==================== design 1
==> design_1/m2.png <==
Scale: 4 px per um. Cells faint in the background.
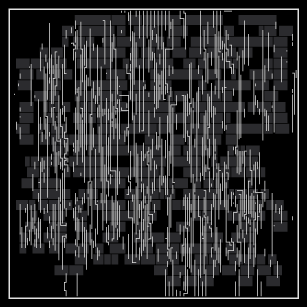
==> design_1/sizing.png <==
Scale: 6 px per um.
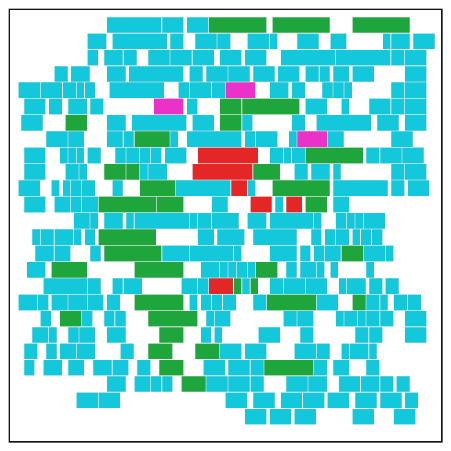
**config.mk**
```make
export PLATFORM = sky130hd
export DESIGN_NAME = pic_ack_controller
export DESIGN_NICKNAME = d
export VERILOG_FILES = /design/src/rtl/pic_pkg.sv /design/src/rtl/pic_priority_select.sv /design/src/rtl/pic_ack_controller.sv
export SDC_FILE = /design/constraint.sdc
export NUM_CORES = 1
export LEC_CHECK = 0
export CAP_MARGIN = 15
export CORE_UTILIZATION = 51
export DETAILED_ROUTE_END_ITERATION = 8
export PLACE_DENSITY_LB_ADDON = 0.25
export SYNTH_ARGS = -nofsm -noshare
export SYNTH_HDL_FRONTEND = slang
export SYNTH_SLANG_ARGS = --single-unit
export TNS_END_PERCENT = 50
```
**constraint.sdc**
```tcl
create_clock -name clk -period 9.4 [get_ports clk]
set_input_delay 1.88 -clock clk [delete_from_list [all_inputs] [get_ports clk]]
set_output_delay 1.88 -clock clk [all_outputs]
set_load 0.005 [all_outputs]
```
**src/rtl/pic_pkg.sv**
```systemverilog
// Shared types and constants for the 8259A-compatible interrupt acknowledge controller.
// Optional auto-EOI support is selected by the PIC_AUTO_EOI_EN macro in pic_ack_controller.
package pic_pkg;

   localparam int LVL_W = 3;

   localparam logic [LVL_W-1:0] SPURIOUS_LEVEL = 3'd7;
   localparam logic [LVL_W-1:0] RESET_LP       = 3'd7;

   typedef enum logic [2:0] {
      IDLE,
      ACK1,
      WAIT_R1,
      WAIT_F2,
      ACK2,
      DONE
   } ack_state_e;

   typedef enum logic [2:0] {
      OCW2_CLR_ROT_AEOI = 3'b000,
      OCW2_NS_EOI       = 3'b001,
      OCW2_NOP          = 3'b010,
      OCW2_SP_EOI       = 3'b011,
      OCW2_SET_ROT_AEOI = 3'b100,
      OCW2_ROT_NS_EOI   = 3'b101,
      OCW2_SET_PRIO     = 3'b110,
      OCW2_ROT_SP_EOI   = 3'b111
   } ocw2_cmd_e;

   // Position of a level in the rotated order: 0 is the highest priority.
   function automatic logic [LVL_W-1:0] prio_rank(input logic [LVL_W-1:0] lvl,
                                                  input logic [LVL_W-1:0] lp);
      return lvl - lp - 3'd1;
   endfunction

endpackage

```
**src/rtl/pic_priority_select.sv**
```systemverilog
// Rotating-priority encoder: finds the highest-priority set bit when level LP is lowest
// priority and (LP+1) mod 8 is highest.
module pic_priority_select
   import pic_pkg::*;
(
   input  logic [7:0]       vec,
   input  logic [LVL_W-1:0] lp,
   output logic             found,
   output logic [LVL_W-1:0] idx
);

   logic [15:0]      dbl;
   logic [7:0]       rot;
   logic [LVL_W-1:0] first;

   // NOTE: every variable written here gets a default first, so no latch can be inferred.
   always_comb begin
      dbl   = {vec, vec};
      rot   = 8'(dbl >> (4'(lp) + 4'd1));
      found = |rot;
      first = '0;
      for (int k = 7; k >= 0; k--) begin
         if (rot[k]) first = 3'(k);
      end
      idx = first + lp + 3'd1;
   end

endmodule

```
**src/rtl/pic_ack_controller.sv**
```systemverilog
// 8259A-style interrupt acknowledge sequencer: owns ISR, the priority pointer and OCW2 commands.
// Define PIC_AUTO_EOI_EN to enable the AEOI input and the rotate-in-AEOI commands.
module pic_ack_controller
   import pic_pkg::*;
#(
   parameter int NUM_IRQ     = 8,
   parameter int SYNC_STAGES = 2
) (
   input  logic               clk,
   input  logic               reset,
   input  logic [NUM_IRQ-1:0] IRR,
   input  logic [NUM_IRQ-1:0] IMR,
   input  logic [4:0]         ICW2,
   input  logic               AEOI,
   input  logic [7:0]         OCW2,
   input  logic               OCW2_WR,
   input  logic               INTA,
   output logic               INT,
   output logic [NUM_IRQ-1:0] ISR,
   output logic [NUM_IRQ-1:0] IRR_CLR,
   output logic [7:0]         VECTOR,
   output logic               VECTOR_OE,
   output logic               BUSY
);

   ack_state_e state_q, state_d;

   logic [SYNC_STAGES-1:0] inta_sync;
   logic                   inta_prev;
   logic                   inta_fall, inta_rise;

   logic [NUM_IRQ-1:0] pend;
   logic               pend_found, isr_found;
   logic [LVL_W-1:0]   pend_idx, isr_idx;
   logic               qualify;

   logic [LVL_W-1:0]   lp_q, lp_d;
   logic [LVL_W-1:0]   win_q;
   logic               spur_q;
   logic               rot_q, rot_d;
   logic               aeoi_en;
   logic [NUM_IRQ-1:0] isr_set, isr_clr, isr_d;
   logic [LVL_W-1:0]   ocw2_lvl;

   // INTA is asynchronous; the flops idle high so reset never fakes a falling edge.
   always_ff @(posedge clk or posedge reset) begin
      if (reset) begin
         inta_sync <= '1;
         inta_prev <= 1'b1;
      end else begin
         // NOTE: clocked state uses non-blocking assignments so every flop samples pre-edge values.
         inta_sync <= {inta_sync[SYNC_STAGES-2:0], INTA};
         inta_prev <= inta_sync[SYNC_STAGES-1];
      end
   end

   assign inta_fall = inta_prev & ~inta_sync[SYNC_STAGES-1];
   assign inta_rise = ~inta_prev & inta_sync[SYNC_STAGES-1];

   assign pend = IRR & ~IMR;

   pic_priority_select u_pend_sel (
      .vec   (pend),
      .lp    (lp_q),
      .found (pend_found),
      .idx   (pend_idx)
   );

   pic_priority_select u_isr_sel (
      .vec   (ISR),
      .lp    (lp_q),
      .found (isr_found),
      .idx   (isr_idx)
   );

   // Fully nested: a request wins only if it outranks everything already in service.
   assign qualify = pend_found &&
                    (!isr_found || (prio_rank(pend_idx, lp_q) < prio_rank(isr_idx, lp_q)));

   always_comb begin
      state_d   = state_q;
      IRR_CLR   = '0;
      VECTOR    = '0;
      VECTOR_OE = 1'b0;
      BUSY      = 1'b0;
      case (state_q)
         IDLE: begin
            if (inta_fall) state_d = ACK1;
         end
         ACK1: begin
            BUSY    = 1'b1;
            if (qualify) IRR_CLR = {{(NUM_IRQ-1){1'b0}}, 1'b1} << pend_idx;
            state_d = WAIT_R1;
         end
         WAIT_R1: begin
            BUSY = 1'b1;
            if (inta_rise) state_d = WAIT_F2;
         end
         WAIT_F2: begin
            BUSY = 1'b1;
            if (inta_fall) state_d = ACK2;
         end
         ACK2: begin
            BUSY      = 1'b1;
            VECTOR    = {ICW2, win_q};
            VECTOR_OE = 1'b1;
            if (inta_rise) state_d = DONE;
         end
         DONE: begin
            state_d = IDLE;
         end
         default: state_d = IDLE;
      endcase
   end

   assign ocw2_lvl = OCW2[2:0];

   // Clears are gathered first and the ACK1 set is OR-ed in last, so a set always wins.
   // An OCW2 pointer update overrides an auto-EOI rotation landing in the same cycle.
   always_comb begin
      isr_set = '0;
      isr_clr = '0;
      lp_d    = lp_q;
      rot_d   = rot_q;
      if (state_q == ACK1 && qualify) isr_set[pend_idx] = 1'b1;
      if (state_q == DONE && aeoi_en && !spur_q) begin
         isr_clr[win_q] = 1'b1;
         if (rot_q) lp_d = win_q;
      end
      if (OCW2_WR) begin
         case (ocw2_cmd_e'(OCW2[7:5]))
            OCW2_NS_EOI: begin
               if (isr_found) isr_clr[isr_idx] = 1'b1;
            end
            OCW2_SP_EOI: isr_clr[ocw2_lvl] = 1'b1;
            OCW2_ROT_NS_EOI: begin
               if (isr_found) begin
                  isr_clr[isr_idx] = 1'b1;
                  lp_d             = isr_idx;
               end
            end
            OCW2_ROT_SP_EOI: begin
               if (|ISR) begin
                  isr_clr[ocw2_lvl] = 1'b1;
                  lp_d              = ocw2_lvl;
               end
            end
            OCW2_SET_PRIO:     lp_d  = ocw2_lvl;
            OCW2_SET_ROT_AEOI: rot_d = 1'b1;
            OCW2_CLR_ROT_AEOI: rot_d = 1'b0;
            default: ;
         endcase
      end
      isr_d = (ISR & ~isr_clr) | isr_set;
   end

   always_ff @(posedge clk or posedge reset) begin
      if (reset) begin
         state_q <= IDLE;
         ISR     <= '0;
         lp_q    <= RESET_LP;
         INT     <= 1'b0;
         win_q   <= SPURIOUS_LEVEL;
         spur_q  <= 1'b0;
      end else begin
         state_q <= state_d;
         ISR     <= isr_d;
         lp_q    <= lp_d;
         INT     <= (state_q == IDLE) && qualify;
         if (state_q == ACK1) begin
            win_q  <= qualify ? pend_idx : SPURIOUS_LEVEL;
            spur_q <= !qualify;
         end
      end
   end

`ifdef PIC_AUTO_EOI_EN
   assign aeoi_en = AEOI;

   always_ff @(posedge clk or posedge reset) begin
      if (reset) rot_q <= 1'b0;
      else       rot_q <= rot_d;
   end
`else
   assign aeoi_en = 1'b0;
   assign rot_q   = 1'b0;

   logic unused_auto_eoi;
   assign unused_auto_eoi = AEOI ^ rot_d;
`endif

   logic unused_ocw2;
   assign unused_ocw2 = ^OCW2[4:3];

endmodule

```
==> PnR_summary.wiki <==
== Run summary ==
{| class="wikitable"
! Metric !! Value
|-
| Result of the run || finished, violations left
|-
| Violations in the final reports || DRC
|-
| Count of non-filler cells in the finished layout || 403
|-
| R2R Setup Slk || ~4.1 ns
|-
| # placed instances || 399
|-
| Chip height || between 70 and 80 um
|-
| Count of cells along the worst register-to-register path || 18
|-
| Largest net degree at the start of global routing || 37
|-
| Die width || around 72 um
|-
| Endpoint of the most critical register-to-register path || ISR[3]$_DFF_PP0_
|-
| Top cell type's share of synthesized area || about 12%
|-
| Detailed route wirelength on metal2 || between 3000 and 4000 um
|-
| Top cell types by occurrence after synthesis || nor2_1, nand2_1, nor2b_1, a21oi_1, nand2b_1
|-
| Global routing met3 resource utilization || 3.094%
|-
| Final estimated routing congestion in global placement || 0.9129
|-
| RSZ-0062 raised after global routing || no
|-
| DR DRC count || 1
|-
| Startpoint of the most critical hold path || inta_sync[0]$_DFF_PP1_
|-
| Tap Cells || between 60 and 70
|-
| Met1 GRT Util || 35.61%
|-
| Most used flip-flop cell || dfrtp_1
|-
| Deepest clock path buffer count || 2
|-
| Cell at the root of the clock tree || clkbuf_8
|-
| Most frequent logic cell in the layout || clkdlybuf4s50_1
|-
| Total Die Area || around 5200 um2
|}
About design_1/m2.png:
The layer carries 3160 um of wire. The layer holds 50% of the routed length. 315 nets have wire on it. The longest straight run is 37.6 um. The wires run mostly vertical.
Total Wirelength: 6337 um
M2 GR Usage: 42.45%
via total after detailed routing: 2395

About design_1/sizing.png:
Cyan marks x1 and smaller, cells 291, share 87%, most used clkdlybuf4s50_1. Red marks x3 and x4, cells 6, share 1.8%, most used buf_4. Green marks x2, cells 36, share 11%, most used dfstp_2. Magenta marks x6 and larger, cells 3, share 0.89%, most used clkbuf_8.
worst path setup slack after routing: 0.3496 ns
area of all placed cells without fillers: 3131 um2
Area Overhead vs Synth: 25.79%
number of buffers outside the clock class in the layout: 59


==================== design 2
==> design_2/congestion_map.png <==
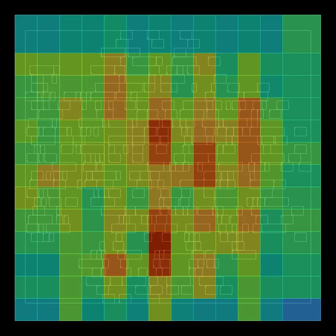
## config.mk

```make
export PLATFORM = sky130hd
export DESIGN_NAME = comp_seq
export DESIGN_NICKNAME = d
export VERILOG_FILES = /design/src/rtl/comp_pkg.sv /design/src/rtl/comp_seq.sv
export SDC_FILE = /design/constraint.sdc
export NUM_CORES = 1
export LEC_CHECK = 0
export ABC_CLOCK_PERIOD_IN_PS = 4700
export CAP_MARGIN = 20
export CELL_PAD_IN_SITES_DETAIL_PLACEMENT = 0
export CELL_PAD_IN_SITES_GLOBAL_PLACEMENT = 2
export CORE_MARGIN = 3
export CORE_UTILIZATION = 29
export CTS_CLUSTER_DIAMETER = 60
export DETAILED_ROUTE_END_ITERATION = 10
export PLACE_DENSITY = 0.93
export SLEW_MARGIN = 20
export SYNTH_ARGS = -nofsm -noshare
export SYNTH_HDL_FRONTEND = slang
export SYNTH_SLANG_ARGS = --single-unit
```

## constraint.sdc

```tcl
create_clock -name clk_i -period 4.7 [get_ports clk_i]
set_input_delay 1.175 -clock clk_i [delete_from_list [all_inputs] [get_ports clk_i]]
set_output_delay 1.175 -clock clk_i [all_outputs]
set_load 0.05 [all_outputs]
```

## src/rtl/comp_pkg.sv

```systemverilog
// Shared types and constants for the comp equality comparator and its sequencer.
package comp_pkg;
  localparam int WIDTH_DEF = 8;

  typedef enum logic [1:0] {
    IDLE = 2'd0,
    SCAN = 2'd1,
    RESP = 2'd2
  } state_t;

  // Sub-phase within SCAN when settling is enabled
  typedef enum logic {
    DRIVE  = 1'b0,
    SAMPLE = 1'b1
  } phase_t;

  // A full wrap-around scan covers 2^w candidates, so the count needs one extra bit
  function automatic int cnt_w(input int w);
    return w + 1;
  endfunction
endpackage

```

## src/rtl/comp_seq.sv

```systemverilog
// Sequential search initiator for the external comp block: scans [start, stop] with wrap.
// Build option COMP_SEQ_SETTLE_EN: two cycles per candidate (DRIVE then SAMPLE).
module comp_seq
  import comp_pkg::*;
#(
  parameter int width = WIDTH_DEF
) (
  input  logic                      clk_i,
  input  logic                      rst_i,
  input  logic                      req_valid_i,
  output logic                      req_ready_o,
  input  logic [width-1:0]          target_i,
  input  logic [width-1:0]          start_i,
  input  logic [width-1:0]          stop_i,
  output logic [width-1:0]          cmp_a_o,
  output logic [width-1:0]          cmp_b_o,
  input  logic                      cmp_equal_i,
  output logic                      rsp_valid_o,
  input  logic                      rsp_ready_i,
  output logic                      rsp_found_o,
  output logic [width-1:0]          rsp_index_o,
  output logic [cnt_w(width)-1:0]   rsp_count_o
);
  state_t           state;
  logic [width-1:0] stop_q;
  logic             sample_en;

`ifdef COMP_SEQ_SETTLE_EN
  phase_t phase;
  assign sample_en = (phase == SAMPLE);
`else
  assign sample_en = 1'b1;
`endif

  always_ff @(posedge clk_i) begin
    if (rst_i) begin
      state       <= IDLE;
      req_ready_o <= 1'b1;
      rsp_valid_o <= 1'b0;
      cmp_a_o     <= '0;
      cmp_b_o     <= '0;
      stop_q      <= '0;
      rsp_found_o <= 1'b0;
      rsp_index_o <= '0;
      rsp_count_o <= '0;
`ifdef COMP_SEQ_SETTLE_EN
      phase       <= DRIVE;
`endif
    end else begin
      case (state)
        IDLE: if (req_valid_i) begin
          cmp_a_o     <= start_i;
          cmp_b_o     <= target_i;
          stop_q      <= stop_i;
          rsp_count_o <= {{(cnt_w(width)-1){1'b0}}, 1'b1};
          req_ready_o <= 1'b0;
          state       <= SCAN;
`ifdef COMP_SEQ_SETTLE_EN
          phase       <= DRIVE;
`endif
        end
        SCAN: begin
`ifdef COMP_SEQ_SETTLE_EN
          phase <= (phase == DRIVE) ? SAMPLE : DRIVE;
`endif
          if (sample_en) begin
            // A match on the last candidate still reports found
            if (cmp_equal_i) begin
              rsp_found_o <= 1'b1;
              rsp_index_o <= cmp_a_o;
              rsp_valid_o <= 1'b1;
              state       <= RESP;
            end else if (cmp_a_o == stop_q) begin
              rsp_found_o <= 1'b0;
              rsp_index_o <= stop_q;
              rsp_valid_o <= 1'b1;
              state       <= RESP;
            end else begin
              cmp_a_o     <= cmp_a_o + 1'b1;
              rsp_count_o <= rsp_count_o + 1'b1;
            end
          end
        end
        RESP: if (rsp_ready_i) begin
          rsp_valid_o <= 1'b0;
          req_ready_o <= 1'b1;
          state       <= IDLE;
        end
        default: state <= IDLE;
      endcase
    end
  end
endmodule
```

==> PnR_summary.wiki <==
== Run summary ==
{| class="wikitable"
! Metric !! Value
|-
| Remaining Overflow, GRT || 0
|-
| Count of instantiated cells in the yosys netlist || approximately 280
|-
| Pwr dens || around 340 nW/um2
|-
| Post-synth area from yosys stat || around 2300 um2
|-
| Fraction of standard cell area that is sequential || between 30 and 40%
|-
| Family with the most delay on the worst path || buffers and inverters
|-
| Synth Seq Share || around two fifths
|-
| Total Wirelength || just over 6000 um
|-
| Startpoint of the most critical hold path || cmp_b_o[1]$_SDFFE_PP0P_
|-
| Final estimated routing congestion in global placement || around 0.72
|-
| Main area contributors after synthesis || dfxtp_1, nand2_1, a21oi_1
|-
| Number of pins with negative max-slew slack in the final report || 0
|-
| Number of synthesis warnings || 0
|-
| Uppermost layer routed || met4
|-
| Number of antenna violations at the first check in global routing || 0
|-
| Synthesized flop and latch total || 46
|-
| # placed instances || 424
|-
| Max-slew headroom || 33.02%
|-
| Startpoint of the worst-slack reg-to-reg timing path || state[0]$_SDFFE_PP0P_
|-
| Commonest non-fill, non-tap cells in the layout || clkdlybuf4s50_1, nand2_1, dfxtp_1, a21oi_1, nand3_1
|-
| Register name with the most flops || rsp_count_o
|-
| Result of the run || completed
|-
| Cell area after synthesis || 2275 um2
|-
| Worst hold path cell count || 2
|-
| Clock latency on the worst-skew pair || 0.30 ns
|-
| Final core occ || 40.99%
|-
| Largest area class, layout || logic gates
|-
| Hold-fix buffers, CTS || 0
|-
| # H-tree levels || 2
|-
| Largest net degree at the start of global routing || 32
|-
| Cell type contributing the most total cell area after synthesis || dfxtp_1
|-
| Number of core rows || 31
|-
| Detailed route wirelength on metal2 || between 2000 and 3000 um
|-
| Sw Share || 36.91%
|-
| DR DRC count || 0
|-
| Top cell types by occurrence after synthesis || nand2_1, dfxtp_1, a21oi_1, clkbuf_1, nand3_1
|-
| Internal power summed over all cells || 0.6470 mW
|-
| Number of primary I/O pins || about 65
|-
| Clock-pin transition on the worst setup and hold timing paths || about 0.090 ns
|}
Notes on design_2/congestion_map.png above:
layer with the highest usage: met2
post-detailed-route wirelength per cell: 14.22 um
global routing met3 resource utilization: 4.622%
GRT Overall Usage: 14.31%
met1 GRT Util: 19.60%


==================== design 3
==> design_3/sizing.png <==
Scale: 3 px per um.
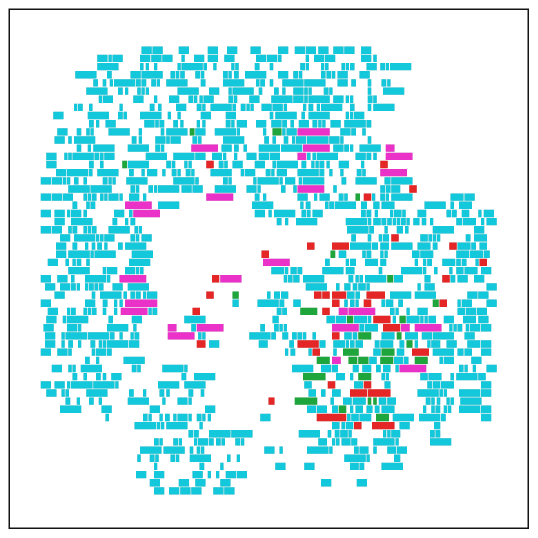
==> design_3/congestion_map.png <==
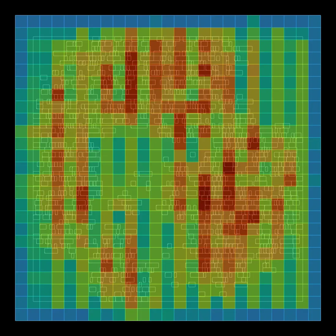
==> design_3/gates.png <==
Scale: 3 px per um.
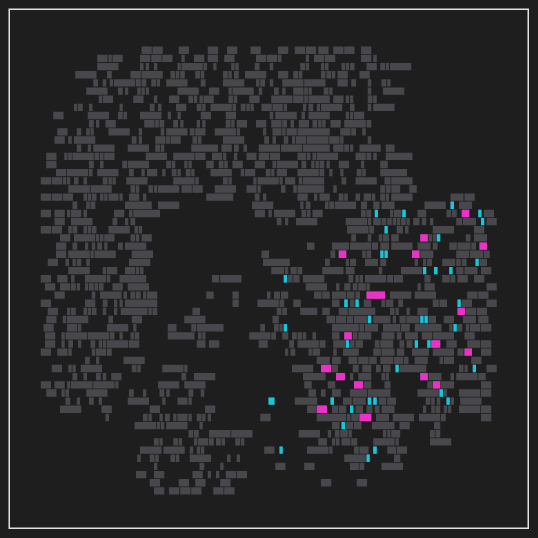
===== config.mk =====
export PLATFORM = sky130hd
export DESIGN_NAME = pipe_slot_sched_flat
export DESIGN_NICKNAME = d
export VERILOG_FILES = /design/src/rtl/pipe_slot_sched_if.sv /design/src/rtl/pipe_slot_sched.sv /design/src/flat_wrapper.sv
export SDC_FILE = /design/constraint.sdc
export NUM_CORES = 1
export LEC_CHECK = 0
export CAP_MARGIN = 20
export CORE_MARGIN = 10
export CORE_UTILIZATION = 30
export CTS_CLUSTER_DIAMETER = 40
export CTS_CLUSTER_SIZE = 20
export DETAILED_ROUTE_END_ITERATION = 7
export PLACE_DENSITY = 0.61
export RECOVER_POWER = 50
export SLEW_MARGIN = 5
export SYNTH_ARGS = -nofsm -noshare
export SYNTH_HDL_FRONTEND = slang
export SYNTH_SLANG_ARGS = --single-unit

===== constraint.sdc =====
create_clock -name clk -period 4.1 [get_ports clk]
set_input_delay 0.82 -clock clk [delete_from_list [all_inputs] [get_ports clk]]
set_output_delay 0.82 -clock clk [all_outputs]
set_load 0.005 [all_outputs]

===== src/rtl/pipe_slot_sched_if.sv =====
// Bus bundle for pipe_slot_sched: decode issue handshake, stall/kill controls,
// per-slot write-back data in, and slot status / retire information out.
// The master side is the surrounding pipeline control; the slave side is the scheduler.
interface pipe_slot_sched_if #(
    parameter int NUM_SLOTS = 3,
    parameter int STAGE_W   = 3,
    parameter int DATA_W    = 32
);
    localparam int SLOT_W = (NUM_SLOTS > 2) ? $clog2(NUM_SLOTS) : 1;

    logic                           issue_valid;
    logic [STAGE_W-1:0]             issue_lat;
    logic                           issue_ready;
    logic [SLOT_W-1:0]              issue_slot;
    logic                           bubble;
    logic [STAGE_W-1:0]             bubble_pri;
    logic                           flush;
    logic [STAGE_W-1:0]             flush_pri;
    logic                           wb_ack;
    logic [NUM_SLOTS*DATA_W-1:0]    wb_data_in;
    logic [NUM_SLOTS-1:0]           slot_busy;
    logic [NUM_SLOTS*STAGE_W-1:0]   slot_stage;
    logic [NUM_SLOTS-1:0]           flush_kill;
    logic                           retire_valid;
    logic [SLOT_W-1:0]              retire_slot;
    logic [DATA_W-1:0]              retire_data;

    modport master (
        output issue_valid, issue_lat, bubble, bubble_pri, flush, flush_pri,
               wb_ack, wb_data_in,
        input  issue_ready, issue_slot, slot_busy, slot_stage, flush_kill,
               retire_valid, retire_slot, retire_data
    );

    modport slave (
        input  issue_valid, issue_lat, bubble, bubble_pri, flush, flush_pri,
               wb_ack, wb_data_in,
        output issue_ready, issue_slot, slot_busy, slot_stage, flush_kill,
               retire_valid, retire_slot, retire_data
    );
endinterface


===== src/rtl/pipe_slot_sched.sv =====
// pipe_slot_sched: multi-slot in-flight instruction scheduler.
// Each slot walks IDLE -> RUN (stage 1..lat) -> DONE -> IDLE; completed
// instructions retire strictly in issue order through an order queue.
// Optional feature macro: PIPE_RETIRE_BYPASS_EN lets a head slot finishing its
// last stage retire in the same cycle, skipping DONE.
module pipe_slot_sched #(
    parameter int NUM_SLOTS = 3,
    parameter int STAGE_W   = 3,
    parameter int DATA_W    = 32
) (
    input  logic             clk,
    input  logic             rst,
    pipe_slot_sched_if.slave bus
);
    localparam int SLOT_W = (NUM_SLOTS > 2) ? $clog2(NUM_SLOTS) : 1;
    localparam int CNT_W  = $clog2(NUM_SLOTS + 1);

    typedef enum logic [1:0] {
        ST_IDLE,
        ST_RUN,
        ST_DONE
    } slot_state_e;

    slot_state_e          state_q [NUM_SLOTS];
    slot_state_e          state_d [NUM_SLOTS];
    logic [STAGE_W-1:0]   stage_q [NUM_SLOTS];
    logic [STAGE_W-1:0]   stage_d [NUM_SLOTS];
    logic [STAGE_W-1:0]   lat_q   [NUM_SLOTS];
    logic [STAGE_W-1:0]   lat_d   [NUM_SLOTS];
    logic [DATA_W-1:0]    data_q  [NUM_SLOTS];
    logic [DATA_W-1:0]    data_d  [NUM_SLOTS];
    logic [SLOT_W-1:0]    order_q [NUM_SLOTS];
    logic [SLOT_W-1:0]    order_d [NUM_SLOTS];
    logic [CNT_W-1:0]     count_q;
    logic [CNT_W-1:0]     count_d;
    logic [NUM_SLOTS-1:0] flush_kill_q;
    logic [NUM_SLOTS-1:0] flush_kill_d;

    logic [DATA_W-1:0]    wb_slice [NUM_SLOTS];
    logic [NUM_SLOTS-1:0] free;
    logic [NUM_SLOTS-1:0] held;
    logic [NUM_SLOTS-1:0] kill;
    logic [SLOT_W-1:0]    free_slot;
    logic [SLOT_W-1:0]    head;
    logic                 head_valid;
    logic                 retire_fire;
    logic                 issue_ok;
    logic                 issue_fire;
    logic [STAGE_W-1:0]   issue_lat_eff;

    // Per-slot classification: free, held by bubble, killed by flush (RUN only).
    always_comb begin
        for (int i = 0; i < NUM_SLOTS; i++) begin
            wb_slice[i] = bus.wb_data_in[i*DATA_W +: DATA_W];
            free[i]     = (state_q[i] == ST_IDLE);
            held[i]     = (state_q[i] == ST_RUN) && bus.bubble
                          && (stage_q[i] <= bus.bubble_pri);
            kill[i]     = (state_q[i] == ST_RUN) && bus.flush
                          && (stage_q[i] < bus.flush_pri);
        end
    end

    // Lowest-index free slot is the issue target.
    always_comb begin
        free_slot = '0;
        for (int i = NUM_SLOTS - 1; i >= 0; i--) begin
            if (free[i]) free_slot = SLOT_W'(i);
        end
    end

    // Issue acceptance: an unissued instruction counts as stage 0, so any
    // bubble or any non-zero flush priority blocks it.
    always_comb begin
        issue_ok      = !rst && (|free) && !bus.bubble
                        && !(bus.flush && (bus.flush_pri != '0));
        issue_fire    = issue_ok && bus.issue_valid;
        issue_lat_eff = (bus.issue_lat == '0) ? STAGE_W'(1) : bus.issue_lat;
    end

    // In-order retire from the queue head; never during reset.
    always_comb begin
        head        = order_q[0];
        head_valid  = (count_q != '0);
        retire_fire = 1'b0;
        if (!rst && bus.wb_ack && head_valid) begin
            if (state_q[head] == ST_DONE) begin
                retire_fire = 1'b1;
            end
`ifdef PIPE_RETIRE_BYPASS_EN
            else if ((state_q[head] == ST_RUN) && (stage_q[head] == lat_q[head])
                     && !held[head] && !kill[head]) begin
                retire_fire = 1'b1;
            end
`endif
        end
    end

    // Per-slot next state: flush beats bubble, DONE ignores both.
    always_comb begin
        for (int i = 0; i < NUM_SLOTS; i++) begin
            // NOTE: every comb output gets a default first so no path leaves it unassigned (no latch).
            state_d[i] = state_q[i];
            stage_d[i] = stage_q[i];
            lat_d[i]   = lat_q[i];
            data_d[i]  = data_q[i];
            case (state_q[i])
                ST_IDLE: begin
                    if (issue_fire && (free_slot == SLOT_W'(i))) begin
                        state_d[i] = ST_RUN;
                        stage_d[i] = STAGE_W'(1);
                        lat_d[i]   = issue_lat_eff;
                    end
                end
                ST_RUN: begin
                    if (kill[i]) begin
                        state_d[i] = ST_IDLE;
                        stage_d[i] = '0;
                    end else if (!held[i]) begin
                        if (stage_q[i] < lat_q[i]) begin
                            stage_d[i] = stage_q[i] + 1'b1;
                        end else if (retire_fire && (head == SLOT_W'(i))) begin
                            // Bypass retire: result leaves straight from the bus.
                            state_d[i] = ST_IDLE;
                            stage_d[i] = '0;
                        end else begin
                            state_d[i] = ST_DONE;
                            data_d[i]  = wb_slice[i];
                        end
                    end
                end
                ST_DONE: begin
                    if (retire_fire && (head == SLOT_W'(i))) begin
                        state_d[i] = ST_IDLE;
                        stage_d[i] = '0;
                    end
                end
                default: begin
                    state_d[i] = ST_IDLE;
                    stage_d[i] = '0;
                end
            endcase
        end
        flush_kill_d = kill;
    end

    // Order queue: drop the retired head and any killed entries, compact,
    // then append the newly issued slot at the tail.
    always_comb begin
        int wr;
        wr = 0;
        for (int p = 0; p < NUM_SLOTS; p++) order_d[p] = order_q[p];
        for (int k = 0; k < NUM_SLOTS; k++) begin
            if ((k < int'(count_q)) && !((k == 0) && retire_fire) && !kill[order_q[k]]) begin
                for (int p = 0; p < NUM_SLOTS; p++) begin
                    if (p == wr) order_d[p] = order_q[k];
                end
                wr = wr + 1;
            end
        end
        if (issue_fire) begin
            for (int p = 0; p < NUM_SLOTS; p++) begin
                if (p == wr) order_d[p] = free_slot;
            end
            wr = wr + 1;
        end
        count_d = CNT_W'(wr);
    end

    // Output drive: status straight from state flops, retire info from the head.
    always_comb begin
        bus.issue_ready  = issue_ok;
        bus.issue_slot   = free_slot;
        bus.slot_busy    = ~free;
        bus.slot_stage   = '0;
        for (int i = 0; i < NUM_SLOTS; i++) begin
            bus.slot_stage[i*STAGE_W +: STAGE_W] = stage_q[i];
        end
        bus.flush_kill   = flush_kill_q;
        bus.retire_valid = retire_fire;
        bus.retire_slot  = retire_fire ? head : '0;
        bus.retire_data  = '0;
        if (retire_fire) begin
            bus.retire_data = (state_q[head] == ST_DONE) ? data_q[head] : wb_slice[head];
        end
    end

    // State registers with synchronous reset.
    always_ff @(posedge clk) begin
        if (rst) begin
            // NOTE: captured data is cleared on reset because it is observable state, not scratch storage.
            for (int i = 0; i < NUM_SLOTS; i++) begin
                // NOTE: sequential state uses <= so every flop samples pre-edge values.
                state_q[i] <= ST_IDLE;
                stage_q[i] <= '0;
                lat_q[i]   <= '0;
                data_q[i]  <= '0;
                order_q[i] <= '0;
            end
            count_q      <= '0;
            flush_kill_q <= '0;
        end else begin
            state_q      <= state_d;
            stage_q      <= stage_d;
            lat_q        <= lat_d;
            data_q       <= data_d;
            order_q      <= order_d;
            count_q      <= count_d;
            flush_kill_q <= flush_kill_d;
        end
    end
endmodule


===== src/flat_wrapper.sv =====
// flat-port wrapper written by rule: the top's interface ports become plain ports
module pipe_slot_sched_flat 
#(
    parameter int NUM_SLOTS = 3,
    parameter int STAGE_W   = 3,
    parameter int DATA_W    = 32
)
  (clk, rst, bus_issue_valid, bus_issue_lat, bus_bubble, bus_bubble_pri, bus_flush, bus_flush_pri, bus_wb_ack, bus_wb_data_in, bus_issue_ready, bus_issue_slot, bus_slot_busy, bus_slot_stage, bus_flush_kill, bus_retire_valid, bus_retire_slot, bus_retire_data);
  pipe_slot_sched_if #(.NUM_SLOTS(NUM_SLOTS), .STAGE_W(STAGE_W), .DATA_W(DATA_W)) bus_i ();
  input  logic clk;
  input  logic rst;
  input wire logic [$bits(bus_i.issue_valid)-1:0] bus_issue_valid;
  input wire logic [$bits(bus_i.issue_lat)-1:0] bus_issue_lat;
  input wire logic [$bits(bus_i.bubble)-1:0] bus_bubble;
  input wire logic [$bits(bus_i.bubble_pri)-1:0] bus_bubble_pri;
  input wire logic [$bits(bus_i.flush)-1:0] bus_flush;
  input wire logic [$bits(bus_i.flush_pri)-1:0] bus_flush_pri;
  input wire logic [$bits(bus_i.wb_ack)-1:0] bus_wb_ack;
  input wire logic [$bits(bus_i.wb_data_in)-1:0] bus_wb_data_in;
  output wire logic [$bits(bus_i.issue_ready)-1:0] bus_issue_ready;
  output wire logic [$bits(bus_i.issue_slot)-1:0] bus_issue_slot;
  output wire logic [$bits(bus_i.slot_busy)-1:0] bus_slot_busy;
  output wire logic [$bits(bus_i.slot_stage)-1:0] bus_slot_stage;
  output wire logic [$bits(bus_i.flush_kill)-1:0] bus_flush_kill;
  output wire logic [$bits(bus_i.retire_valid)-1:0] bus_retire_valid;
  output wire logic [$bits(bus_i.retire_slot)-1:0] bus_retire_slot;
  output wire logic [$bits(bus_i.retire_data)-1:0] bus_retire_data;
  assign bus_i.issue_valid = bus_issue_valid;
  assign bus_i.issue_lat = bus_issue_lat;
  assign bus_i.bubble = bus_bubble;
  assign bus_i.bubble_pri = bus_bubble_pri;
  assign bus_i.flush = bus_flush;
  assign bus_i.flush_pri = bus_flush_pri;
  assign bus_i.wb_ack = bus_wb_ack;
  assign bus_i.wb_data_in = bus_wb_data_in;
  assign bus_issue_ready = bus_i.issue_ready;
  assign bus_issue_slot = bus_i.issue_slot;
  assign bus_slot_busy = bus_i.slot_busy;
  assign bus_slot_stage = bus_i.slot_stage;
  assign bus_flush_kill = bus_i.flush_kill;
  assign bus_retire_valid = bus_i.retire_valid;
  assign bus_retire_slot = bus_i.retire_slot;
  assign bus_retire_data = bus_i.retire_data;
  pipe_slot_sched #(.NUM_SLOTS(NUM_SLOTS), .STAGE_W(STAGE_W), .DATA_W(DATA_W)) u_core (.clk(clk), .rst(rst), .bus(bus_i));
endmodule

==> PnR_summary.wiki <==
== Run summary ==
{| class="wikitable"
! Metric !! Value
|-
| Post-synth area from yosys stat || 6980 um2
|-
| Number of pins with negative max-slew slack in the final report || 6
|-
| Flip-flop count of the largest register, all copies and words added || 96
|-
| Type of origin of the critical path || input port
|-
| First-pass GRT wire length || just under 40000 um
|-
| Number of primary I/O pins || around 160
|-
| Post-Synth AOI/OAI Area || ~22%
|-
| Placed instance area || approximately 9000 um2
|-
| Number of buffers inserted to repair setup after CTS || 0
|-
| Crit share post-route || a little over nine tenths
|-
| XOR/XNOR Fraction of Synth Area || 0.1255%
|-
| Part of the total power dissipated in the clock network || between 40 and 50%
|-
| Hold path endpoint || u_core.data_q[65]$_SDFFE_PP0P_
|-
| Violations in the final reports || capacitance limit, slew limit
|-
| Startpoint of the worst-slack reg-to-reg timing path || u_core.head[0]$_SDFF_PP0_
|-
| Result of the run || finished, violations left
|-
| MaxCap Viol Count || 1
|-
| Multi-input combinational cell area || about 3900 um2
|-
| Total power after layout || approximately 3.1 mW
|}
Notes on design_3/sizing.png above:
Cyan marks x1 and smaller, cells 981, share 92%, most used nand2_1. Green marks x2, cells 28, share 2.6%. Magenta marks x6 and larger, cells 26, share 2.4%, most used clkbuf_16. Red marks x3 and x4, cells 37, share 3.5%, most used buf_4.
worst path setup slack after routing: 0.1462 ns
area of all placed cells without fillers: 9443 um2
number of buffers outside the clock class in the layout: 190
Area Overhead vs Synth: 35.28%

Notes on design_3/congestion_map.png above:
M2 GR Usage: 27.03%
global routing met3 resource utilization: 3.942%
post-detailed-route wirelength per cell: 17.56 um
final core occ: 41.46%

Notes on design_3/gates.png above:
Cyan marks inv cells, cells 38, most used inv_1. Magenta marks non-inverting ao/oa cells, cells 17, most used a21o_1.
fraction of area in multi-input gates: 41.05%
count of non-filler cells in the finished layout: 1385
most frequent logic cell in the layout: nand2_1


==================== design 4
==> design_4/gates.png <==
Scale: 6 px per um.
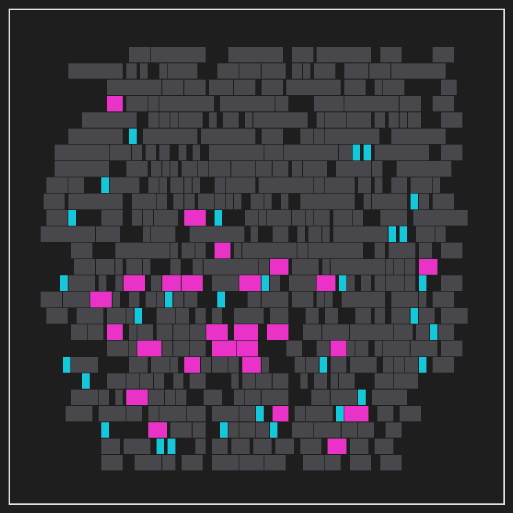
==> design_4/m2.png <==
Scale: 3 px per um. Cells faint in the background.
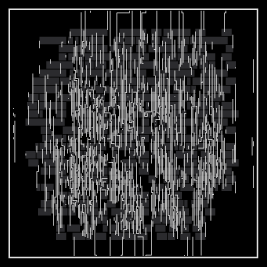
==> design_4/m3.png <==
Scale: 3 px per um.
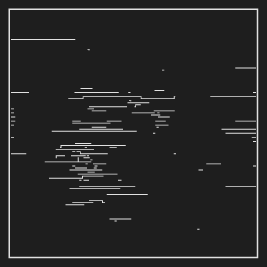
## src/rtl/wb_alu_pkg.sv

```systemverilog
// ============================================================================
// Module : wb_alu_pkg
// Brief  : Shared opcode, FSM state and width definitions for the write-back ALU.
// Rev    : 1.0  initial release
// ============================================================================
`default_nettype none

package wb_alu_pkg;

  localparam int unsigned c_DATA_W  = 8;
  localparam int unsigned c_SHAMT_W = 3;

  typedef enum logic [2:0] {
    OP_ADD  = 3'd0,
    OP_SUB  = 3'd1,
    OP_AND  = 3'd2,
    OP_OR   = 3'd3,
    OP_XOR  = 3'd4,
    OP_SHL  = 3'd5,
    OP_SHR  = 3'd6,
    OP_PASS = 3'd7
  } alu_op_t;

  typedef enum logic [1:0] {
    ST_IDLE  = 2'd0,
    ST_SHIFT = 2'd1,
    ST_WB    = 2'd2
  } state_t;

  function automatic logic is_shift(input alu_op_t op);
    return (op == OP_SHL) || (op == OP_SHR);
  endfunction

endpackage

`default_nettype wire

```

## src/rtl/wb_alu_comb.sv

```systemverilog
// ============================================================================
// Module : alu_comb
// Brief  : Single-cycle ADD/SUB/logic/PASS evaluation; shifts pass op_a through.
// Rev    : 1.0  initial release
// ============================================================================
`default_nettype none

module alu_comb
  import wb_alu_pkg::*;
(
  input  alu_op_t                op,
  input  logic [c_DATA_W-1:0]    a,
  input  logic [c_DATA_W-1:0]    b,
  output logic [c_DATA_W-1:0]    result,
  output logic                   carry
);

  always_comb begin
    result = '0;
    carry  = 1'b0;
    case (op)
      OP_ADD:  {carry, result} = {1'b0, a} + {1'b0, b};
      OP_SUB: begin
        result = a - b;
        carry  = (a < b);
      end
      OP_AND:  result = a & b;
      OP_OR:   result = a | b;
      OP_XOR:  result = a ^ b;
      OP_PASS: result = b;
      // Only zero-amount shifts reach this path; they leave op_a untouched.
      default: result = a;
    endcase
  end

endmodule

`default_nettype wire

```

## src/rtl/wb_alu.sv

```systemverilog
// ============================================================================
// Module : wb_alu
// Brief  : Register-file write-back ALU with bit-serial shifter and flush.
// Rev    : 1.0  initial release
// ============================================================================
`default_nettype none

module wb_alu
  import wb_alu_pkg::*;
#(
  parameter int PW = 3
) (
  input  logic                clk,
  input  logic                rst_n,
  input  logic                in_valid,
  output logic                in_ready,
  input  logic [2:0]          op,
  input  logic [7:0]          op_a,
  input  logic [7:0]          op_b,
  input  logic [PW:0]         dst,
  input  logic                flush,
  output logic                wr_en,
  output logic [PW:0]         wr_addr,
  output logic [7:0]          dat_out,
  output logic                zero,
  output logic                ngtv,
  output logic                scry
);

  state_t                 r_state;
  alu_op_t                r_op;
  logic [c_DATA_W-1:0]    r_acc;
  logic [c_SHAMT_W-1:0]   r_cnt;
  logic [PW:0]            r_dst;

  alu_op_t                w_op;
  logic [c_SHAMT_W-1:0]   w_shamt;
  logic                   w_accept;
  logic [c_DATA_W-1:0]    w_alu_res;
  logic                   w_alu_cry;
  logic [c_DATA_W-1:0]    w_shift_val;
  logic                   w_shift_bit;

  assign w_op     = alu_op_t'(op);
  assign w_shamt  = op_b[c_SHAMT_W-1:0];
  assign in_ready = (r_state == ST_IDLE);
  assign w_accept = in_valid & in_ready & ~flush;

  alu_comb u_alu_comb (
    .op     (w_op),
    .a      (op_a),
    .b      (op_b),
    .result (w_alu_res),
    .carry  (w_alu_cry)
  );

  // One bit per cycle; the bit leaving the word becomes the carry flag.
  assign w_shift_val = (r_op == OP_SHL) ? {r_acc[6:0], 1'b0} : {1'b0, r_acc[7:1]};
  assign w_shift_bit = (r_op == OP_SHL) ? r_acc[7] : r_acc[0];

  always_ff @(posedge clk or negedge rst_n) begin
    if (!rst_n) begin
      r_state <= ST_IDLE;
      r_op    <= OP_ADD;
      r_acc   <= '0;
      r_cnt   <= '0;
      r_dst   <= '0;
      wr_en   <= 1'b0;
      wr_addr <= '0;
      dat_out <= '0;
      zero    <= 1'b0;
      ngtv    <= 1'b0;
      scry    <= 1'b0;
    end else begin
      wr_en <= 1'b0;
      case (r_state)
        ST_IDLE: begin
          if (w_accept) begin
            if (is_shift(w_op) && (w_shamt != '0)) begin
              r_state <= ST_SHIFT;
              r_op    <= w_op;
              r_acc   <= op_a;
              r_cnt   <= w_shamt;
              r_dst   <= dst;
            end else begin
              r_state <= ST_WB;
              wr_en   <= 1'b1;
              wr_addr <= dst;
              dat_out <= w_alu_res;
              zero    <= (w_alu_res == '0);
              ngtv    <= w_alu_res[7];
              scry    <= w_alu_cry;
            end
          end
        end
        ST_SHIFT: begin
          if (flush) begin
            r_state <= ST_IDLE;
            r_cnt   <= '0;
          end else begin
            r_acc <= w_shift_val;
            r_cnt <= r_cnt - 1'b1;
            if (r_cnt == 3'd1) begin
              r_state <= ST_WB;
              wr_en   <= 1'b1;
              wr_addr <= r_dst;
              dat_out <= w_shift_val;
              zero    <= (w_shift_val == '0);
              ngtv    <= w_shift_val[7];
              scry    <= w_shift_bit;
            end
          end
        end
        ST_WB:   r_state <= ST_IDLE;
        default: r_state <= ST_IDLE;
      endcase
    end
  end

endmodule

`default_nettype wire

```

## config.mk

```make
export PLATFORM = sky130hd
export DESIGN_NAME = wb_alu
export DESIGN_NICKNAME = d
export VERILOG_FILES = /design/src/rtl/wb_alu_pkg.sv /design/src/rtl/wb_alu_comb.sv /design/src/rtl/wb_alu.sv
export SDC_FILE = /design/constraint.sdc
export NUM_CORES = 1
export LEC_CHECK = 0
export CAP_MARGIN = 20
export CORE_MARGIN = 5
export CORE_UTILIZATION = 60
export CTS_CLUSTER_SIZE = 12
export DETAILED_ROUTE_END_ITERATION = 8
export GPL_ROUTABILITY_DRIVEN = 0
export HOLD_SLACK_MARGIN = 0.08
export MAX_ROUTING_LAYER = met4
export PLACE_DENSITY = 0.87
export SLEW_MARGIN = 40
export SYNTH_ARGS = -nofsm -noshare
export SYNTH_HDL_FRONTEND = slang
export SYNTH_SLANG_ARGS = --single-unit
```

## constraint.sdc

```tcl
create_clock -name clk -period 3.4 [get_ports clk]
set_input_delay 0.34 -clock clk [delete_from_list [all_inputs] [get_ports clk]]
set_output_delay 0.34 -clock clk [all_outputs]
set_load 0.03 [all_outputs]
```

==> PnR_summary.wiki <==
== Run summary ==
{| class="wikitable"
! Metric !! Value
|-
| Number of hold violations in the final report || 0
|-
| Cell at the root of the clock tree || clkbuf_8
|-
| Final setup TNS || 0 ns
|-
| Inverters, non-clock || 30
|-
| Result of the run || completed
|-
| Residual antenna-violating net count after detailed routing || 0
|-
| Fraction of standard cell area that is sequential || a little under a quarter
|-
| Startpoint of the worst-slack reg-to-reg timing path || r_state[1]$_DFFE_PN0P_
|-
| Core region area || a little over 5000 um2
|-
| FFs w/ async S/R, synth || 100.0%
|-
| Pwr dens || ~460 nW/um2
|-
| Tap Cells || 70
|-
| Share of total power in sequential cells || ~38%
|-
| Top pwr grp || combinational logic
|-
| Mux area share || under 10%
|-
| Layer with the highest usage || met2
|-
| Largest area class, layout || logic gates
|-
| Type of origin of the critical path || input port
|-
| R2R Setup Slk || around 1.4 ns
|}
Notes on design_4/gates.png above:
Cyan marks inv cells, cells 30, most used inv_1. Magenta marks non-inverting ao/oa cells, cells 26.
count of non-filler cells in the finished layout: 474
most frequent logic cell in the layout: clkdlybuf4s50_1
fraction of area in multi-input gates: 54.23%

Notes on design_4/m2.png above:
The layer carries 3870 um of wire. The layer holds 46% of the routed length.
via total after detailed routing: 3021
Total Wirelength: 8370 um
M2 GR Usage: 40.54%

Notes on design_4/m3.png above:
The longest straight run is 28.1 um. The layer carries 499 um of wire. The layer holds 6.0% of the routed length. 66 nets have wire on it. The wires run mostly horizontal.
global routing met3 resource utilization: 3.688%


==================== design 5
===== config.mk =====
export PLATFORM = sky130hd
export DESIGN_NAME = seg_scan_display
export DESIGN_NICKNAME = d
export VERILOG_FILES = /design/src/rtl/seg_pkg.sv /design/src/rtl/bin2bcd_seq.sv /design/src/rtl/seg_scan_display.sv
export SDC_FILE = /design/constraint.sdc
export NUM_CORES = 1
export LEC_CHECK = 0
export ABC_CLOCK_PERIOD_IN_PS = 7600
export CAP_MARGIN = 10
export CORE_AREA = 2 2 117 142
export CTS_BUF_LIST = sky130_fd_sc_hd__clkbuf_16
export DETAILED_ROUTE_END_ITERATION = 16
export DIE_AREA = 0 0 119 144
export SYNTH_ARGS = -nofsm -noshare
export SYNTH_HDL_FRONTEND = slang
export SYNTH_HIERARCHICAL = 1
export SYNTH_SLANG_ARGS = --single-unit

===== constraint.sdc =====
create_clock -name clk -period 7.6 [get_ports clk]
set_clock_uncertainty 0.05 [all_clocks]
set_input_delay 1.9 -clock clk [delete_from_list [all_inputs] [get_ports clk]]
set_output_delay 1.9 -clock clk [all_outputs]
set_load 0.005 [all_outputs]

===== src/rtl/seg_pkg.sv =====
// Shared definitions for the multiplexed seven-segment display: segment patterns,
// symbol codes, converter states and the symbol-to-segment decoder.
package seg_pkg;

    typedef enum logic [1:0] {
        CV_IDLE  = 2'd0,
        CV_SHIFT = 2'd1,
        CV_DONE  = 2'd2
    } conv_state_e;

    localparam logic [3:0] UNIT_C = 4'd1;
    localparam logic [3:0] UNIT_F = 4'd2;
    localparam logic [3:0] UNIT_H = 4'd3;

    // Internal symbol codes: 0-9 are decimal digits
    localparam logic [3:0] SYM_C     = 4'd10;
    localparam logic [3:0] SYM_F     = 4'd11;
    localparam logic [3:0] SYM_H     = 4'd12;
    localparam logic [3:0] SYM_DASH  = 4'd13;
    localparam logic [3:0] SYM_BLANK = 4'd15;

    localparam logic [6:0] SEG_DASH  = 7'b1111110;
    localparam logic [6:0] SEG_BLANK = 7'b1111111;

    function automatic logic [6:0] seg_decode(input logic [3:0] sym);
        logic [6:0] seg;
        case (sym)
            4'd0:     seg = 7'b0000001;
            4'd1:     seg = 7'b1001111;
            4'd2:     seg = 7'b0010010;
            4'd3:     seg = 7'b0000110;
            4'd4:     seg = 7'b1001100;
            4'd5:     seg = 7'b0100100;
            4'd6:     seg = 7'b0100000;
            4'd7:     seg = 7'b0001111;
            4'd8:     seg = 7'b0000000;
            4'd9:     seg = 7'b0000100;
            SYM_C:    seg = 7'b0110001;
            SYM_F:    seg = 7'b0111000;
            SYM_H:    seg = 7'b1001000;
            SYM_DASH: seg = SEG_DASH;
            default:  seg = SEG_BLANK;
        endcase
        return seg;
    endfunction

    function automatic logic [3:0] unit_to_sym(input logic [3:0] unit);
        logic [3:0] sym;
        case (unit)
            UNIT_C:  sym = SYM_C;
            UNIT_F:  sym = SYM_F;
            UNIT_H:  sym = SYM_H;
            default: sym = SYM_BLANK;
        endcase
        return sym;
    endfunction

endpackage


===== src/rtl/bin2bcd_seq.sv =====
// Sequential shift-add-3 binary to BCD converter: one shift per cycle, result
// held and flagged for one cycle in CV_DONE, where a new start is also accepted.
module bin2bcd_seq
    import seg_pkg::*;
#(
    parameter int VAL_W   = 10,
    parameter int NUM_NUM = 3
) (
    input  logic                 clk,
    input  logic                 rst,
    input  logic                 i_start,
    input  logic [VAL_W-1:0]     i_bin,
    output logic                 o_ready,
    output logic                 o_done,
    output logic [NUM_NUM*4-1:0] o_bcd
);
    localparam int DW    = NUM_NUM * 4;
    localparam int CNT_W = (VAL_W > 1) ? $clog2(VAL_W) : 1;

    conv_state_e      state_q, state_d;
    logic [VAL_W-1:0] bin_q, bin_d;
    logic [DW-1:0]    bcd_q, bcd_d;
    logic [CNT_W-1:0] cnt_q, cnt_d;
    logic [DW-1:0]    adj_s;

    // Add-3 correction applied to every nibble before it is shifted.
    always_comb begin
        adj_s = bcd_q;
        for (int n = 0; n < NUM_NUM; n++) begin
            if (bcd_q[n*4 +: 4] > 4'd4) begin
                adj_s[n*4 +: 4] = bcd_q[n*4 +: 4] + 4'd3;
            end else begin
                adj_s[n*4 +: 4] = bcd_q[n*4 +: 4];
            end
        end
    end

    // Next-state and datapath control.
    always_comb begin
        state_d = state_q;
        bin_d   = bin_q;
        bcd_d   = bcd_q;
        cnt_d   = cnt_q;
        case (state_q)
            CV_IDLE, CV_DONE: begin
                if (i_start) begin
                    bin_d   = i_bin;
                    bcd_d   = '0;
                    cnt_d   = '0;
                    state_d = CV_SHIFT;
                end else begin
                    state_d = CV_IDLE;
                end
            end
            CV_SHIFT: begin
                {bcd_d, bin_d} = {adj_s, bin_q} << 1;
                cnt_d          = cnt_q + CNT_W'(1);
                if (cnt_q == CNT_W'(VAL_W - 1)) begin
                    state_d = CV_DONE;
                end else begin
                    state_d = CV_SHIFT;
                end
            end
            default: state_d = CV_IDLE;
        endcase
    end

    // State registers.
    always_ff @(posedge clk or posedge rst) begin
        if (rst) begin
            state_q <= CV_IDLE;
            bin_q   <= '0;
            bcd_q   <= '0;
            cnt_q   <= '0;
        end else begin
            state_q <= state_d;
            bin_q   <= bin_d;
            bcd_q   <= bcd_d;
            cnt_q   <= cnt_d;
        end
    end

    assign o_ready = (state_q != CV_SHIFT);
    assign o_done  = (state_q == CV_DONE);
    assign o_bcd   = bcd_q;

endmodule


===== src/rtl/seg_scan_display.sv =====
// Multi-channel measurement display: captures channel values, converts them to BCD
// with one shared converter under round-robin arbitration, and scans the digits.
module seg_scan_display
    import seg_pkg::*;
#(
    parameter int NUM_CH   = 2,
    parameter int NUM_NUM  = 3,
    parameter int VAL_W    = 10,
    parameter int REFRESH  = 288000,
    parameter int BLANK_LZ = 1,
    localparam int ND      = NUM_CH * (NUM_NUM + 1)
) (
    input  logic                    clk,
    input  logic                    rst,
    input  logic [NUM_CH*VAL_W-1:0] i_val,
    input  logic [NUM_CH*4-1:0]     i_unit,
    input  logic [NUM_CH-1:0]       i_load,
    output logic                    o_busy,
    output logic [ND-1:0]           o_an,
    output logic [6:0]              o_seg,
    output logic                    o_dp
);
    localparam int DW     = NUM_NUM * 4;
    localparam int CH_W   = (NUM_CH > 1) ? $clog2(NUM_CH) : 1;
    localparam int POS_W  = $clog2(NUM_NUM + 1);
    localparam int SLOT_W = (ND > 1) ? $clog2(ND) : 1;
    localparam int CNT_W  = (REFRESH > 1) ? $clog2(REFRESH) : 1;
    localparam logic [31:0] MAX_V = 32'(10**NUM_NUM - 1);

    logic [NUM_CH-1:0][VAL_W-1:0] val_q, val_d;
    logic [NUM_CH-1:0][3:0]       unit_q, unit_d;
    logic [NUM_CH-1:0]            ovf_q, ovf_d, pending_q, pending_d;
    logic [CH_W-1:0]              last_q, last_d, cur_ch_q, cur_ch_d;
    logic                         cur_ovf_q, cur_ovf_d;
    logic [3:0]                   cur_unit_q, cur_unit_d;
    logic [NUM_CH-1:0][DW-1:0]    disp_bcd_q, disp_bcd_d;
    logic [NUM_CH-1:0][3:0]       disp_unit_q, disp_unit_d;
    logic [NUM_CH-1:0]            disp_ovf_q, disp_ovf_d, disp_vld_q, disp_vld_d;
    logic [SLOT_W-1:0]            slot_q, slot_d;
    logic [POS_W-1:0]             pos_q, pos_d;
    logic [CH_W-1:0]              ch_q, ch_d;
    logic [CNT_W-1:0]             cnt_q, cnt_d;
    logic [ND-1:0]                an_q, an_d;
    logic [6:0]                   seg_q, seg_d;
    logic                         dp_q, dp_d, busy_q, busy_d;

    logic            start_s, conv_ready_s, conv_done_s;
    logic [CH_W-1:0] sel_s, idx_s;
    logic [DW-1:0]   conv_bcd_s;
    logic [3:0]      sym_s, dig_s;
    logic            zero_run_s;
    int              didx_s;

    bin2bcd_seq #(.VAL_W(VAL_W), .NUM_NUM(NUM_NUM)) u_conv (
        .clk    (clk),
        .rst    (rst),
        .i_start(start_s),
        .i_bin  (val_q[sel_s]),
        .o_ready(conv_ready_s),
        .o_done (conv_done_s),
        .o_bcd  (conv_bcd_s)
    );

    // Round-robin pick of the next pending channel after the one served last.
    always_comb begin
        start_s = 1'b0;
        sel_s   = '0;
        idx_s   = '0;
        for (int i = 1; i <= NUM_CH; i++) begin
            idx_s = CH_W'((int'(last_q) + i) % NUM_CH);
            if (!start_s && conv_ready_s && pending_q[idx_s]) begin
                start_s = 1'b1;
                sel_s   = idx_s;
            end else begin
                start_s = start_s;
            end
        end
    end

    // Capture, pending bookkeeping and atomic display register update.
    always_comb begin
        val_d       = val_q;
        unit_d      = unit_q;
        ovf_d       = ovf_q;
        pending_d   = pending_q;
        last_d      = last_q;
        cur_ch_d    = cur_ch_q;
        cur_ovf_d   = cur_ovf_q;
        cur_unit_d  = cur_unit_q;
        disp_bcd_d  = disp_bcd_q;
        disp_unit_d = disp_unit_q;
        disp_ovf_d  = disp_ovf_q;
        disp_vld_d  = disp_vld_q;
        for (int c = 0; c < NUM_CH; c++) begin
            if (i_load[c]) begin
                val_d[c]  = i_val[c*VAL_W +: VAL_W];
                unit_d[c] = i_unit[c*4 +: 4];
                ovf_d[c]  = (32'(i_val[c*VAL_W +: VAL_W]) > MAX_V);
            end else begin
                val_d[c] = val_q[c];
            end
        end
        // Unit and overflow travel with the conversion so a mid-conversion reload
        // cannot pair old digits with new attributes.
        if (start_s) begin
            pending_d[sel_s] = 1'b0;
            last_d           = sel_s;
            cur_ch_d         = sel_s;
            cur_ovf_d        = ovf_q[sel_s];
            cur_unit_d       = unit_q[sel_s];
        end else begin
            last_d = last_q;
        end
        pending_d = pending_d | i_load;
        if (conv_done_s) begin
            disp_bcd_d[cur_ch_q]  = conv_bcd_s;
            disp_unit_d[cur_ch_q] = cur_unit_q;
            disp_ovf_d[cur_ch_q]  = cur_ovf_q;
            disp_vld_d[cur_ch_q]  = 1'b1;
        end else begin
            disp_vld_d = disp_vld_q;
        end
        busy_d = (|pending_d) | start_s | ~conv_ready_s;
    end

    // Scan position: REFRESH cycles per slot, slots counted down with wrap.
    always_comb begin
        cnt_d  = cnt_q + CNT_W'(1);
        slot_d = slot_q;
        pos_d  = pos_q;
        ch_d   = ch_q;
        if (cnt_q == CNT_W'(REFRESH - 1)) begin
            cnt_d = '0;
            if (slot_q == '0) begin
                slot_d = SLOT_W'(ND - 1);
                pos_d  = POS_W'(NUM_NUM);
                ch_d   = CH_W'(NUM_CH - 1);
            end else if (pos_q == '0) begin
                slot_d = slot_q - SLOT_W'(1);
                pos_d  = POS_W'(NUM_NUM);
                ch_d   = ch_q - CH_W'(1);
            end else begin
                slot_d = slot_q - SLOT_W'(1);
                pos_d  = pos_q - POS_W'(1);
            end
        end else begin
            slot_d = slot_q;
        end
    end

    // Symbol selection for the current slot; pos 0 is the unit, pos k>0 is digit k-1.
    always_comb begin
        an_d       = '1;
        dp_d       = 1'b1;
        sym_s      = SYM_BLANK;
        zero_run_s = 1'b1;
        didx_s     = (pos_q == '0) ? 0 : int'(pos_q) - 1;
        dig_s      = disp_bcd_q[ch_q][didx_s*4 +: 4];
        if (cnt_q != '0) begin
            an_d[slot_q] = 1'b0;
        end else begin
            an_d = '1;
        end
        for (int k = 0; k < NUM_NUM; k++) begin
            zero_run_s = zero_run_s & ((k < didx_s) | (disp_bcd_q[ch_q][k*4 +: 4] == 4'd0));
        end
        if (!disp_vld_q[ch_q]) begin
            sym_s = SYM_BLANK;
        end else if (pos_q == '0) begin
            sym_s = unit_to_sym(disp_unit_q[ch_q]);
        end else begin
            dp_d = (didx_s == 1) ? 1'b0 : 1'b1;
            if (disp_ovf_q[ch_q]) begin
                sym_s = SYM_DASH;
            end else if ((BLANK_LZ != 0) && (didx_s >= 2) && zero_run_s) begin
                sym_s = SYM_BLANK;
            end else begin
                sym_s = dig_s;
            end
        end
        seg_d = seg_decode(sym_s);
    end

    // All state and registered outputs.
    always_ff @(posedge clk or posedge rst) begin
        if (rst) begin
            val_q       <= '0;
            unit_q      <= '0;
            ovf_q       <= '0;
            pending_q   <= '0;
            last_q      <= CH_W'(NUM_CH - 1);
            cur_ch_q    <= '0;
            cur_ovf_q   <= 1'b0;
            cur_unit_q  <= 4'd0;
            disp_bcd_q  <= '0;
            disp_unit_q <= '0;
            disp_ovf_q  <= '0;
            disp_vld_q  <= '0;
            slot_q      <= SLOT_W'(ND - 1);
            pos_q       <= POS_W'(NUM_NUM);
            ch_q        <= CH_W'(NUM_CH - 1);
            cnt_q       <= '0;
            an_q        <= '1;
            seg_q       <= SEG_BLANK;
            dp_q        <= 1'b1;
            busy_q      <= 1'b0;
        end else begin
            val_q       <= val_d;
            unit_q      <= unit_d;
            ovf_q       <= ovf_d;
            pending_q   <= pending_d;
            last_q      <= last_d;
            cur_ch_q    <= cur_ch_d;
            cur_ovf_q   <= cur_ovf_d;
            cur_unit_q  <= cur_unit_d;
            disp_bcd_q  <= disp_bcd_d;
            disp_unit_q <= disp_unit_d;
            disp_ovf_q  <= disp_ovf_d;
            disp_vld_q  <= disp_vld_d;
            slot_q      <= slot_d;
            pos_q       <= pos_d;
            ch_q        <= ch_d;
            cnt_q       <= cnt_d;
            an_q        <= an_d;
            seg_q       <= seg_d;
            dp_q        <= dp_d;
            busy_q      <= busy_d;
        end
    end

    assign o_an   = an_q;
    assign o_seg  = seg_q;
    assign o_dp   = dp_q;
    assign o_busy = busy_q;

endmodule


==> design_5/sizing.png <==
Scale: 3 px per um.
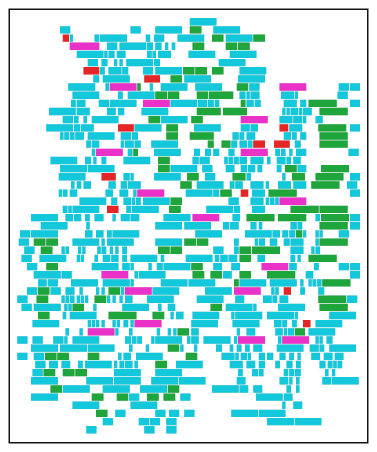
Magenta marks x6 and larger, cells 18, share 2.7%, most used clkbuf_16. Red marks x3 and x4, cells 12, share 1.8%, most used mux2_4. Green marks x2, cells 102, share 15%, most used mux2_2. Cyan marks x1 and smaller, cells 535, share 80%, most used dfrtp_1.
worst path setup slack after routing: 4.232 ns
Area Overhead vs Synth: 16.77%
number of buffers outside the clock class in the layout: 51

==> design_5/m3.png <==
Scale: 2 px per um.
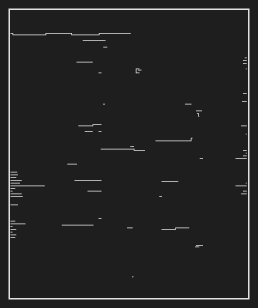
The layer holds 2.4% of the routed length. The wires run mostly horizontal.
via total after detailed routing: 4821
global routing met3 resource utilization: 3.785%
Total Wirelength: 13890 um

==> PnR_summary.wiki <==
== Run summary ==
{| class="wikitable"
! Metric !! Value
|-
| Result of the run || completed
|-
| FFs w/ async S/R, synth || 100.0%
|-
| Share of total power in sequential cells || about 45%
|-
| Clock-pin transition on the worst setup and hold timing paths || roughly 0.06 ns
|-
| Post-detailed-placement half-perimeter wirelength || 9685 um
|-
| Type of origin of the critical path || flip-flop
|-
| Average vias per placed instance || roughly 5.5
|-
| Transition time at the pin with the least slew margin || 1.034 ns
|-
| First-pass GRT wire length || 23740 um
|-
| Core region area || 15890 um2
|-
| Floorplan-stage core utilization || a little over two fifths
|-
| Startpoint of the worst-slack reg-to-reg timing path || pos_q[1]$_DFFE_PP1N_
|-
| RSZ-0062 raised after global routing || no
|-
| Syn Nets || around 660
|-
| NumNets Final || approximately 710
|-
| Startpoint of the most critical hold path || last_q$_DFFE_PP1N_
|-
| Count of non-filler cells in the finished layout || approximately 900
|-
| Number of clock-tree buffers in the layout || 17
|-
| Final core occ || 51.04%
|-
| Worst min path class || flip-flop to flip-flop
|-
| XOR/XNOR Fraction of Synth Area || under 10%
|-
| Clock buffer count from CTS || 17
|-
| M2 GR Usage || 31.22%
|-
| Flip-flop and latch power || between 1 and 1.5 mW
|-
| End point of the critical path || o_an[6]
|-
| Max-slew headroom || 30.54%
|-
| Die width || roughly 120 um
|-
| Chip height || 144 um
|}

==================== design 6
==> design_6/m3.png <==
Scale: 2 px per um.
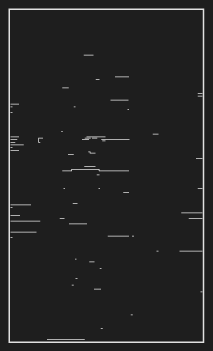
==> design_6/sizing.png <==
Scale: 4 px per um.
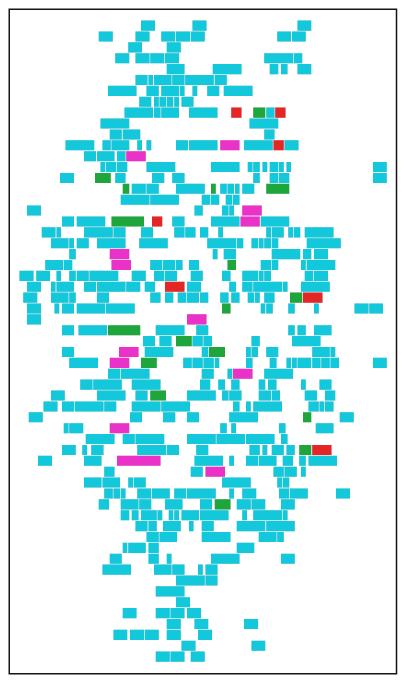
==> design_6/congestion_map.png <==
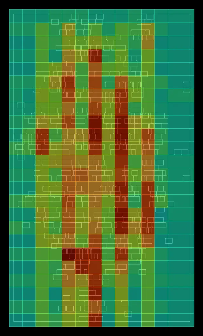
**src/rtl/box_pkg.sv**
```systemverilog
// rtl/box_pkg.sv - shared constants and FSM encoding for the bounding-box packet framer
//
// Purpose : single home for the packet format constants used by box_packer.
// Contents: HEADER_DEF  default first byte of every packet
//           PKT_LEN     bytes per packet
//           IDX_W       width of the byte index
//           LAST_IDX    index of the checksum byte
//           state_t     framer FSM states
package box_pkg;

  localparam logic [7:0] HEADER_DEF = 8'hAA;
  localparam int         PKT_LEN    = 11;
  localparam int         IDX_W      = 4;
  localparam logic [IDX_W-1:0] LAST_IDX = IDX_W'(PKT_LEN - 1);

  typedef enum logic {
    ST_IDLE = 1'b0,
    ST_SEND = 1'b1
  } state_t;

endpackage

```
**src/rtl/box_packer.sv**
```systemverilog
// rtl/box_packer.sv - frames a face-seek bounding box into an 11-byte UART packet
//
// Purpose : latch a bounding box on pi_flag and stream it out as
//           HEADER, status, x_min hi/lo, x_max hi/lo, y_min hi/lo, y_max hi/lo,
//           checksum, using a valid/ready byte handshake.
// Ports   : sclk        clock, rising edge
//           rst_n       synchronous active-low reset
//           x_min..y_max  box coordinates, sampled when pi_flag is accepted
//           pi_flag     one-cycle pulse: new box available
//           tx_data     packet byte
//           tx_valid    tx_data valid (equals busy)
//           tx_ready    transmitter accepts the byte this cycle
//           busy        packet in progress
//           overrun     sticky: a box arrived mid-packet and was dropped
//           clr_overrun clears overrun (a simultaneous drop wins)
module box_packer
  import box_pkg::*;
#(
  parameter logic [7:0] HEADER = HEADER_DEF,
  parameter int         CNT_W  = 11
) (
  input  logic             sclk,
  input  logic             rst_n,
  input  logic [CNT_W-1:0] x_min,
  input  logic [CNT_W-1:0] x_max,
  input  logic [CNT_W-1:0] y_min,
  input  logic [CNT_W-1:0] y_max,
  input  logic             pi_flag,
  output logic [7:0]       tx_data,
  output logic             tx_valid,
  input  logic             tx_ready,
  output logic             busy,
  output logic             overrun,
  input  logic             clr_overrun
);

  // Coordinates are zero-extended to 16 bits before splitting, so the high
  // byte carries c[CNT_W-1:8] with leading zeros.
  function automatic logic [7:0] hi_byte(input logic [CNT_W-1:0] c);
    logic [15:0] e;
    e = 16'(c);
    return e[15:8];
  endfunction

  function automatic logic [7:0] lo_byte(input logic [CNT_W-1:0] c);
    logic [15:0] e;
    e = 16'(c);
    return e[7:0];
  endfunction

  state_t           r_state;
  logic [IDX_W-1:0] r_idx;
  logic [CNT_W-1:0] r_x_min;
  logic [CNT_W-1:0] r_x_max;
  logic [CNT_W-1:0] r_y_min;
  logic [CNT_W-1:0] r_y_max;
  logic             r_status;
  logic [7:0]       r_csum;
  logic [7:0]       r_tx_data;
  logic             r_overrun;

  logic             w_hs;
  logic             w_last;
  logic             w_accept;
  logic             w_drop;
  logic [7:0]       w_next_byte;

  assign w_hs   = (r_state == ST_SEND) && tx_ready;
  assign w_last = (r_idx == LAST_IDX);

  // A box is taken when idle, or exactly on the checksum handshake so that
  // back-to-back packets run without a gap.
  assign w_accept = pi_flag && ((r_state == ST_IDLE) || (w_hs && w_last));
  assign w_drop   = pi_flag && (r_state == ST_SEND) && !w_accept;

  // Byte presented after the handshake of byte r_idx. r_csum holds the sum of
  // bytes 1..r_idx-1, so the checksum is r_csum plus the last coordinate byte
  // currently on tx_data.
  always_comb begin
    w_next_byte = 8'h00;
    case (r_idx)
      4'd0:    w_next_byte = {7'b0, r_status};
      4'd1:    w_next_byte = hi_byte(r_x_min);
      4'd2:    w_next_byte = lo_byte(r_x_min);
      4'd3:    w_next_byte = hi_byte(r_x_max);
      4'd4:    w_next_byte = lo_byte(r_x_max);
      4'd5:    w_next_byte = hi_byte(r_y_min);
      4'd6:    w_next_byte = lo_byte(r_y_min);
      4'd7:    w_next_byte = hi_byte(r_y_max);
      4'd8:    w_next_byte = lo_byte(r_y_max);
      4'd9:    w_next_byte = r_csum + r_tx_data;
      default: w_next_byte = 8'h00;
    endcase
  end

  always_ff @(posedge sclk) begin
    if (!rst_n) begin
      r_state   <= ST_IDLE;
      r_idx     <= '0;
      r_x_min   <= '0;
      r_x_max   <= '0;
      r_y_min   <= '0;
      r_y_max   <= '0;
      r_status  <= 1'b0;
      r_csum    <= 8'h00;
      r_tx_data <= 8'h00;
      r_overrun <= 1'b0;
    end else begin
      if (w_drop) begin
        r_overrun <= 1'b1;
      end else if (clr_overrun) begin
        r_overrun <= 1'b0;
      end

      if (w_accept) begin
        r_x_min   <= x_min;
        r_x_max   <= x_max;
        r_y_min   <= y_min;
        r_y_max   <= y_max;
        r_status  <= (x_min <= x_max) && (y_min <= y_max);
        r_idx     <= '0;
        r_csum    <= 8'h00;
        r_tx_data <= HEADER;
        r_state   <= ST_SEND;
      end else if (w_hs) begin
        if (w_last) begin
          r_state   <= ST_IDLE;
          r_idx     <= '0;
          r_tx_data <= 8'h00;
        end else begin
          r_idx     <= r_idx + 1'b1;
          r_tx_data <= w_next_byte;
          // Header is excluded from the checksum.
          if (r_idx != '0) begin
            r_csum <= r_csum + r_tx_data;
          end
        end
      end
    end
  end

  assign tx_data  = r_tx_data;
  assign busy     = (r_state == ST_SEND);
  assign tx_valid = busy;
  assign overrun  = r_overrun;

endmodule

```
**config.mk**
```make
export PLATFORM = sky130hd
export DESIGN_NAME = box_packer
export DESIGN_NICKNAME = d
export VERILOG_FILES = /design/src/rtl/box_pkg.sv /design/src/rtl/box_packer.sv
export SDC_FILE = /design/constraint.sdc
export NUM_CORES = 1
export LEC_CHECK = 0
export CAP_MARGIN = 25
export CORE_ASPECT_RATIO = 1.75
export CORE_MARGIN = 2
export CORE_UTILIZATION = 25
export CTS_BUF_LIST = sky130_fd_sc_hd__clkbuf_8
export CTS_CLUSTER_SIZE = 16
export DETAILED_ROUTE_END_ITERATION = 10
export PLACE_DENSITY_LB_ADDON = 0.25
export SETUP_SLACK_MARGIN = 0.3
export SYNTH_ARGS = -nofsm -noshare
export SYNTH_HDL_FRONTEND = slang
export SYNTH_SLANG_ARGS = --single-unit
```
**constraint.sdc**
```tcl
create_clock -name sclk -period 4.3 [get_ports sclk]
set_clock_uncertainty 0.2 [all_clocks]
set_input_delay 0.43 -clock sclk [delete_from_list [all_inputs] [get_ports sclk]]
set_output_delay 0.43 -clock sclk [all_outputs]
set_load 0.005 [all_outputs]
```
==> PnR_summary.wiki <==
== Run summary ==
{| class="wikitable"
! Metric !! Value
|-
| Main area contributors after synthesis || dfxtp_1, a22o_1, ha_1
|-
| Most frequently used cell type in the post-synthesis netlist || dfxtp_1
|-
| Final estimated routing congestion in global placement || between 0.8 and 0.9
|-
| End point of the critical path || r_csum[7]$_SDFFE_PP0P_
|-
| Most common cell on crit path || mux2i_1
|-
| Sw Share || 25.37%
|-
| Area share of fa/ha/maj cells after synthesis || just over 10%
|-
| Final setup TNS || 0 ns
|-
| Top achievable clock speed || 365.8 MHz
|-
| Cell-by-cell listing of the critical path || buf_4, nor2b_1, o41a_1, nand2_1, mux2i_1, mux2i_1
|-
| Number of antenna violations at the first check in global routing || 0
|-
| Number of pins with negative max-slew slack in the final report || 0
|-
| Inverters, non-clock || 29
|-
| Crit Path Category || flip-flop to flip-flop
|-
| Max-slew headroom || roughly 47%
|-
| Count of routing violations after the opening detailed-route iteration || between 150 and 200
|-
| Clock buffer count from CTS || 9
|-
| Crit share post-route || 63.57%
|-
| Deepest clock path buffer count || 2
|-
| Static leakage || 1.812 nW
|-
| Worst VDD drop || roughly 0.00013 V
|-
| Post-synth area from yosys stat || 3737 um2
|-
| Remaining Overflow, GRT || 0
|-
| Synthesized flop and latch total || approximately 67
|-
| Result of the run || completed
|-
| Worst hold path cell count || 1
|-
| WP depth || 6
|-
| Clk sinks || 67
|-
| Fraction of area in multi-input gates || ~46%
|-
| FFs w/ async S/R, synth || 0%
|-
| Hold-fix buffers, CTS || 0
|}
About design_6/m3.png:
The layer carries 274 um of wire. The longest straight run is 18.6 um.
Total Wirelength: 11090 um
via total after detailed routing: 3131

About design_6/sizing.png:
Magenta marks x6 and larger, cells 13, share 3.0%, most used clkbuf_8. Green marks x2, cells 17, share 3.9%, most used mux2_2. Red marks x3 and x4, cells 7, share 1.6%, most used buf_4. Cyan marks x1 and smaller, cells 403, share 92%, most used dfxtp_1.
area of all placed cells without fillers: 4617 um2
Area Overhead vs Synth: 23.54%

About design_6/congestion_map.png:
post-detailed-route wirelength per cell: 17.79 um
layer with the highest usage: met2
met1 GRT Util: 14.96%


==================== design 7
==> design_7/m2.png <==
Scale: 3 px per um. Cells faint in the background.
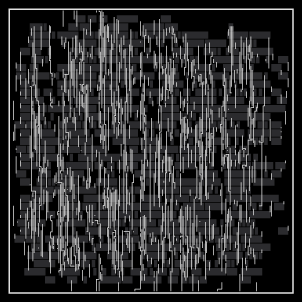
<file path="src/rtl/pipe_seg_adder.sv">
// ---------------------------------------------------------------------------
// pipe_seg_adder
//
// Pipelined adder/subtractor for the Gaussian FIR datapath. A WIDTH-bit add
// is split into STAGES = WIDTH/SEG ripple segments. Each segment is built
// from full-adder cells and has its own register stage, so the carry
// between segments is registered.
//
// Operand segments that are not consumed yet travel forward through the
// stages (skew). Result segments that are already finished travel forward
// with them (deskew), so the whole sum emerges together. A final output
// register presents the result. From the accepting edge t, the result is
// visible after edge t+STAGES.
//
// The whole pipeline shares one advance enable:
//   adv = ~out_valid | out_ready
// There is no bubble compression.
//
// Parameters
//   WIDTH : operand/result width. Must be a multiple of SEG, and >= SEG.
//   SEG   : bits per pipeline segment.
//
// Ports
//   clk       : rising-edge clock
//   rst       : synchronous active-high reset; clears every register
//   in_valid  : a, b, cin, sub carry valid operands
//   in_ready  : operands are accepted this cycle (equals adv)
//   a, b      : operands
//   cin       : carry-in, ignored when sub=1
//   sub       : 0 -> a+b+cin, 1 -> a-b computed as a+~b+1
//   out_valid : sum/cout/ovf hold a valid result
//   out_ready : downstream accepts the result
//   sum       : result modulo 2^WIDTH
//   cout      : carry out of the MSB (not-borrow when sub=1)
//   ovf       : signed overflow, evaluated against the effective B operand
// ---------------------------------------------------------------------------
module pipe_seg_adder #(
  parameter int WIDTH = 16,
  parameter int SEG   = 4
) (
  input  logic             clk,
  input  logic             rst,
  input  logic             in_valid,
  output logic             in_ready,
  input  logic [WIDTH-1:0] a,
  input  logic [WIDTH-1:0] b,
  input  logic             cin,
  input  logic             sub,
  output logic             out_valid,
  input  logic             out_ready,
  output logic [WIDTH-1:0] sum,
  output logic             cout,
  output logic             ovf
);

  localparam int STAGES = WIDTH / SEG;

  // One SEG-bit ripple segment of full-adder cells.
  // Returns {carry_out, partial_sum}.
  function automatic logic [SEG:0] seg_add(
    input logic [SEG-1:0] x,
    input logic [SEG-1:0] y,
    input logic           ci
  );
    logic [SEG-1:0] s;
    logic           c;
    c = ci;
    for (int i = 0; i < SEG; i++) begin
      s[i] = x[i] ^ y[i] ^ c;
      c    = (x[i] & y[i]) | (c & (x[i] ^ y[i]));
    end
    return {c, s};
  endfunction

  logic             w_adv;
  logic [WIDTH-1:0] w_bb;
  logic             w_c0;

  assign w_adv    = ~out_valid | out_ready;
  assign in_ready = w_adv;
  assign w_bb     = sub ? ~b : b;
  assign w_c0     = sub | cin;

  for (genvar k = 0; k < STAGES; k++) begin : g_stage
    // Operand bits still pending when entering stage k:
    // segments k..STAGES-1.
    localparam int IW = (STAGES - k) * SEG;

    logic [IW-1:0]          w_ia;
    logic [IW-1:0]          w_ib;
    logic                   w_ci;
    logic                   w_vi;
    logic [SEG:0]           w_add;
    logic [(k+1)*SEG-1:0]   w_sum_nx;

    logic                   r_vld;
    logic                   r_c;
    logic [(k+1)*SEG-1:0]   r_sum;

    if (k == 0) begin : g_src
      assign w_ia     = a;
      assign w_ib     = w_bb;
      assign w_ci     = w_c0;
      assign w_vi     = in_valid;
      assign w_sum_nx = w_add[SEG-1:0];
    end else begin : g_src
      assign w_ia     = g_stage[k-1].g_fwd.r_ua;
      assign w_ib     = g_stage[k-1].g_fwd.r_ub;
      assign w_ci     = g_stage[k-1].r_c;
      assign w_vi     = g_stage[k-1].r_vld;
      // Lower result segments ride along so all segments line up at the end.
      assign w_sum_nx = {w_add[SEG-1:0], g_stage[k-1].r_sum};
    end

    assign w_add = seg_add(w_ia[SEG-1:0], w_ib[SEG-1:0], w_ci);

    // ---- stage k register boundary ----
    always_ff @(posedge clk) begin
      if (rst) begin
        r_vld <= 1'b0;
        r_c   <= 1'b0;
        r_sum <= '0;
      end else if (w_adv) begin
        r_vld <= w_vi;
        r_c   <= w_add[SEG];
        r_sum <= w_sum_nx;
      end
    end

    if (k < STAGES - 1) begin : g_fwd
      // Operand segments k+1.. are consumed by later stages.
      logic [IW-SEG-1:0] r_ua;
      logic [IW-SEG-1:0] r_ub;

      always_ff @(posedge clk) begin
        if (rst) begin
          r_ua <= '0;
          r_ub <= '0;
        end else if (w_adv) begin
          r_ua <= w_ia[IW-1:SEG];
          r_ub <= w_ib[IW-1:SEG];
        end
      end
    end else begin : g_last
      // The MSBs of a, bb and the sum are all local to the final segment.
      logic r_ovf;

      always_ff @(posedge clk) begin
        if (rst) begin
          r_ovf <= 1'b0;
        end else if (w_adv) begin
          r_ovf <= (w_ia[SEG-1] == w_ib[SEG-1]) && (w_add[SEG-1] != w_ia[SEG-1]);
        end
      end
    end
  end

  logic             r_out_vld;
  logic [WIDTH-1:0] r_out_sum;
  logic             r_out_c;
  logic             r_out_ovf;

  // ---- output register boundary ----
  always_ff @(posedge clk) begin
    if (rst) begin
      r_out_vld <= 1'b0;
      r_out_sum <= '0;
      r_out_c   <= 1'b0;
      r_out_ovf <= 1'b0;
    end else if (w_adv) begin
      r_out_vld <= g_stage[STAGES-1].r_vld;
      r_out_sum <= g_stage[STAGES-1].r_sum;
      r_out_c   <= g_stage[STAGES-1].r_c;
      r_out_ovf <= g_stage[STAGES-1].g_last.r_ovf;
    end
  end

  assign out_valid = r_out_vld;
  assign sum       = r_out_sum;
  assign cout      = r_out_c;
  assign ovf       = r_out_ovf;

endmodule
</file>
<file path="config.mk">
export PLATFORM = sky130hd
export DESIGN_NAME = pipe_seg_adder
export DESIGN_NICKNAME = d
export VERILOG_FILES = /design/src/rtl/pipe_seg_adder.sv
export SDC_FILE = /design/constraint.sdc
export NUM_CORES = 1
export LEC_CHECK = 0
export CORE_UTILIZATION = 55
export DETAILED_ROUTE_END_ITERATION = 8
export GPL_TIMING_DRIVEN = 1
export PLACE_DENSITY_LB_ADDON = 0.2
export SLEW_MARGIN = 5
export SYNTH_ARGS = -nofsm -noshare
export SYNTH_HDL_FRONTEND = slang
export SYNTH_SLANG_ARGS = --single-unit
</file>
<file path="constraint.sdc">
create_clock -name clk -period 3.3 [get_ports clk]
set_input_delay 0.495 -clock clk [delete_from_list [all_inputs] [get_ports clk]]
set_output_delay 0.495 -clock clk [all_outputs]
set_load 0.005 [all_outputs]
</file>
==> PnR_summary.wiki <==
== Run summary ==
{| class="wikitable"
! Metric !! Value
|-
| Remaining Overflow, GRT || 0
|-
| Result of the run || completed
|-
| Number of buffers inserted to repair setup after CTS || 0
|-
| Startpoint of the most critical hold path || g_stage[0].g_fwd.r_ua[7]$_SDFFE_PP0P_
|-
| Most frequent logic cell in the layout || nand2_1
|-
| Syn Nets || 597
|-
| Total power after layout || 3.559 mW
|-
| Ant. Diodes || 0
|-
| Final core occ || 70.37%
|-
| Largest regs || g_stage.r_sum (40), g_stage.g_fwd.r_ua (24), g_stage.g_fwd.r_ub (24)
|-
| Number of hold violations in the final report || 0
|-
| Count of cells along the worst register-to-register path || 10
|-
| Routed wl met3 || 340 um
|-
| Time the final worst path needs with I/O delays and setup || about 2.5 ns
|-
| Worst hold path cell count || 2
|-
| Detailed route wirelength on metal2 || between 4000 and 5000 um
|}
## Picture notes: design_7/m2.png
The layer carries 4360 um of wire. The longest straight run is 34.9 um. The layer holds 50% of the routed length.
Total Wirelength: 8774 um
via total after detailed routing: 3496


==================== design 8
==> design_8/m2.png <==
Scale: 1 px per um. Cells faint in the background.
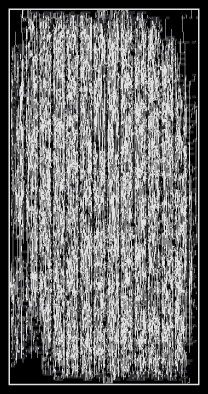
==> design_8/congestion_map.png <==
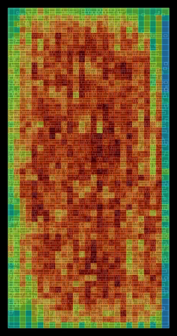
File: src/rtl/msg_sched_seq_pkg.sv
// Shared definitions for the miner core: ALU issue encoding and the
// message-schedule sequencer state type.
package definitions;
  localparam int unsigned WORD_W = 32;
  localparam int unsigned IDX_W  = 6;
  localparam int unsigned WIN_AW = 4;

  typedef enum logic [3:0] {
    OPC_NOP  = 4'h0,
    OPC_ADDU = 4'h1,
    OPC_LA   = 4'h8,
    OPC_LB   = 4'h9
  } alu_opcode_e;

  typedef struct packed {
    alu_opcode_e opcode;
    logic        rd_en;
    logic        rs_en;
    logic        wb_en;
  } instruction_s;

  localparam instruction_s kNOP     = '{opcode: OPC_NOP,  rd_en: 1'b0, rs_en: 1'b0, wb_en: 1'b0};
  localparam instruction_s kLB_OP   = '{opcode: OPC_LB,   rd_en: 1'b0, rs_en: 1'b1, wb_en: 1'b1};
  localparam instruction_s kLA_OP   = '{opcode: OPC_LA,   rd_en: 1'b0, rs_en: 1'b1, wb_en: 1'b1};
  localparam instruction_s kADDU_OP = '{opcode: OPC_ADDU, rd_en: 1'b1, rs_en: 1'b1, wb_en: 1'b1};

  typedef enum logic [2:0] {
    ST_LOAD,
    ST_C0,
    ST_C1,
    ST_C2,
    ST_C3,
    ST_C4,
    ST_DRAIN
  } msg_sched_state_e;

  // Window slot `back` entries behind slot t, wrapping mod 16.
  function automatic logic [WIN_AW-1:0] win_slot(input logic [WIN_AW-1:0] t,
                                                 input logic [WIN_AW-1:0] back);
    return t - back;
  endfunction
endpackage

File: src/rtl/msg_sched_seq_window.sv
// 16x32 circular window of schedule words: one write port, four read taps
// at t-2, t-7, t-15 and t-16 (the latter being the slot about to be overwritten).
module sched_window
  import definitions::*;
(
  input  logic              clk,
  input  logic              n_reset,
  input  logic              we,
  input  logic [WIN_AW-1:0] slot,
  input  logic [WORD_W-1:0] wdata,
  output logic [WORD_W-1:0] w_m2,
  output logic [WORD_W-1:0] w_m7,
  output logic [WORD_W-1:0] w_m15,
  output logic [WORD_W-1:0] w_m16
);
  logic [WORD_W-1:0] mem [16];

  always_ff @(posedge clk or negedge n_reset) begin
    if (!n_reset) begin
      for (int unsigned i = 0; i < 16; i++) mem[i] <= '0;
    end else if (we) begin
      mem[slot] <= wdata;
    end
  end

  assign w_m2  = mem[win_slot(slot, 4'd2)];
  assign w_m7  = mem[win_slot(slot, 4'd7)];
  assign w_m15 = mem[win_slot(slot, 4'd15)];
  assign w_m16 = mem[slot];
endmodule

File: src/rtl/msg_sched_seq.sv
// SHA-256 message-schedule sequencer: loads W0..W15, expands W16..W63 through
// the core ALU (sigma1, add, sigma0, add, add) and streams every word out.
module msg_sched_seq
  import definitions::*;
(
  input  logic              clk,
  input  logic              n_reset_i,
  input  logic [WORD_W-1:0] msg_i,
  input  logic              msg_valid_i,
  output logic              msg_ready_o,
  output instruction_s      alu_op_o,
  output logic [WORD_W-1:0] alu_rd_o,
  output logic [WORD_W-1:0] alu_rs_o,
  input  logic [WORD_W-1:0] alu_result_i,
  output logic [WORD_W-1:0] w_o,
  output logic [IDX_W-1:0]  w_idx_o,
  output logic              w_valid_o,
  input  logic              w_ready_i,
  output logic              done_o
);
  msg_sched_state_e  state, state_n;
  logic [IDX_W-1:0]  t;
  logic [WORD_W-1:0] acc, tmp;
  logic [WORD_W-1:0] w_m2, w_m7, w_m15, w_m16;
  logic [WORD_W-1:0] new_word;
  logic              out_free, word_we, acc_we, tmp_we, t_clr, done_set;

  assign out_free = !w_valid_o || w_ready_i;

  sched_window u_window (
    .clk     (clk),
    .n_reset (n_reset_i),
    .we      (word_we),
    .slot    (t[WIN_AW-1:0]),
    .wdata   (new_word),
    .w_m2    (w_m2),
    .w_m7    (w_m7),
    .w_m15   (w_m15),
    .w_m16   (w_m16)
  );

  always_ff @(posedge clk or negedge n_reset_i) begin
    if (!n_reset_i) state <= ST_LOAD;
    else            state <= state_n;
  end

  always_comb begin
    state_n     = state;
    msg_ready_o = 1'b0;
    alu_op_o    = kNOP;
    alu_rd_o    = '0;
    alu_rs_o    = '0;
    word_we     = 1'b0;
    new_word    = '0;
    acc_we      = 1'b0;
    tmp_we      = 1'b0;
    t_clr       = 1'b0;
    done_set    = 1'b0;
    unique case (state)
      ST_LOAD: begin
        msg_ready_o = out_free;
        if (msg_valid_i && out_free) begin
          word_we  = 1'b1;
          new_word = msg_i;
          if (t == 6'd15) state_n = ST_C0;
        end
      end
      ST_C0: begin
        alu_op_o = kLB_OP;
        alu_rs_o = w_m2;
        acc_we   = 1'b1;
        state_n  = ST_C1;
      end
      ST_C1: begin
        alu_op_o = kADDU_OP;
        alu_rd_o = acc;
        alu_rs_o = w_m7;
        acc_we   = 1'b1;
        state_n  = ST_C2;
      end
      ST_C2: begin
        alu_op_o = kLA_OP;
        alu_rs_o = w_m15;
        tmp_we   = 1'b1;
        state_n  = ST_C3;
      end
      ST_C3: begin
        alu_op_o = kADDU_OP;
        alu_rd_o = acc;
        alu_rs_o = tmp;
        acc_we   = 1'b1;
        state_n  = ST_C4;
      end
      ST_C4: begin
        // Operands come from registers that do not change while stalled,
        // so holding here re-issues the identical add each cycle.
        alu_op_o = kADDU_OP;
        alu_rd_o = acc;
        alu_rs_o = w_m16;
        if (out_free) begin
          word_we  = 1'b1;
          new_word = alu_result_i;
          state_n  = (t == 6'd63) ? ST_DRAIN : ST_C0;
        end
      end
      ST_DRAIN: begin
        if (w_valid_o && w_ready_i) begin
          done_set = 1'b1;
          t_clr    = 1'b1;
          state_n  = ST_LOAD;
        end
      end
      default: state_n = ST_LOAD;
    endcase
  end

  always_ff @(posedge clk or negedge n_reset_i) begin
    if (!n_reset_i) begin
      t         <= '0;
      acc       <= '0;
      tmp       <= '0;
      w_o       <= '0;
      w_idx_o   <= '0;
      w_valid_o <= 1'b0;
      done_o    <= 1'b0;
    end else begin
      done_o <= done_set;
      if (acc_we) acc <= alu_result_i;
      if (tmp_we) tmp <= alu_result_i;
      if (t_clr)        t <= '0;
      else if (word_we) t <= t + 1'b1;
      // Every window write is also the next outgoing word.
      if (word_we) begin
        w_o       <= new_word;
        w_idx_o   <= t;
        w_valid_o <= 1'b1;
      end else if (w_ready_i) begin
        w_valid_o <= 1'b0;
      end
    end
  end
endmodule
File: config.mk
export PLATFORM = sky130hd
export DESIGN_NAME = msg_sched_seq
export DESIGN_NICKNAME = d
export VERILOG_FILES = /design/src/rtl/msg_sched_seq_pkg.sv /design/src/rtl/msg_sched_seq_window.sv /design/src/rtl/msg_sched_seq.sv
export SDC_FILE = /design/constraint.sdc
export NUM_CORES = 2
export LEC_CHECK = 0
export ABC_AREA = 1
export ABC_CLOCK_PERIOD_IN_PS = 3540
export CORE_ASPECT_RATIO = 2
export CORE_UTILIZATION = 56
export CTS_BUF_LIST = sky130_fd_sc_hd__clkbuf_4 sky130_fd_sc_hd__clkbuf_8 sky130_fd_sc_hd__clkbuf_16
export DETAILED_ROUTE_END_ITERATION = 8
export PLACE_DENSITY_LB_ADDON = 0.15
export RECOVER_POWER = 25
export SETUP_SLACK_MARGIN = 0.5
export SKIP_CTS_REPAIR_TIMING = 1
export SYNTH_ARGS = -nofsm -noshare
export SYNTH_HDL_FRONTEND = slang
export SYNTH_SLANG_ARGS = --single-unit
File: constraint.sdc
create_clock -name clk -period 3.54 [get_ports clk]
set_clock_uncertainty 0.15 [all_clocks]
set_input_delay 0.708 -clock clk [delete_from_list [all_inputs] [get_ports clk]]
set_output_delay 0.708 -clock clk [all_outputs]
set_load 0.02 [all_outputs]
==> PnR_summary.wiki <==
== Run summary ==
{| class="wikitable"
! Metric !! Value
|-
| Result of the run || finished, violations left
|-
| Violations in the final reports || capacitance limit, slew limit, setup timing
|-
| Final core occ || 66.66%
|-
| Register name with the most flops || u_window.mem
|-
| # port buffers || ~180
|-
| Clock latency on the worst-skew pair || between 0.6 and 0.7 ns
|-
| Count of non-filler cells in the finished layout || slightly below 7000
|-
| Synthesized flop and latch total || between 600 and 700
|-
| Clock tree from TritonCTS || yes
|-
| Clock net power || between 6 and 7 mW
|-
| Remaining Overflow, GRT || 0
|-
| Pwr dens || ~1200 nW/um2
|-
| # placed instances || 6695
|-
| Crit share post-route || 108.8%
|-
| ClkCell Share || roughly 4.5%
|-
| Flip-flop count of the largest register, all copies and words added || between 500 and 600
|-
| Startpoint of the worst-slack reg-to-reg timing path || state[1]$_DFFE_PN0P_
|-
| Multi-input combinational cell area || slightly below 20000 um2
|-
| NumNets Final || ~6000
|-
| Main area contributors after synthesis || dfrtp_1, nand2_1, nand3_1
|-
| Routed wl met3 || 18240 um
|-
| Largest area class, layout || logic gates
|-
| Worst min path class || flip-flop to flip-flop
|-
| Number of pins with negative max-slew slack in the final report || 33
|-
| Post-detailed-placement half-perimeter wirelength || ~90000 um
|-
| Worst path setup slack after routing || -0.3108 ns
|-
| Clock buffer count from CTS || 59
|-
| Most common cell on crit path || nand2_1
|-
| Startpoint of the most critical hold path || w_o[15]$_DFFE_PN0P_
|-
| Ant. Diodes || 3
|-
| Worst VDD drop || between 0.0009 and 0.001 V
|-
| Combinational share of power || between 60% and 70%
|-
| Number of primary I/O pins || about 180
|-
| Cell type contributing the most total cell area after synthesis || dfrtp_1
|-
| Cell at the root of the clock tree || clkbuf_16
|-
| Average vias per placed instance || 6.163
|-
| Count of endpoints failing setup in the final report || 32
|-
| Post-synthesis cell count || 5888
|-
| MaxCap Viol Count || 1
|-
| Main logic family || simple AND/OR/NAND/NOR gates
|-
| Part of the total power dissipated in the clock network || between 10% and 20%
|-
| Max-slew headroom || -62.23%
|-
| Area share of buffers outside the clock network || between 10% and 20%
|-
| Layout cell share with drive strength beyond 1 || a little under a tenth
|}
## Picture notes: design_8/m2.png
The layer holds 45% of the routed length. 4780 nets have wire on it.
M2 GR Usage: 66.25%
via total after detailed routing: 42220
Total Wirelength: 155300 um

## Picture notes: design_8/congestion_map.png
met1 GRT Util: 48.64%
layer with the highest usage: met2
post-detailed-route wirelength per cell: 22.67 um


==================== design 9
==> design_9/m3.png <==
Scale: 2 px per um.
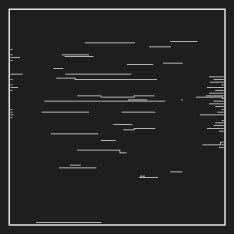
--- config.mk ---
export PLATFORM = sky130hd
export DESIGN_NAME = pc_unit
export DESIGN_NICKNAME = d
export VERILOG_FILES = /design/src/rtl/pc_unit.sv
export SDC_FILE = /design/constraint.sdc
export NUM_CORES = 1
export LEC_CHECK = 0
export CORE_MARGIN = 2
export CORE_UTILIZATION = 35
export DETAILED_ROUTE_END_ITERATION = 10
export MAX_ROUTING_LAYER = met4
export PLACE_DENSITY = 0.57
export SLEW_MARGIN = 20
export SYNTH_ARGS = -nofsm -noshare
export SYNTH_HDL_FRONTEND = slang
export SYNTH_SLANG_ARGS = --single-unit
--- constraint.sdc ---
create_clock -name clk -period 3.9 [get_ports clk]
set_input_delay 0.78 -clock clk [delete_from_list [all_inputs] [get_ports clk]]
set_output_delay 0.78 -clock clk [all_outputs]
set_load 0.02 [all_outputs]
--- src/rtl/pc_unit.sv ---
// Program-counter unit: holds the PC, computes the next PC for
// INC/BRANCH/JUMP/CALL/RET/TRAP and keeps a circular return-address stack.
module pc_unit #(
    parameter int unsigned     PC_W      = 11,
    parameter int unsigned     STEP      = 1,
    parameter int unsigned     RAS_DEPTH = 4,
    parameter logic [PC_W-1:0] RESET_PC  = '0,
    parameter logic [PC_W-1:0] TRAP_VEC  = 11'h7F0
) (
    input  logic                         clk,
    input  logic                         rst,
    input  logic                         we,
    input  logic [2:0]                   op,
    input  logic [PC_W-1:0]              imm,
    input  logic [PC_W-1:0]              target,
    input  logic                         flush,
    output logic [PC_W-1:0]              pc,
    output logic [PC_W-1:0]              pc_plus,
    output logic [PC_W-1:0]              ras_top,
    output logic [$clog2(RAS_DEPTH):0]   ras_count,
    output logic                         ras_empty,
    output logic                         ras_full,
    output logic                         ras_ovf,
    output logic                         ras_unf,
    output logic                         illegal_op
);

    localparam int unsigned PTR_W = $clog2(RAS_DEPTH);
    localparam int unsigned CNT_W = PTR_W + 1;

    localparam logic [2:0] OP_INC    = 3'b000;
    localparam logic [2:0] OP_BRANCH = 3'b001;
    localparam logic [2:0] OP_JUMP   = 3'b010;
    localparam logic [2:0] OP_CALL   = 3'b011;
    localparam logic [2:0] OP_RET    = 3'b100;
    localparam logic [2:0] OP_TRAP   = 3'b101;

    logic [PC_W-1:0]  pc_q, pc_d;
    logic [PTR_W-1:0] sp_q, sp_d;
    logic [CNT_W-1:0] cnt_q, cnt_d;
    logic [PC_W-1:0]  mem_q [RAS_DEPTH];
    logic             push_c;
    logic             ovf_q, ovf_d;
    logic             unf_q, unf_d;
    logic             ill_q, ill_d;
    logic [PTR_W-1:0] top_idx_c;

    // Combinational views of PC and stack state
    always_comb begin
        top_idx_c = sp_q - PTR_W'(1);
        pc_plus   = pc_q + PC_W'(STEP);
        ras_empty = (cnt_q == '0);
        ras_full  = (cnt_q == CNT_W'(RAS_DEPTH));
        ras_top   = ras_empty ? '0 : mem_q[top_idx_c];
    end

    assign pc         = pc_q;
    assign ras_count  = cnt_q;
    assign ras_ovf    = ovf_q;
    assign ras_unf    = unf_q;
    assign illegal_op = ill_q;

    // Next-state decode for PC, stack pointer, count and pulse flags
    always_comb begin
        pc_d   = pc_q;
        sp_d   = sp_q;
        cnt_d  = cnt_q;
        push_c = 1'b0;
        ovf_d  = 1'b0;
        unf_d  = 1'b0;
        ill_d  = 1'b0;
        if (we) begin
            case (op)
                OP_INC:    pc_d = pc_plus;
                OP_BRANCH: pc_d = pc_plus + imm;
                OP_JUMP:   pc_d = target;
                OP_CALL: begin
                    pc_d   = target;
                    push_c = 1'b1;
                    sp_d   = sp_q + PTR_W'(1);
                    if (ras_full) begin
                        ovf_d = 1'b1;
                    end else begin
                        cnt_d = cnt_q + CNT_W'(1);
                    end
                end
                OP_RET: begin
                    if (ras_empty) begin
                        pc_d  = TRAP_VEC;
                        unf_d = 1'b1;
                    end else begin
                        pc_d  = ras_top;
                        sp_d  = top_idx_c;
                        cnt_d = cnt_q - CNT_W'(1);
                    end
                end
                OP_TRAP:   pc_d = TRAP_VEC;
                default:   ill_d = 1'b1;
            endcase
        end
        // Flush empties the stack; a concurrent push is discarded
        if (flush) begin
            sp_d   = '0;
            cnt_d  = '0;
            push_c = 1'b0;
            ovf_d  = 1'b0;
        end
    end

    // State registers with synchronous reset
    always_ff @(posedge clk) begin
        if (rst) begin
            pc_q  <= RESET_PC;
            sp_q  <= '0;
            cnt_q <= '0;
            ovf_q <= 1'b0;
            unf_q <= 1'b0;
            ill_q <= 1'b0;
            for (int i = 0; i < int'(RAS_DEPTH); i++) begin
                mem_q[i] <= '0;
            end
        end else begin
            pc_q  <= pc_d;
            sp_q  <= sp_d;
            cnt_q <= cnt_d;
            ovf_q <= ovf_d;
            unf_q <= unf_d;
            ill_q <= ill_d;
            if (push_c) begin
                mem_q[sp_q] <= pc_plus;
            end
        end
    end

endmodule

==> PnR_summary.wiki <==
== Run summary ==
{| class="wikitable"
! Metric !! Value
|-
| Ant. Diodes || 0
|-
| Average vias per placed instance || a little over 5
|-
| Number of clock-tree buffers in the layout || 9
|-
| Synth Seq Share || between 40% and 50%
|-
| Area share of buffers outside the clock network || ~17%
|-
| Time the final worst path needs with I/O delays and setup || about 3.4 ns
|-
| Clock net power || between 0.6 and 0.7 mW
|-
| Core region area || just over 10000 um2
|-
| Mux area share || under 10%
|-
| Area Overhead vs Synth || 29.86%
|-
| Synthesized flop and latch total || 63
|-
| Number of hold violations in the final report || 0
|-
| Most used flip-flop cell || edfxtp_1
|-
| Endpoint of the most critical register-to-register path || pc[6]$_SDFFE_PP0P_
|-
| Number of buffers inserted to repair setup after CTS || 0
|-
| Worst VDD drop || 0.0001489 V
|-
| Final setup TNS || 0 ns
|-
| Combinational share of power || 19.2%
|-
| First-pass GRT wire length || 16200 um
|-
| Tap Cells || between 100 and 150
|-
| Floorplan-stage core utilization || about 36%
|-
| Flip-flop and latch power || approximately 0.76 mW
|-
| Vias in the first global route || 2978
|-
| Hold path endpoint || pc[4]$_SDFFE_PP0P_
|-
| Synthesized area divided by synthesized cell count || a little over 10 um2
|-
| Number of primary I/O pins || roughly 70
|-
| R2R Setup Slk || around 0.6 ns
|-
| Total Die Area || about 11000 um2
|-
| # H-tree levels || 3
|-
| Required time of the worst setup path || ~3.1 ns
|-
| Uppermost layer routed || met4
|-
| Number of antenna violations at the first check in global routing || 0
|-
| Die width || between 100 and 150 um
|-
| Post-synthesis cell count || about 360
|-
| Top cell type's share of synthesized area || 35.47%
|-
| Result of the run || completed
|-
| Part of the total power dissipated in the clock network || 36.9%
|-
| Number of buffers outside the clock class in the layout || between 80 and 90
|-
| Startpoint of the most critical setup path || pc[1]$_SDFFE_PP0P_
|-
| Residual antenna-violating net count after detailed routing || 0
|}
Notes on design_9/m3.png above:
The wires run mostly horizontal. The layer carries 639 um of wire. The layer holds 6.2% of the routed length.
global routing met3 resource utilization: 3.769%
via total after detailed routing: 3000
Total Wirelength: 10350 um


==================== design 10
[config.mk]
export PLATFORM = sky130hd
export DESIGN_NAME = countdown_timer_flat
export DESIGN_NICKNAME = d
export VERILOG_FILES = /design/src/rtl/countdown_timer_pkg.sv /design/src/rtl/countdown_timer_if.sv /design/src/rtl/countdown_timer_tick_prescaler.sv /design/src/rtl/countdown_timer.sv /design/src/flat_wrapper.sv
export SDC_FILE = /design/constraint.sdc
export NUM_CORES = 1
export LEC_CHECK = 0
export CAP_MARGIN = 25
export CORE_MARGIN = 4
export CORE_UTILIZATION = 34
export CTS_CLUSTER_SIZE = 40
export DETAILED_ROUTE_END_ITERATION = 16
export GPL_TIMING_DRIVEN = 0
export PLACE_DENSITY = 0.65
export RECOVER_POWER = 50
export SYNTH_ARGS = -nofsm -noshare
export SYNTH_HDL_FRONTEND = slang
export SYNTH_SLANG_ARGS = --single-unit
[constraint.sdc]
create_clock -name clk -period 5.5 [get_ports clk]
set_input_delay 1.1 -clock clk [delete_from_list [all_inputs] [get_ports clk]]
set_output_delay 1.1 -clock clk [all_outputs]
set_load 0.01 [all_outputs]
[src/rtl/countdown_timer_pkg.sv]
// Shared definitions for the countdown timer: FSM state encoding and the
// prescaler width helper.
package countdown_timer_pkg;

    typedef enum logic [1:0] {
        ST_IDLE   = 2'd0,
        ST_RUN    = 2'd1,
        ST_PAUSED = 2'd2,
        ST_DONE   = 2'd3
    } state_t;

    // Bits needed to count 0..prescale-1, never less than one bit.
    function automatic int presc_width(input int prescale);
        return (prescale <= 1) ? 1 : $clog2(prescale);
    endfunction

endpackage

[src/rtl/countdown_timer_if.sv]
// Control and status bundle of the countdown timer. The controller drives
// load/start/pause; the timer returns count, busy, done and state.
interface countdown_timer_if
    import countdown_timer_pkg::*;
#(
    parameter int WIDTH = 8
) ();

    logic             load;
    logic [WIDTH-1:0] load_val;
    logic             start;
    logic             pause;
    logic [WIDTH-1:0] count;
    logic             busy;
    logic             done;
    state_t           state;

    modport master (
        output load, load_val, start, pause,
        input  count, busy, done, state
    );

    modport slave (
        input  load, load_val, start, pause,
        output count, busy, done, state
    );

endinterface

[src/rtl/countdown_timer_tick_prescaler.sv]
// Free-running prescaler that emits a one-cycle enable tick every PRESCALE
// enabled cycles; the count holds whenever en is low.
module tick_prescaler
    import countdown_timer_pkg::*;
#(
    parameter int PRESCALE = 4
) (
    input  logic clk,
    input  logic RSTN,
    input  logic en,
    input  logic clr,
    output logic tick
);

    localparam int            PW   = presc_width(PRESCALE);
    localparam logic [PW-1:0] LAST = PW'(PRESCALE - 1);

    logic [PW-1:0] cnt;

    assign tick = en && (cnt == LAST);

    // NOTE: clocked state uses non-blocking (<=) so every register samples
    // pre-edge values; blocking here would create order-dependent races.
    always_ff @(posedge clk) begin
        if (!RSTN) begin
            cnt <= '0;
        end else if (clr) begin
            cnt <= '0;
        end else if (en) begin
            cnt <= (cnt == LAST) ? '0 : cnt + 1'b1;
        end
    end

endmodule

[src/rtl/countdown_timer.sv]
// Loadable down-counter stepped by tick_prescaler, with optional auto-reload
// and a registered one-cycle done pulse on expiry.
module countdown_timer
    import countdown_timer_pkg::*;
#(
    parameter int WIDTH       = 8,
    parameter int PRESCALE    = 4,
    parameter bit AUTO_RELOAD = 1'b0
) (
    input logic               clk,
    input logic               RSTN,
    countdown_timer_if.slave  bus
);

    state_t           state_q, state_d;
    logic [WIDTH-1:0] count_q, count_d;
    logic [WIDTH-1:0] reload_q, reload_d;
    logic             done_q, done_d;
    logic             presc_en, presc_clr, tick;

    // The prescaler keeps running through a pause request so that a tick
    // landing on the pause edge is fully applied; it freezes in PAUSED.
    assign presc_en  = (state_q == ST_RUN) && !bus.load;
    assign presc_clr = bus.load ||
                       (bus.start && (state_q == ST_IDLE || state_q == ST_DONE));

    tick_prescaler #(.PRESCALE(PRESCALE)) u_presc (
        .clk  (clk),
        .RSTN (RSTN),
        .en   (presc_en),
        .clr  (presc_clr),
        .tick (tick)
    );

    // NOTE: every signal driven here gets a default first, so no path can
    // leave it unassigned and infer a latch.
    always_comb begin
        state_d  = state_q;
        count_d  = count_q;
        reload_d = reload_q;
        done_d   = 1'b0;

        if (bus.load) begin
            count_d  = bus.load_val;
            reload_d = bus.load_val;
            state_d  = ST_IDLE;
        end else begin
            unique case (state_q)
                ST_IDLE: begin
                    if (bus.start) begin
                        if (count_q != '0) begin
                            state_d = ST_RUN;
                        end else begin
                            state_d = ST_DONE;
                            done_d  = 1'b1;
                        end
                    end
                end
                ST_RUN: begin
                    if (tick) begin
                        if (count_q == WIDTH'(1)) begin
                            done_d = 1'b1;
                            if (AUTO_RELOAD && reload_q != '0) begin
                                count_d = reload_q;
                            end else begin
                                count_d = '0;
                                state_d = ST_DONE;
                            end
                        end else if (count_q != '0) begin
                            count_d = count_q - 1'b1;
                        end
                    end
                    // Expiry into DONE takes precedence over a pause request.
                    if (bus.pause && state_d == ST_RUN) begin
                        state_d = ST_PAUSED;
                    end
                end
                ST_PAUSED: begin
                    if (bus.start) begin
                        state_d = ST_RUN;
                    end
                end
                ST_DONE: begin
                    if (bus.start) begin
                        if (reload_q != '0) begin
                            count_d = reload_q;
                            state_d = ST_RUN;
                        end else begin
                            done_d = 1'b1;
                        end
                    end
                end
            endcase
        end
    end

    always_ff @(posedge clk) begin
        if (!RSTN) begin
            state_q  <= ST_IDLE;
            count_q  <= '0;
            reload_q <= '0;
            done_q   <= 1'b0;
        end else begin
            state_q  <= state_d;
            count_q  <= count_d;
            reload_q <= reload_d;
            done_q   <= done_d;
        end
    end

    assign bus.count = count_q;
    assign bus.state = state_q;
    assign bus.done  = done_q;
    assign bus.busy  = (state_q == ST_RUN);

endmodule

[src/flat_wrapper.sv]
// flat-port wrapper written by rule: the top's interface ports become plain ports
module countdown_timer_flat import countdown_timer_pkg::*;
#(
    parameter int WIDTH       = 8,
    parameter int PRESCALE    = 4,
    parameter bit AUTO_RELOAD = 1'b0
)
  (clk, RSTN, bus_load, bus_load_val, bus_start, bus_pause, bus_count, bus_busy, bus_done, bus_state);
  countdown_timer_if #(.WIDTH(WIDTH)) bus_i ();
  input logic clk;
  input logic RSTN;
  input wire logic [$bits(bus_i.load)-1:0] bus_load;
  input wire logic [$bits(bus_i.load_val)-1:0] bus_load_val;
  input wire logic [$bits(bus_i.start)-1:0] bus_start;
  input wire logic [$bits(bus_i.pause)-1:0] bus_pause;
  output wire logic [$bits(bus_i.count)-1:0] bus_count;
  output wire logic [$bits(bus_i.busy)-1:0] bus_busy;
  output wire logic [$bits(bus_i.done)-1:0] bus_done;
  output wire logic [$bits(bus_i.state)-1:0] bus_state;
  assign bus_i.load = bus_load;
  assign bus_i.load_val = bus_load_val;
  assign bus_i.start = bus_start;
  assign bus_i.pause = bus_pause;
  assign bus_count = bus_i.count;
  assign bus_busy = bus_i.busy;
  assign bus_done = bus_i.done;
  assign bus_state = bus_i.state;
  countdown_timer #(.WIDTH(WIDTH), .PRESCALE(PRESCALE), .AUTO_RELOAD(AUTO_RELOAD)) u_core (.clk(clk), .RSTN(RSTN), .bus(bus_i));
endmodule
==> design_10/m2.png <==
Scale: 4 px per um. Cells faint in the background.
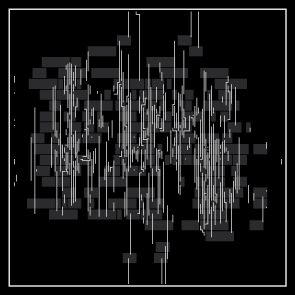
The longest straight run is 26.5 um. The layer holds 47% of the routed length. The layer carries 1510 um of wire.
Total Wirelength: 3188 um
M2 GR Usage: 24.08%
via total after detailed routing: 1211

==> PnR_summary.wiki <==
== Run summary ==
{| class="wikitable"
! Metric !! Value
|-
| NumNets Final || between 150 and 200
|-
| Internal power summed over all cells || about 0.26 mW
|-
| Number of synthesis warnings || 0
|-
| # port buffers || 23
|-
| Inverters, non-clock || 7
|-
| Result of the run || completed
|-
| Flip-flop and latch power || 0.175 mW
|-
| Number of core rows || 21
|-
| Multi-input combinational cell area || just under 800 um2
|-
| Startpoint of the most critical setup path || u_core.bus.state[1]$_SDFFE_PP0P_
|-
| Main logic family || AND-OR/OR-AND gates
|-
| Worst VDD drop || between 0.0002 and 0.00025 V
|-
| Share of total power in sequential cells || a little under half
|-
| Floorplan-stage core utilization || between 30 and 40%
|-
| Detailed route wirelength on metal2 || about 1500 um
|}

==================== design 11
==> design_11/congestion_map.png <==
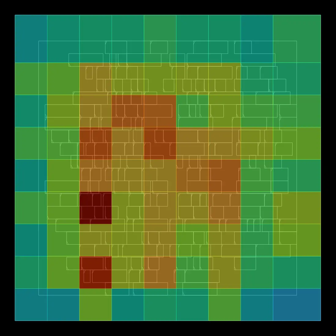
### src/rtl/scrambler_frame_ctrl.sv
// Frames payload words into a serial bitstream: fixed preamble, then payload scrambled by a reseeded
// x^12+x^9+x^2+1 self-sync LFSR. Define SCR_FRAME_PARITY_EN to append an even-parity bit per frame.
`timescale 1ns/1ps

module scrambler_frame_ctrl #(
   parameter int               DATA_W      = 8,
   parameter int               PRE_W       = 16,
   parameter logic [PRE_W-1:0] PRE_PATTERN = 16'hF0F0,
   parameter logic [11:0]      SEED        = 12'hABC,
   parameter int               GAP_CYCLES  = 2
) (
   input  logic              clk_i,
   input  logic              rst_i,
   input  logic [DATA_W-1:0] s_data_i,
   input  logic              s_valid_i,
   input  logic              s_last_i,
   output logic              s_ready_o,
   output logic              ser_data_o,
   output logic              ser_valid_o,
   output logic              ser_sof_o,
   output logic              ser_eof_o,
   output logic              busy_o
);

   localparam int PCW = (PRE_W > 1) ? $clog2(PRE_W) : 1;
   localparam int DCW = $clog2(DATA_W);
   localparam int GCW = (GAP_CYCLES > 1) ? $clog2(GAP_CYCLES) : 1;
   localparam logic [PCW-1:0] PRE_LAST = PCW'(PRE_W - 1);
   localparam logic [DCW-1:0] BIT_LAST = DCW'(DATA_W - 1);
   localparam logic [GCW-1:0] GAP_LAST = GCW'(GAP_CYCLES - 1);

`ifdef SCR_FRAME_PARITY_EN
   typedef enum logic [2:0] {ST_IDLE, ST_PRE, ST_PAY, ST_WAIT, ST_PAR, ST_GAP} state_t;
`else
   typedef enum logic [2:0] {ST_IDLE, ST_PRE, ST_PAY, ST_WAIT, ST_GAP} state_t;
`endif

   state_t            state_q, state_d;
   logic [PCW-1:0]    pre_cnt_q, pre_cnt_d;
   logic [DCW-1:0]    bit_cnt_q, bit_cnt_d;
   logic [GCW-1:0]    gap_cnt_q, gap_cnt_d;
   logic [DATA_W-1:0] shreg_q, shreg_d;
   logic              last_q, last_d;
   logic [11:0]       lfsr_q, lfsr_d;
   logic              ser_data_q, ser_data_d;
   logic              ser_valid_q, ser_valid_d;
   logic              ser_sof_q, ser_sof_d;
   logic              ser_eof_q, ser_eof_d;
   logic              ready_c;
   logic              fb;
`ifdef SCR_FRAME_PARITY_EN
   logic              par_q, par_d;
`endif

   always_comb begin
      state_d     = state_q;
      pre_cnt_d   = pre_cnt_q;
      bit_cnt_d   = bit_cnt_q;
      gap_cnt_d   = gap_cnt_q;
      shreg_d     = shreg_q;
      last_d      = last_q;
      lfsr_d      = lfsr_q;
      ser_data_d  = 1'b0;
      ser_valid_d = 1'b0;
      ser_sof_d   = 1'b0;
      ser_eof_d   = 1'b0;
      ready_c     = 1'b0;
      fb          = shreg_q[DATA_W-1] ^ lfsr_q[11] ^ lfsr_q[8] ^ lfsr_q[1];
`ifdef SCR_FRAME_PARITY_EN
      par_d       = par_q;
`endif
      unique case (state_q)
         ST_IDLE: begin
            ready_c = 1'b1;
            if (s_valid_i && !rst_i) begin
               shreg_d   = s_data_i;
               last_d    = s_last_i;
               lfsr_d    = SEED;
               pre_cnt_d = '0;
               state_d   = ST_PRE;
`ifdef SCR_FRAME_PARITY_EN
               par_d     = 1'b0;
`endif
            end
         end
         ST_PRE: begin
            ser_valid_d = 1'b1;
            ser_data_d  = PRE_PATTERN[PRE_LAST - pre_cnt_q];
            ser_sof_d   = (pre_cnt_q == '0);
            if (pre_cnt_q == PRE_LAST) begin
               pre_cnt_d = '0;
               bit_cnt_d = '0;
               state_d   = ST_PAY;
            end else begin
               pre_cnt_d = pre_cnt_q + PCW'(1);
            end
         end
         ST_PAY: begin
            ser_valid_d = 1'b1;
            ser_data_d  = fb;
            lfsr_d      = {lfsr_q[10:0], fb};
            shreg_d     = {shreg_q[DATA_W-2:0], 1'b0};
`ifdef SCR_FRAME_PARITY_EN
            par_d       = par_q ^ shreg_q[DATA_W-1];
`endif
            if (bit_cnt_q == BIT_LAST) begin
               bit_cnt_d = '0;
               if (last_q) begin
`ifdef SCR_FRAME_PARITY_EN
                  state_d   = ST_PAR;
`else
                  ser_eof_d = 1'b1;
                  gap_cnt_d = '0;
                  state_d   = ST_GAP;
`endif
               end else begin
                  // Offer the next word on the final bit so a waiting source sees no bubble
                  ready_c = 1'b1;
                  if (s_valid_i && !rst_i) begin
                     shreg_d = s_data_i;
                     last_d  = s_last_i;
                  end else begin
                     state_d = ST_WAIT;
                  end
               end
            end else begin
               bit_cnt_d = bit_cnt_q + DCW'(1);
            end
         end
         ST_WAIT: begin
            ready_c = 1'b1;
            if (s_valid_i && !rst_i) begin
               shreg_d   = s_data_i;
               last_d    = s_last_i;
               bit_cnt_d = '0;
               state_d   = ST_PAY;
            end
         end
`ifdef SCR_FRAME_PARITY_EN
         ST_PAR: begin
            ser_valid_d = 1'b1;
            ser_eof_d   = 1'b1;
            ser_data_d  = par_q;
            gap_cnt_d   = '0;
            state_d     = ST_GAP;
         end
`endif
         ST_GAP: begin
            if (gap_cnt_q == GAP_LAST) begin
               gap_cnt_d = '0;
               state_d   = ST_IDLE;
            end else begin
               gap_cnt_d = gap_cnt_q + GCW'(1);
            end
         end
         default: state_d = ST_IDLE;
      endcase
   end

   // Reset abandons any frame in flight; the held word is simply never shifted out
   always_ff @(posedge clk_i) begin
      if (rst_i) begin
         state_q     <= ST_IDLE;
         pre_cnt_q   <= '0;
         bit_cnt_q   <= '0;
         gap_cnt_q   <= '0;
         shreg_q     <= '0;
         last_q      <= 1'b0;
         lfsr_q      <= SEED;
         ser_data_q  <= 1'b0;
         ser_valid_q <= 1'b0;
         ser_sof_q   <= 1'b0;
         ser_eof_q   <= 1'b0;
`ifdef SCR_FRAME_PARITY_EN
         par_q       <= 1'b0;
`endif
      end else begin
         state_q     <= state_d;
         pre_cnt_q   <= pre_cnt_d;
         bit_cnt_q   <= bit_cnt_d;
         gap_cnt_q   <= gap_cnt_d;
         shreg_q     <= shreg_d;
         last_q      <= last_d;
         lfsr_q      <= lfsr_d;
         ser_data_q  <= ser_data_d;
         ser_valid_q <= ser_valid_d;
         ser_sof_q   <= ser_sof_d;
         ser_eof_q   <= ser_eof_d;
`ifdef SCR_FRAME_PARITY_EN
         par_q       <= par_d;
`endif
      end
   end

   assign s_ready_o   = ready_c & ~rst_i;
   assign ser_data_o  = ser_data_q;
   assign ser_valid_o = ser_valid_q;
   assign ser_sof_o   = ser_sof_q;
   assign ser_eof_o   = ser_eof_q;
   assign busy_o      = (state_q != ST_IDLE);

endmodule

### config.mk
export PLATFORM = sky130hd
export DESIGN_NAME = scrambler_frame_ctrl
export DESIGN_NICKNAME = d
export VERILOG_FILES = /design/src/rtl/scrambler_frame_ctrl.sv
export SDC_FILE = /design/constraint.sdc
export NUM_CORES = 1
export LEC_CHECK = 0
export CAP_MARGIN = 25
export CORE_MARGIN = 5
export CORE_UTILIZATION = 55
export CTS_CLUSTER_DIAMETER = 200
export DETAILED_ROUTE_END_ITERATION = 8
export HOLD_SLACK_MARGIN = 0.02
export PLACE_DENSITY = 0.77
export SLEW_MARGIN = 20
export SYNTH_ARGS = -nofsm -noshare
export SYNTH_HDL_FRONTEND = slang
export SYNTH_SLANG_ARGS = --single-unit
### constraint.sdc
create_clock -name clk_i -period 4.85 [get_ports clk_i]
set_clock_uncertainty 0.1 [all_clocks]
set_input_delay 0.7275 -clock clk_i [delete_from_list [all_inputs] [get_ports clk_i]]
set_output_delay 0.7275 -clock clk_i [all_outputs]
set_load 0.01 [all_outputs]
==> PnR_summary.wiki <==
== Run summary ==
{| class="wikitable"
! Metric !! Value
|-
| Result of the run || completed
|-
| Stage-log warning count || 28
|-
| Total net switching power || about 0.13 mW
|-
| Top pwr grp || registers
|-
| Residual antenna-violating net count after detailed routing || 0
|-
| Max-slew headroom || a little over two fifths
|-
| Global routing met3 resource utilization || between 4 and 5%
|-
| Time the final worst path needs with I/O delays and setup || approximately 3.4 ns
|-
| Hold path endpoint || shreg_q[0]$_SDFFE_PP0P_
|-
| Pwr dens || approximately 280 nW/um2
|-
| Commonest non-fill, non-tap cells in the layout || dfxtp_1, nor2_1, clkdlybuf4s50_1, a21oi_1, nand2b_1
|-
| Inverters, non-clock || 5
|-
| Share of total power in sequential cells || a little under three fifths
|-
| Average vias per placed instance || approximately 6.0
|-
| Crit share post-route || 70.47%
|-
| Post-Synth AOI/OAI Area || roughly a quarter
|-
| Endpoint of the most critical register-to-register path || shreg_q[6]$_SDFFE_PP0P_
|-
| Area Overhead vs Synth || 13.79%
|}
About design_11/congestion_map.png:
met1 GRT Util: 21.24%
layer with the highest usage: met2
final core occ: 63.96%
post-detailed-route wirelength per cell: 14.28 um


==================== design 12
==> design_12/congestion_map.png <==
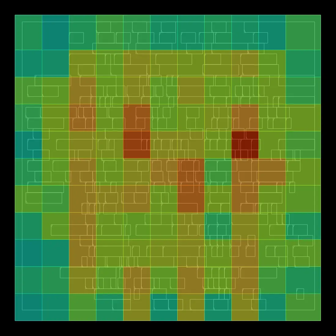
==> design_12/m2.png <==
Scale: 4 px per um. Cells faint in the background.
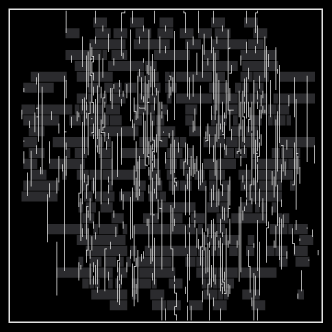
## src/rtl/tpu_pkg.sv

```systemverilog
// Shared types and constants for the systolic-array tile control path.
package tpu_pkg;

    typedef enum logic [2:0] {
        S_IDLE,
        S_FETCH,
        S_SHIFT,
        S_SETTLE,
        S_STREAM,
        S_DRAIN,
        S_DONE
    } seq_state_t;

    // Cycles needed for the last skewed partial sum to leave an NxN array.
    function automatic int DRAIN_CYCLES(input int n);
        return 2 * n - 1;
    endfunction

endpackage

```

## src/rtl/tile_sequencer.sv

```systemverilog
// Sequences one weight tile plus its activation rows through the systolic array:
// fetch, skewed weight shift, settle, stream with stalls, then pipeline drain.
module tile_sequencer
    import tpu_pkg::*;
#(
    parameter int N     = 4,
    parameter int ROW_W = 16
) (
    input  logic             clk,
    input  logic             reset_n,
    input  logic             start,
    input  logic [ROW_W-1:0] num_rows,
    input  logic             abort,
    input  logic             wt_valid,
    output logic             wt_ready,
    output logic             weight_en,
    output logic             weight_ctr,
    input  logic             act_valid,
    output logic             act_en,
    output logic             acc_flush,
    output logic             busy,
    output logic             done
);

    localparam int CNT_W = $clog2(2 * N) + 1;
    localparam logic [CNT_W-1:0] SHIFT_LAST = CNT_W'(N - 1);
    localparam logic [CNT_W-1:0] DRAIN_LAST = CNT_W'(DRAIN_CYCLES(N) - 1);

    seq_state_t       state_q, state_d;
    logic [CNT_W-1:0] cnt_q, cnt_d;
    logic [ROW_W-1:0] row_cnt_q, row_cnt_d;
    logic [ROW_W-1:0] rows_q, rows_d;
    logic             act_fire;

    always_ff @(posedge clk or negedge reset_n) begin
        if (!reset_n) begin
            state_q   <= S_IDLE;
            cnt_q     <= '0;
            row_cnt_q <= '0;
            rows_q    <= '0;
        end else begin
            state_q   <= state_d;
            cnt_q     <= cnt_d;
            row_cnt_q <= row_cnt_d;
            rows_q    <= rows_d;
        end
    end

    always_comb begin
        state_d   = state_q;
        rows_d    = rows_q;
        act_fire  = (state_q == S_STREAM) && act_valid;
        case (state_q)
            S_IDLE: begin
                if (start) begin
                    state_d = S_FETCH;
                    rows_d  = num_rows;
                end
            end
            S_FETCH:  if (wt_valid) state_d = S_SHIFT;
            // weight_ctr must stay high for the full N cycles or the arranger restarts its count
            S_SHIFT:  if (cnt_q == SHIFT_LAST) state_d = S_SETTLE;
            S_SETTLE: state_d = (rows_q == '0) ? S_DRAIN : S_STREAM;
            S_STREAM: if (act_fire && (row_cnt_q == rows_q - ROW_W'(1))) state_d = S_DRAIN;
            S_DRAIN:  if (cnt_q == DRAIN_LAST) state_d = S_DONE;
            S_DONE:   state_d = S_IDLE;
            default:  state_d = S_IDLE;
        endcase
        if (abort) begin
            state_d = S_IDLE;
            rows_d  = rows_q;
        end

        cnt_d     = cnt_q;
        row_cnt_d = row_cnt_q;
        if (state_q == S_SHIFT || state_q == S_DRAIN) cnt_d = cnt_q + CNT_W'(1);
        if (act_fire) row_cnt_d = row_cnt_q + ROW_W'(1);
        if (state_d != state_q || abort) begin
            cnt_d     = '0;
            row_cnt_d = '0;
        end
    end

    always_comb begin
        wt_ready   = (state_q == S_FETCH);
        weight_ctr = (state_q == S_SHIFT);
        acc_flush  = (state_q == S_DRAIN);
        done       = (state_q == S_DONE);
        busy       = (state_q != S_IDLE);
        weight_en  = (state_q == S_FETCH) && wt_valid && !abort;
        act_en     = (state_q == S_STREAM) && act_valid && !abort;
    end

endmodule
```

## config.mk

```make
export PLATFORM = sky130hd
export DESIGN_NAME = tile_sequencer
export DESIGN_NICKNAME = d
export VERILOG_FILES = /design/src/rtl/tpu_pkg.sv /design/src/rtl/tile_sequencer.sv
export SDC_FILE = /design/constraint.sdc
export NUM_CORES = 1
export LEC_CHECK = 0
export CORE_MARGIN = 1.5
export CORE_UTILIZATION = 45
export DETAILED_ROUTE_END_ITERATION = 8
export PLACE_DENSITY = 0.66
export SLEW_MARGIN = 20
export SYNTH_ARGS = -nofsm -noshare
export SYNTH_HDL_FRONTEND = slang
export SYNTH_SLANG_ARGS = --single-unit
```

## constraint.sdc

```tcl
create_clock -name clk -period 3.85 [get_ports clk]
set_input_delay 0.5775 -clock clk [delete_from_list [all_inputs] [get_ports clk]]
set_output_delay 0.5775 -clock clk [all_outputs]
set_load 0.05 [all_outputs]
```

==> PnR_summary.wiki <==
== Run summary ==
{| class="wikitable"
! Metric !! Value
|-
| Largest net degree at the start of global routing || approximately 40
|-
| Number of logic gates || approximately 210
|-
| Sum of buffers and inverters on the critical path || 2
|-
| Total net switching power || approximately 0.35 mW
|-
| DR DRC count || 0
|-
| Startpoint of the worst-slack reg-to-reg timing path || rows_q[0]$_DFFE_PN0P_
|-
| Synthesized flop and latch total || 39
|-
| Count of instantiated cells in the yosys netlist || 270
|-
| R2R Setup Slk || between 0.7 and 0.8 ns
|-
| Clock net power || 0.267 mW
|-
| Layout cell share with drive strength beyond 1 || a little over a tenth
|-
| Result of the run || completed
|-
| Part of the total power dissipated in the clock network || about a quarter
|-
| Synth Seq Share || about 39%
|-
| Num sequential || 39
|-
| # port buffers || 28
|-
| Worst clock skew || 0.005069 ns
|-
| Setup crit end kind || flip-flop
|-
| Most frequently used cell type in the post-synthesis netlist || nor2_1
|-
| Family with the most delay on the worst path || simple AND/OR/NAND/NOR gates
|-
| Count of cells along the worst register-to-register path || 10
|-
| Number of enable flip-flop cells || 0
|-
| Cell at the root of the clock tree || clkbuf_8
|-
| Average vias per placed instance || around 5.4
|-
| Crit share post-route || approximately four fifths
|-
| Most frequent logic cell in the layout || nor2_1
|-
| Max stage delay cell, worst path || or4b_4
|-
| Cts repair resizes || 0
|-
| Met1 GRT Util || roughly 24%
|-
| Main area contributors after synthesis || dfrtp_1, mux2_2, xnor2_1
|-
| Post-synthesis cell count || approximately 270
|-
| Final estimated routing congestion in global placement || 0.8122
|}
About design_12/congestion_map.png:
GRT Overall Usage: 18.56%
final core occ: 53.61%
layer with the highest usage: met2
M2 GR Usage: 30.78%
post-detailed-route wirelength per cell: 14.01 um

About design_12/m2.png:
267 nets have wire on it. The layer holds 48% of the routed length. The longest straight run is 48.6 um. The wires run mostly vertical. The layer carries 2470 um of wire.
via total after detailed routing: 2003
Total Wirelength: 5157 um



## Gallery

Metal 3.
(a)
Scale: 4 px per um.
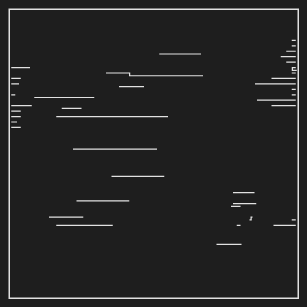
(b)
Scale: 1 px per um.
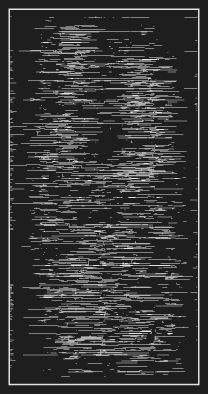
(c)
Scale: 4 px per um.
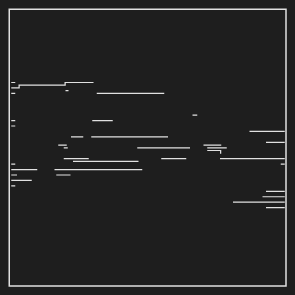
(d)
Scale: 3 px per um.
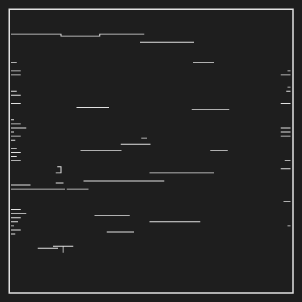
(e)
Scale: 1.5 px per um.
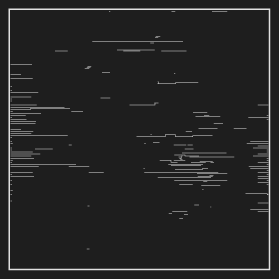
(f)
Scale: 4 px per um.
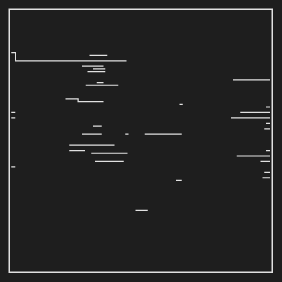
- (c) = design 10
- (e) = design 3
- (f) = design 11
- (d) = design 7
- (b) = design 8
- (a) = design 1
- largest die: (b)

Key to (b):
The longest straight run is 139 um. The wires run mostly horizontal. 615 nets have wire on it.


==> gallery <==
Cell sizes after repair.
image #1
Scale: 4 px per um.
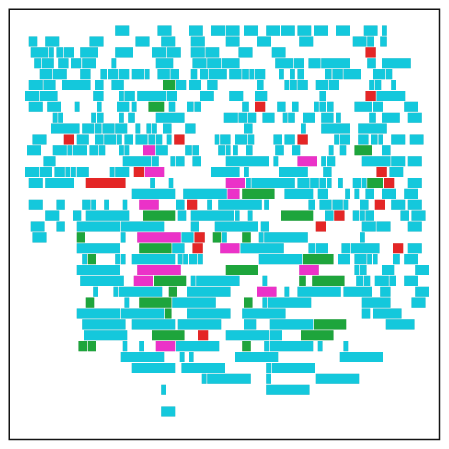
image #2
Scale: 4 px per um.
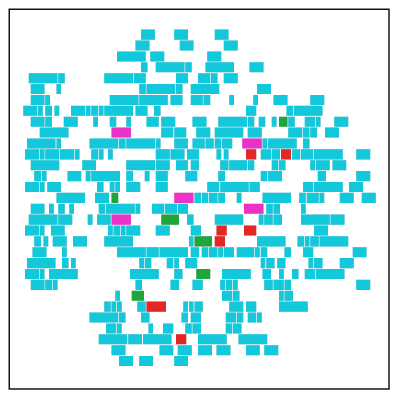
image #3
Scale: 6 px per um.
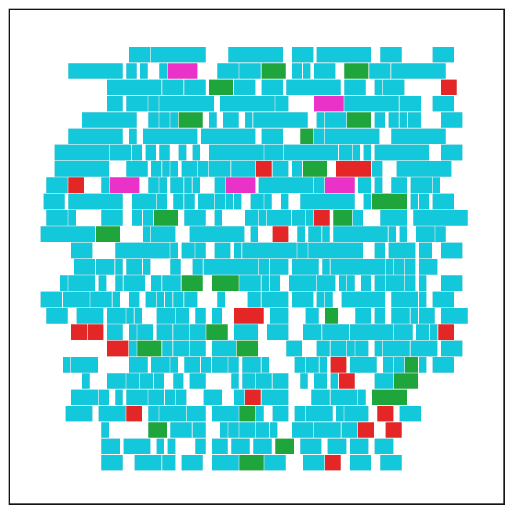
image #4
Scale: 6 px per um.
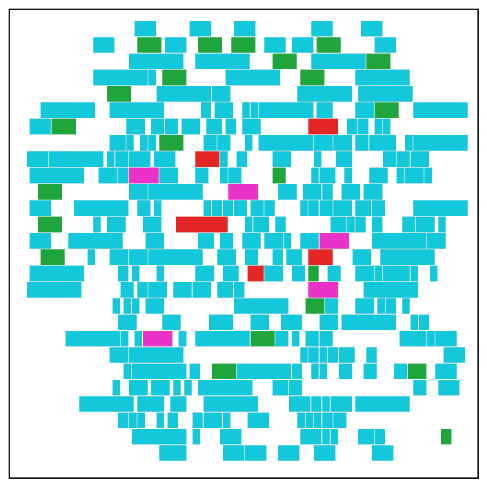
image #5
Scale: 8 px per um.
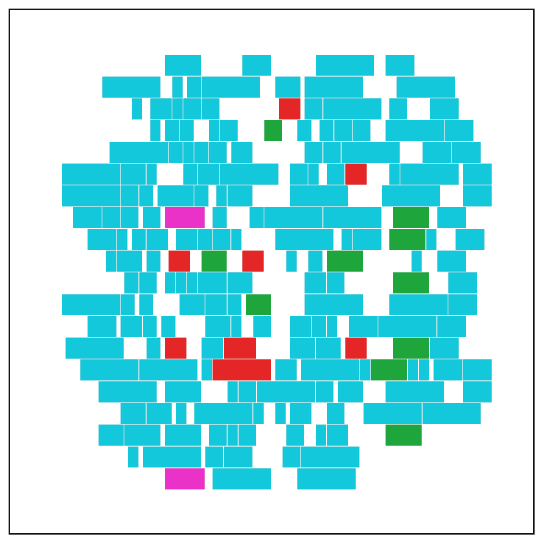
image #6
Scale: 4 px per um.
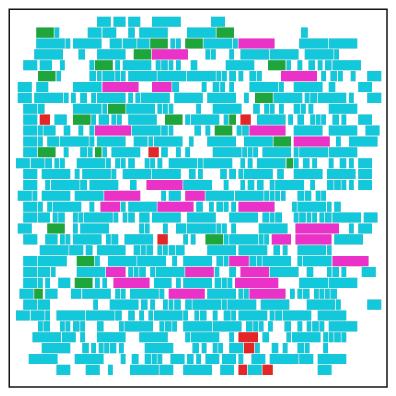
| picture | from |
|---|---|
| image #6 | design 7 |
| image #3 | design 4 |
| image #4 | design 12 |
| image #5 | design 11 |
| image #1 | design 9 |
| image #2 | design 2 |
- most cells: image #6

Key to image #4:
Red marks x3 and x4, cells 5, share 1.7%, most used or4_4. Green marks x2, cells 22, share 7.4%, most used mux2_2. Magenta marks x6 and larger, cells 5, share 1.7%, most used clkbuf_8. Cyan marks x1 and smaller, cells 264, share 89%, most used nor2_1.

Power and IR drop assume default switching activity.
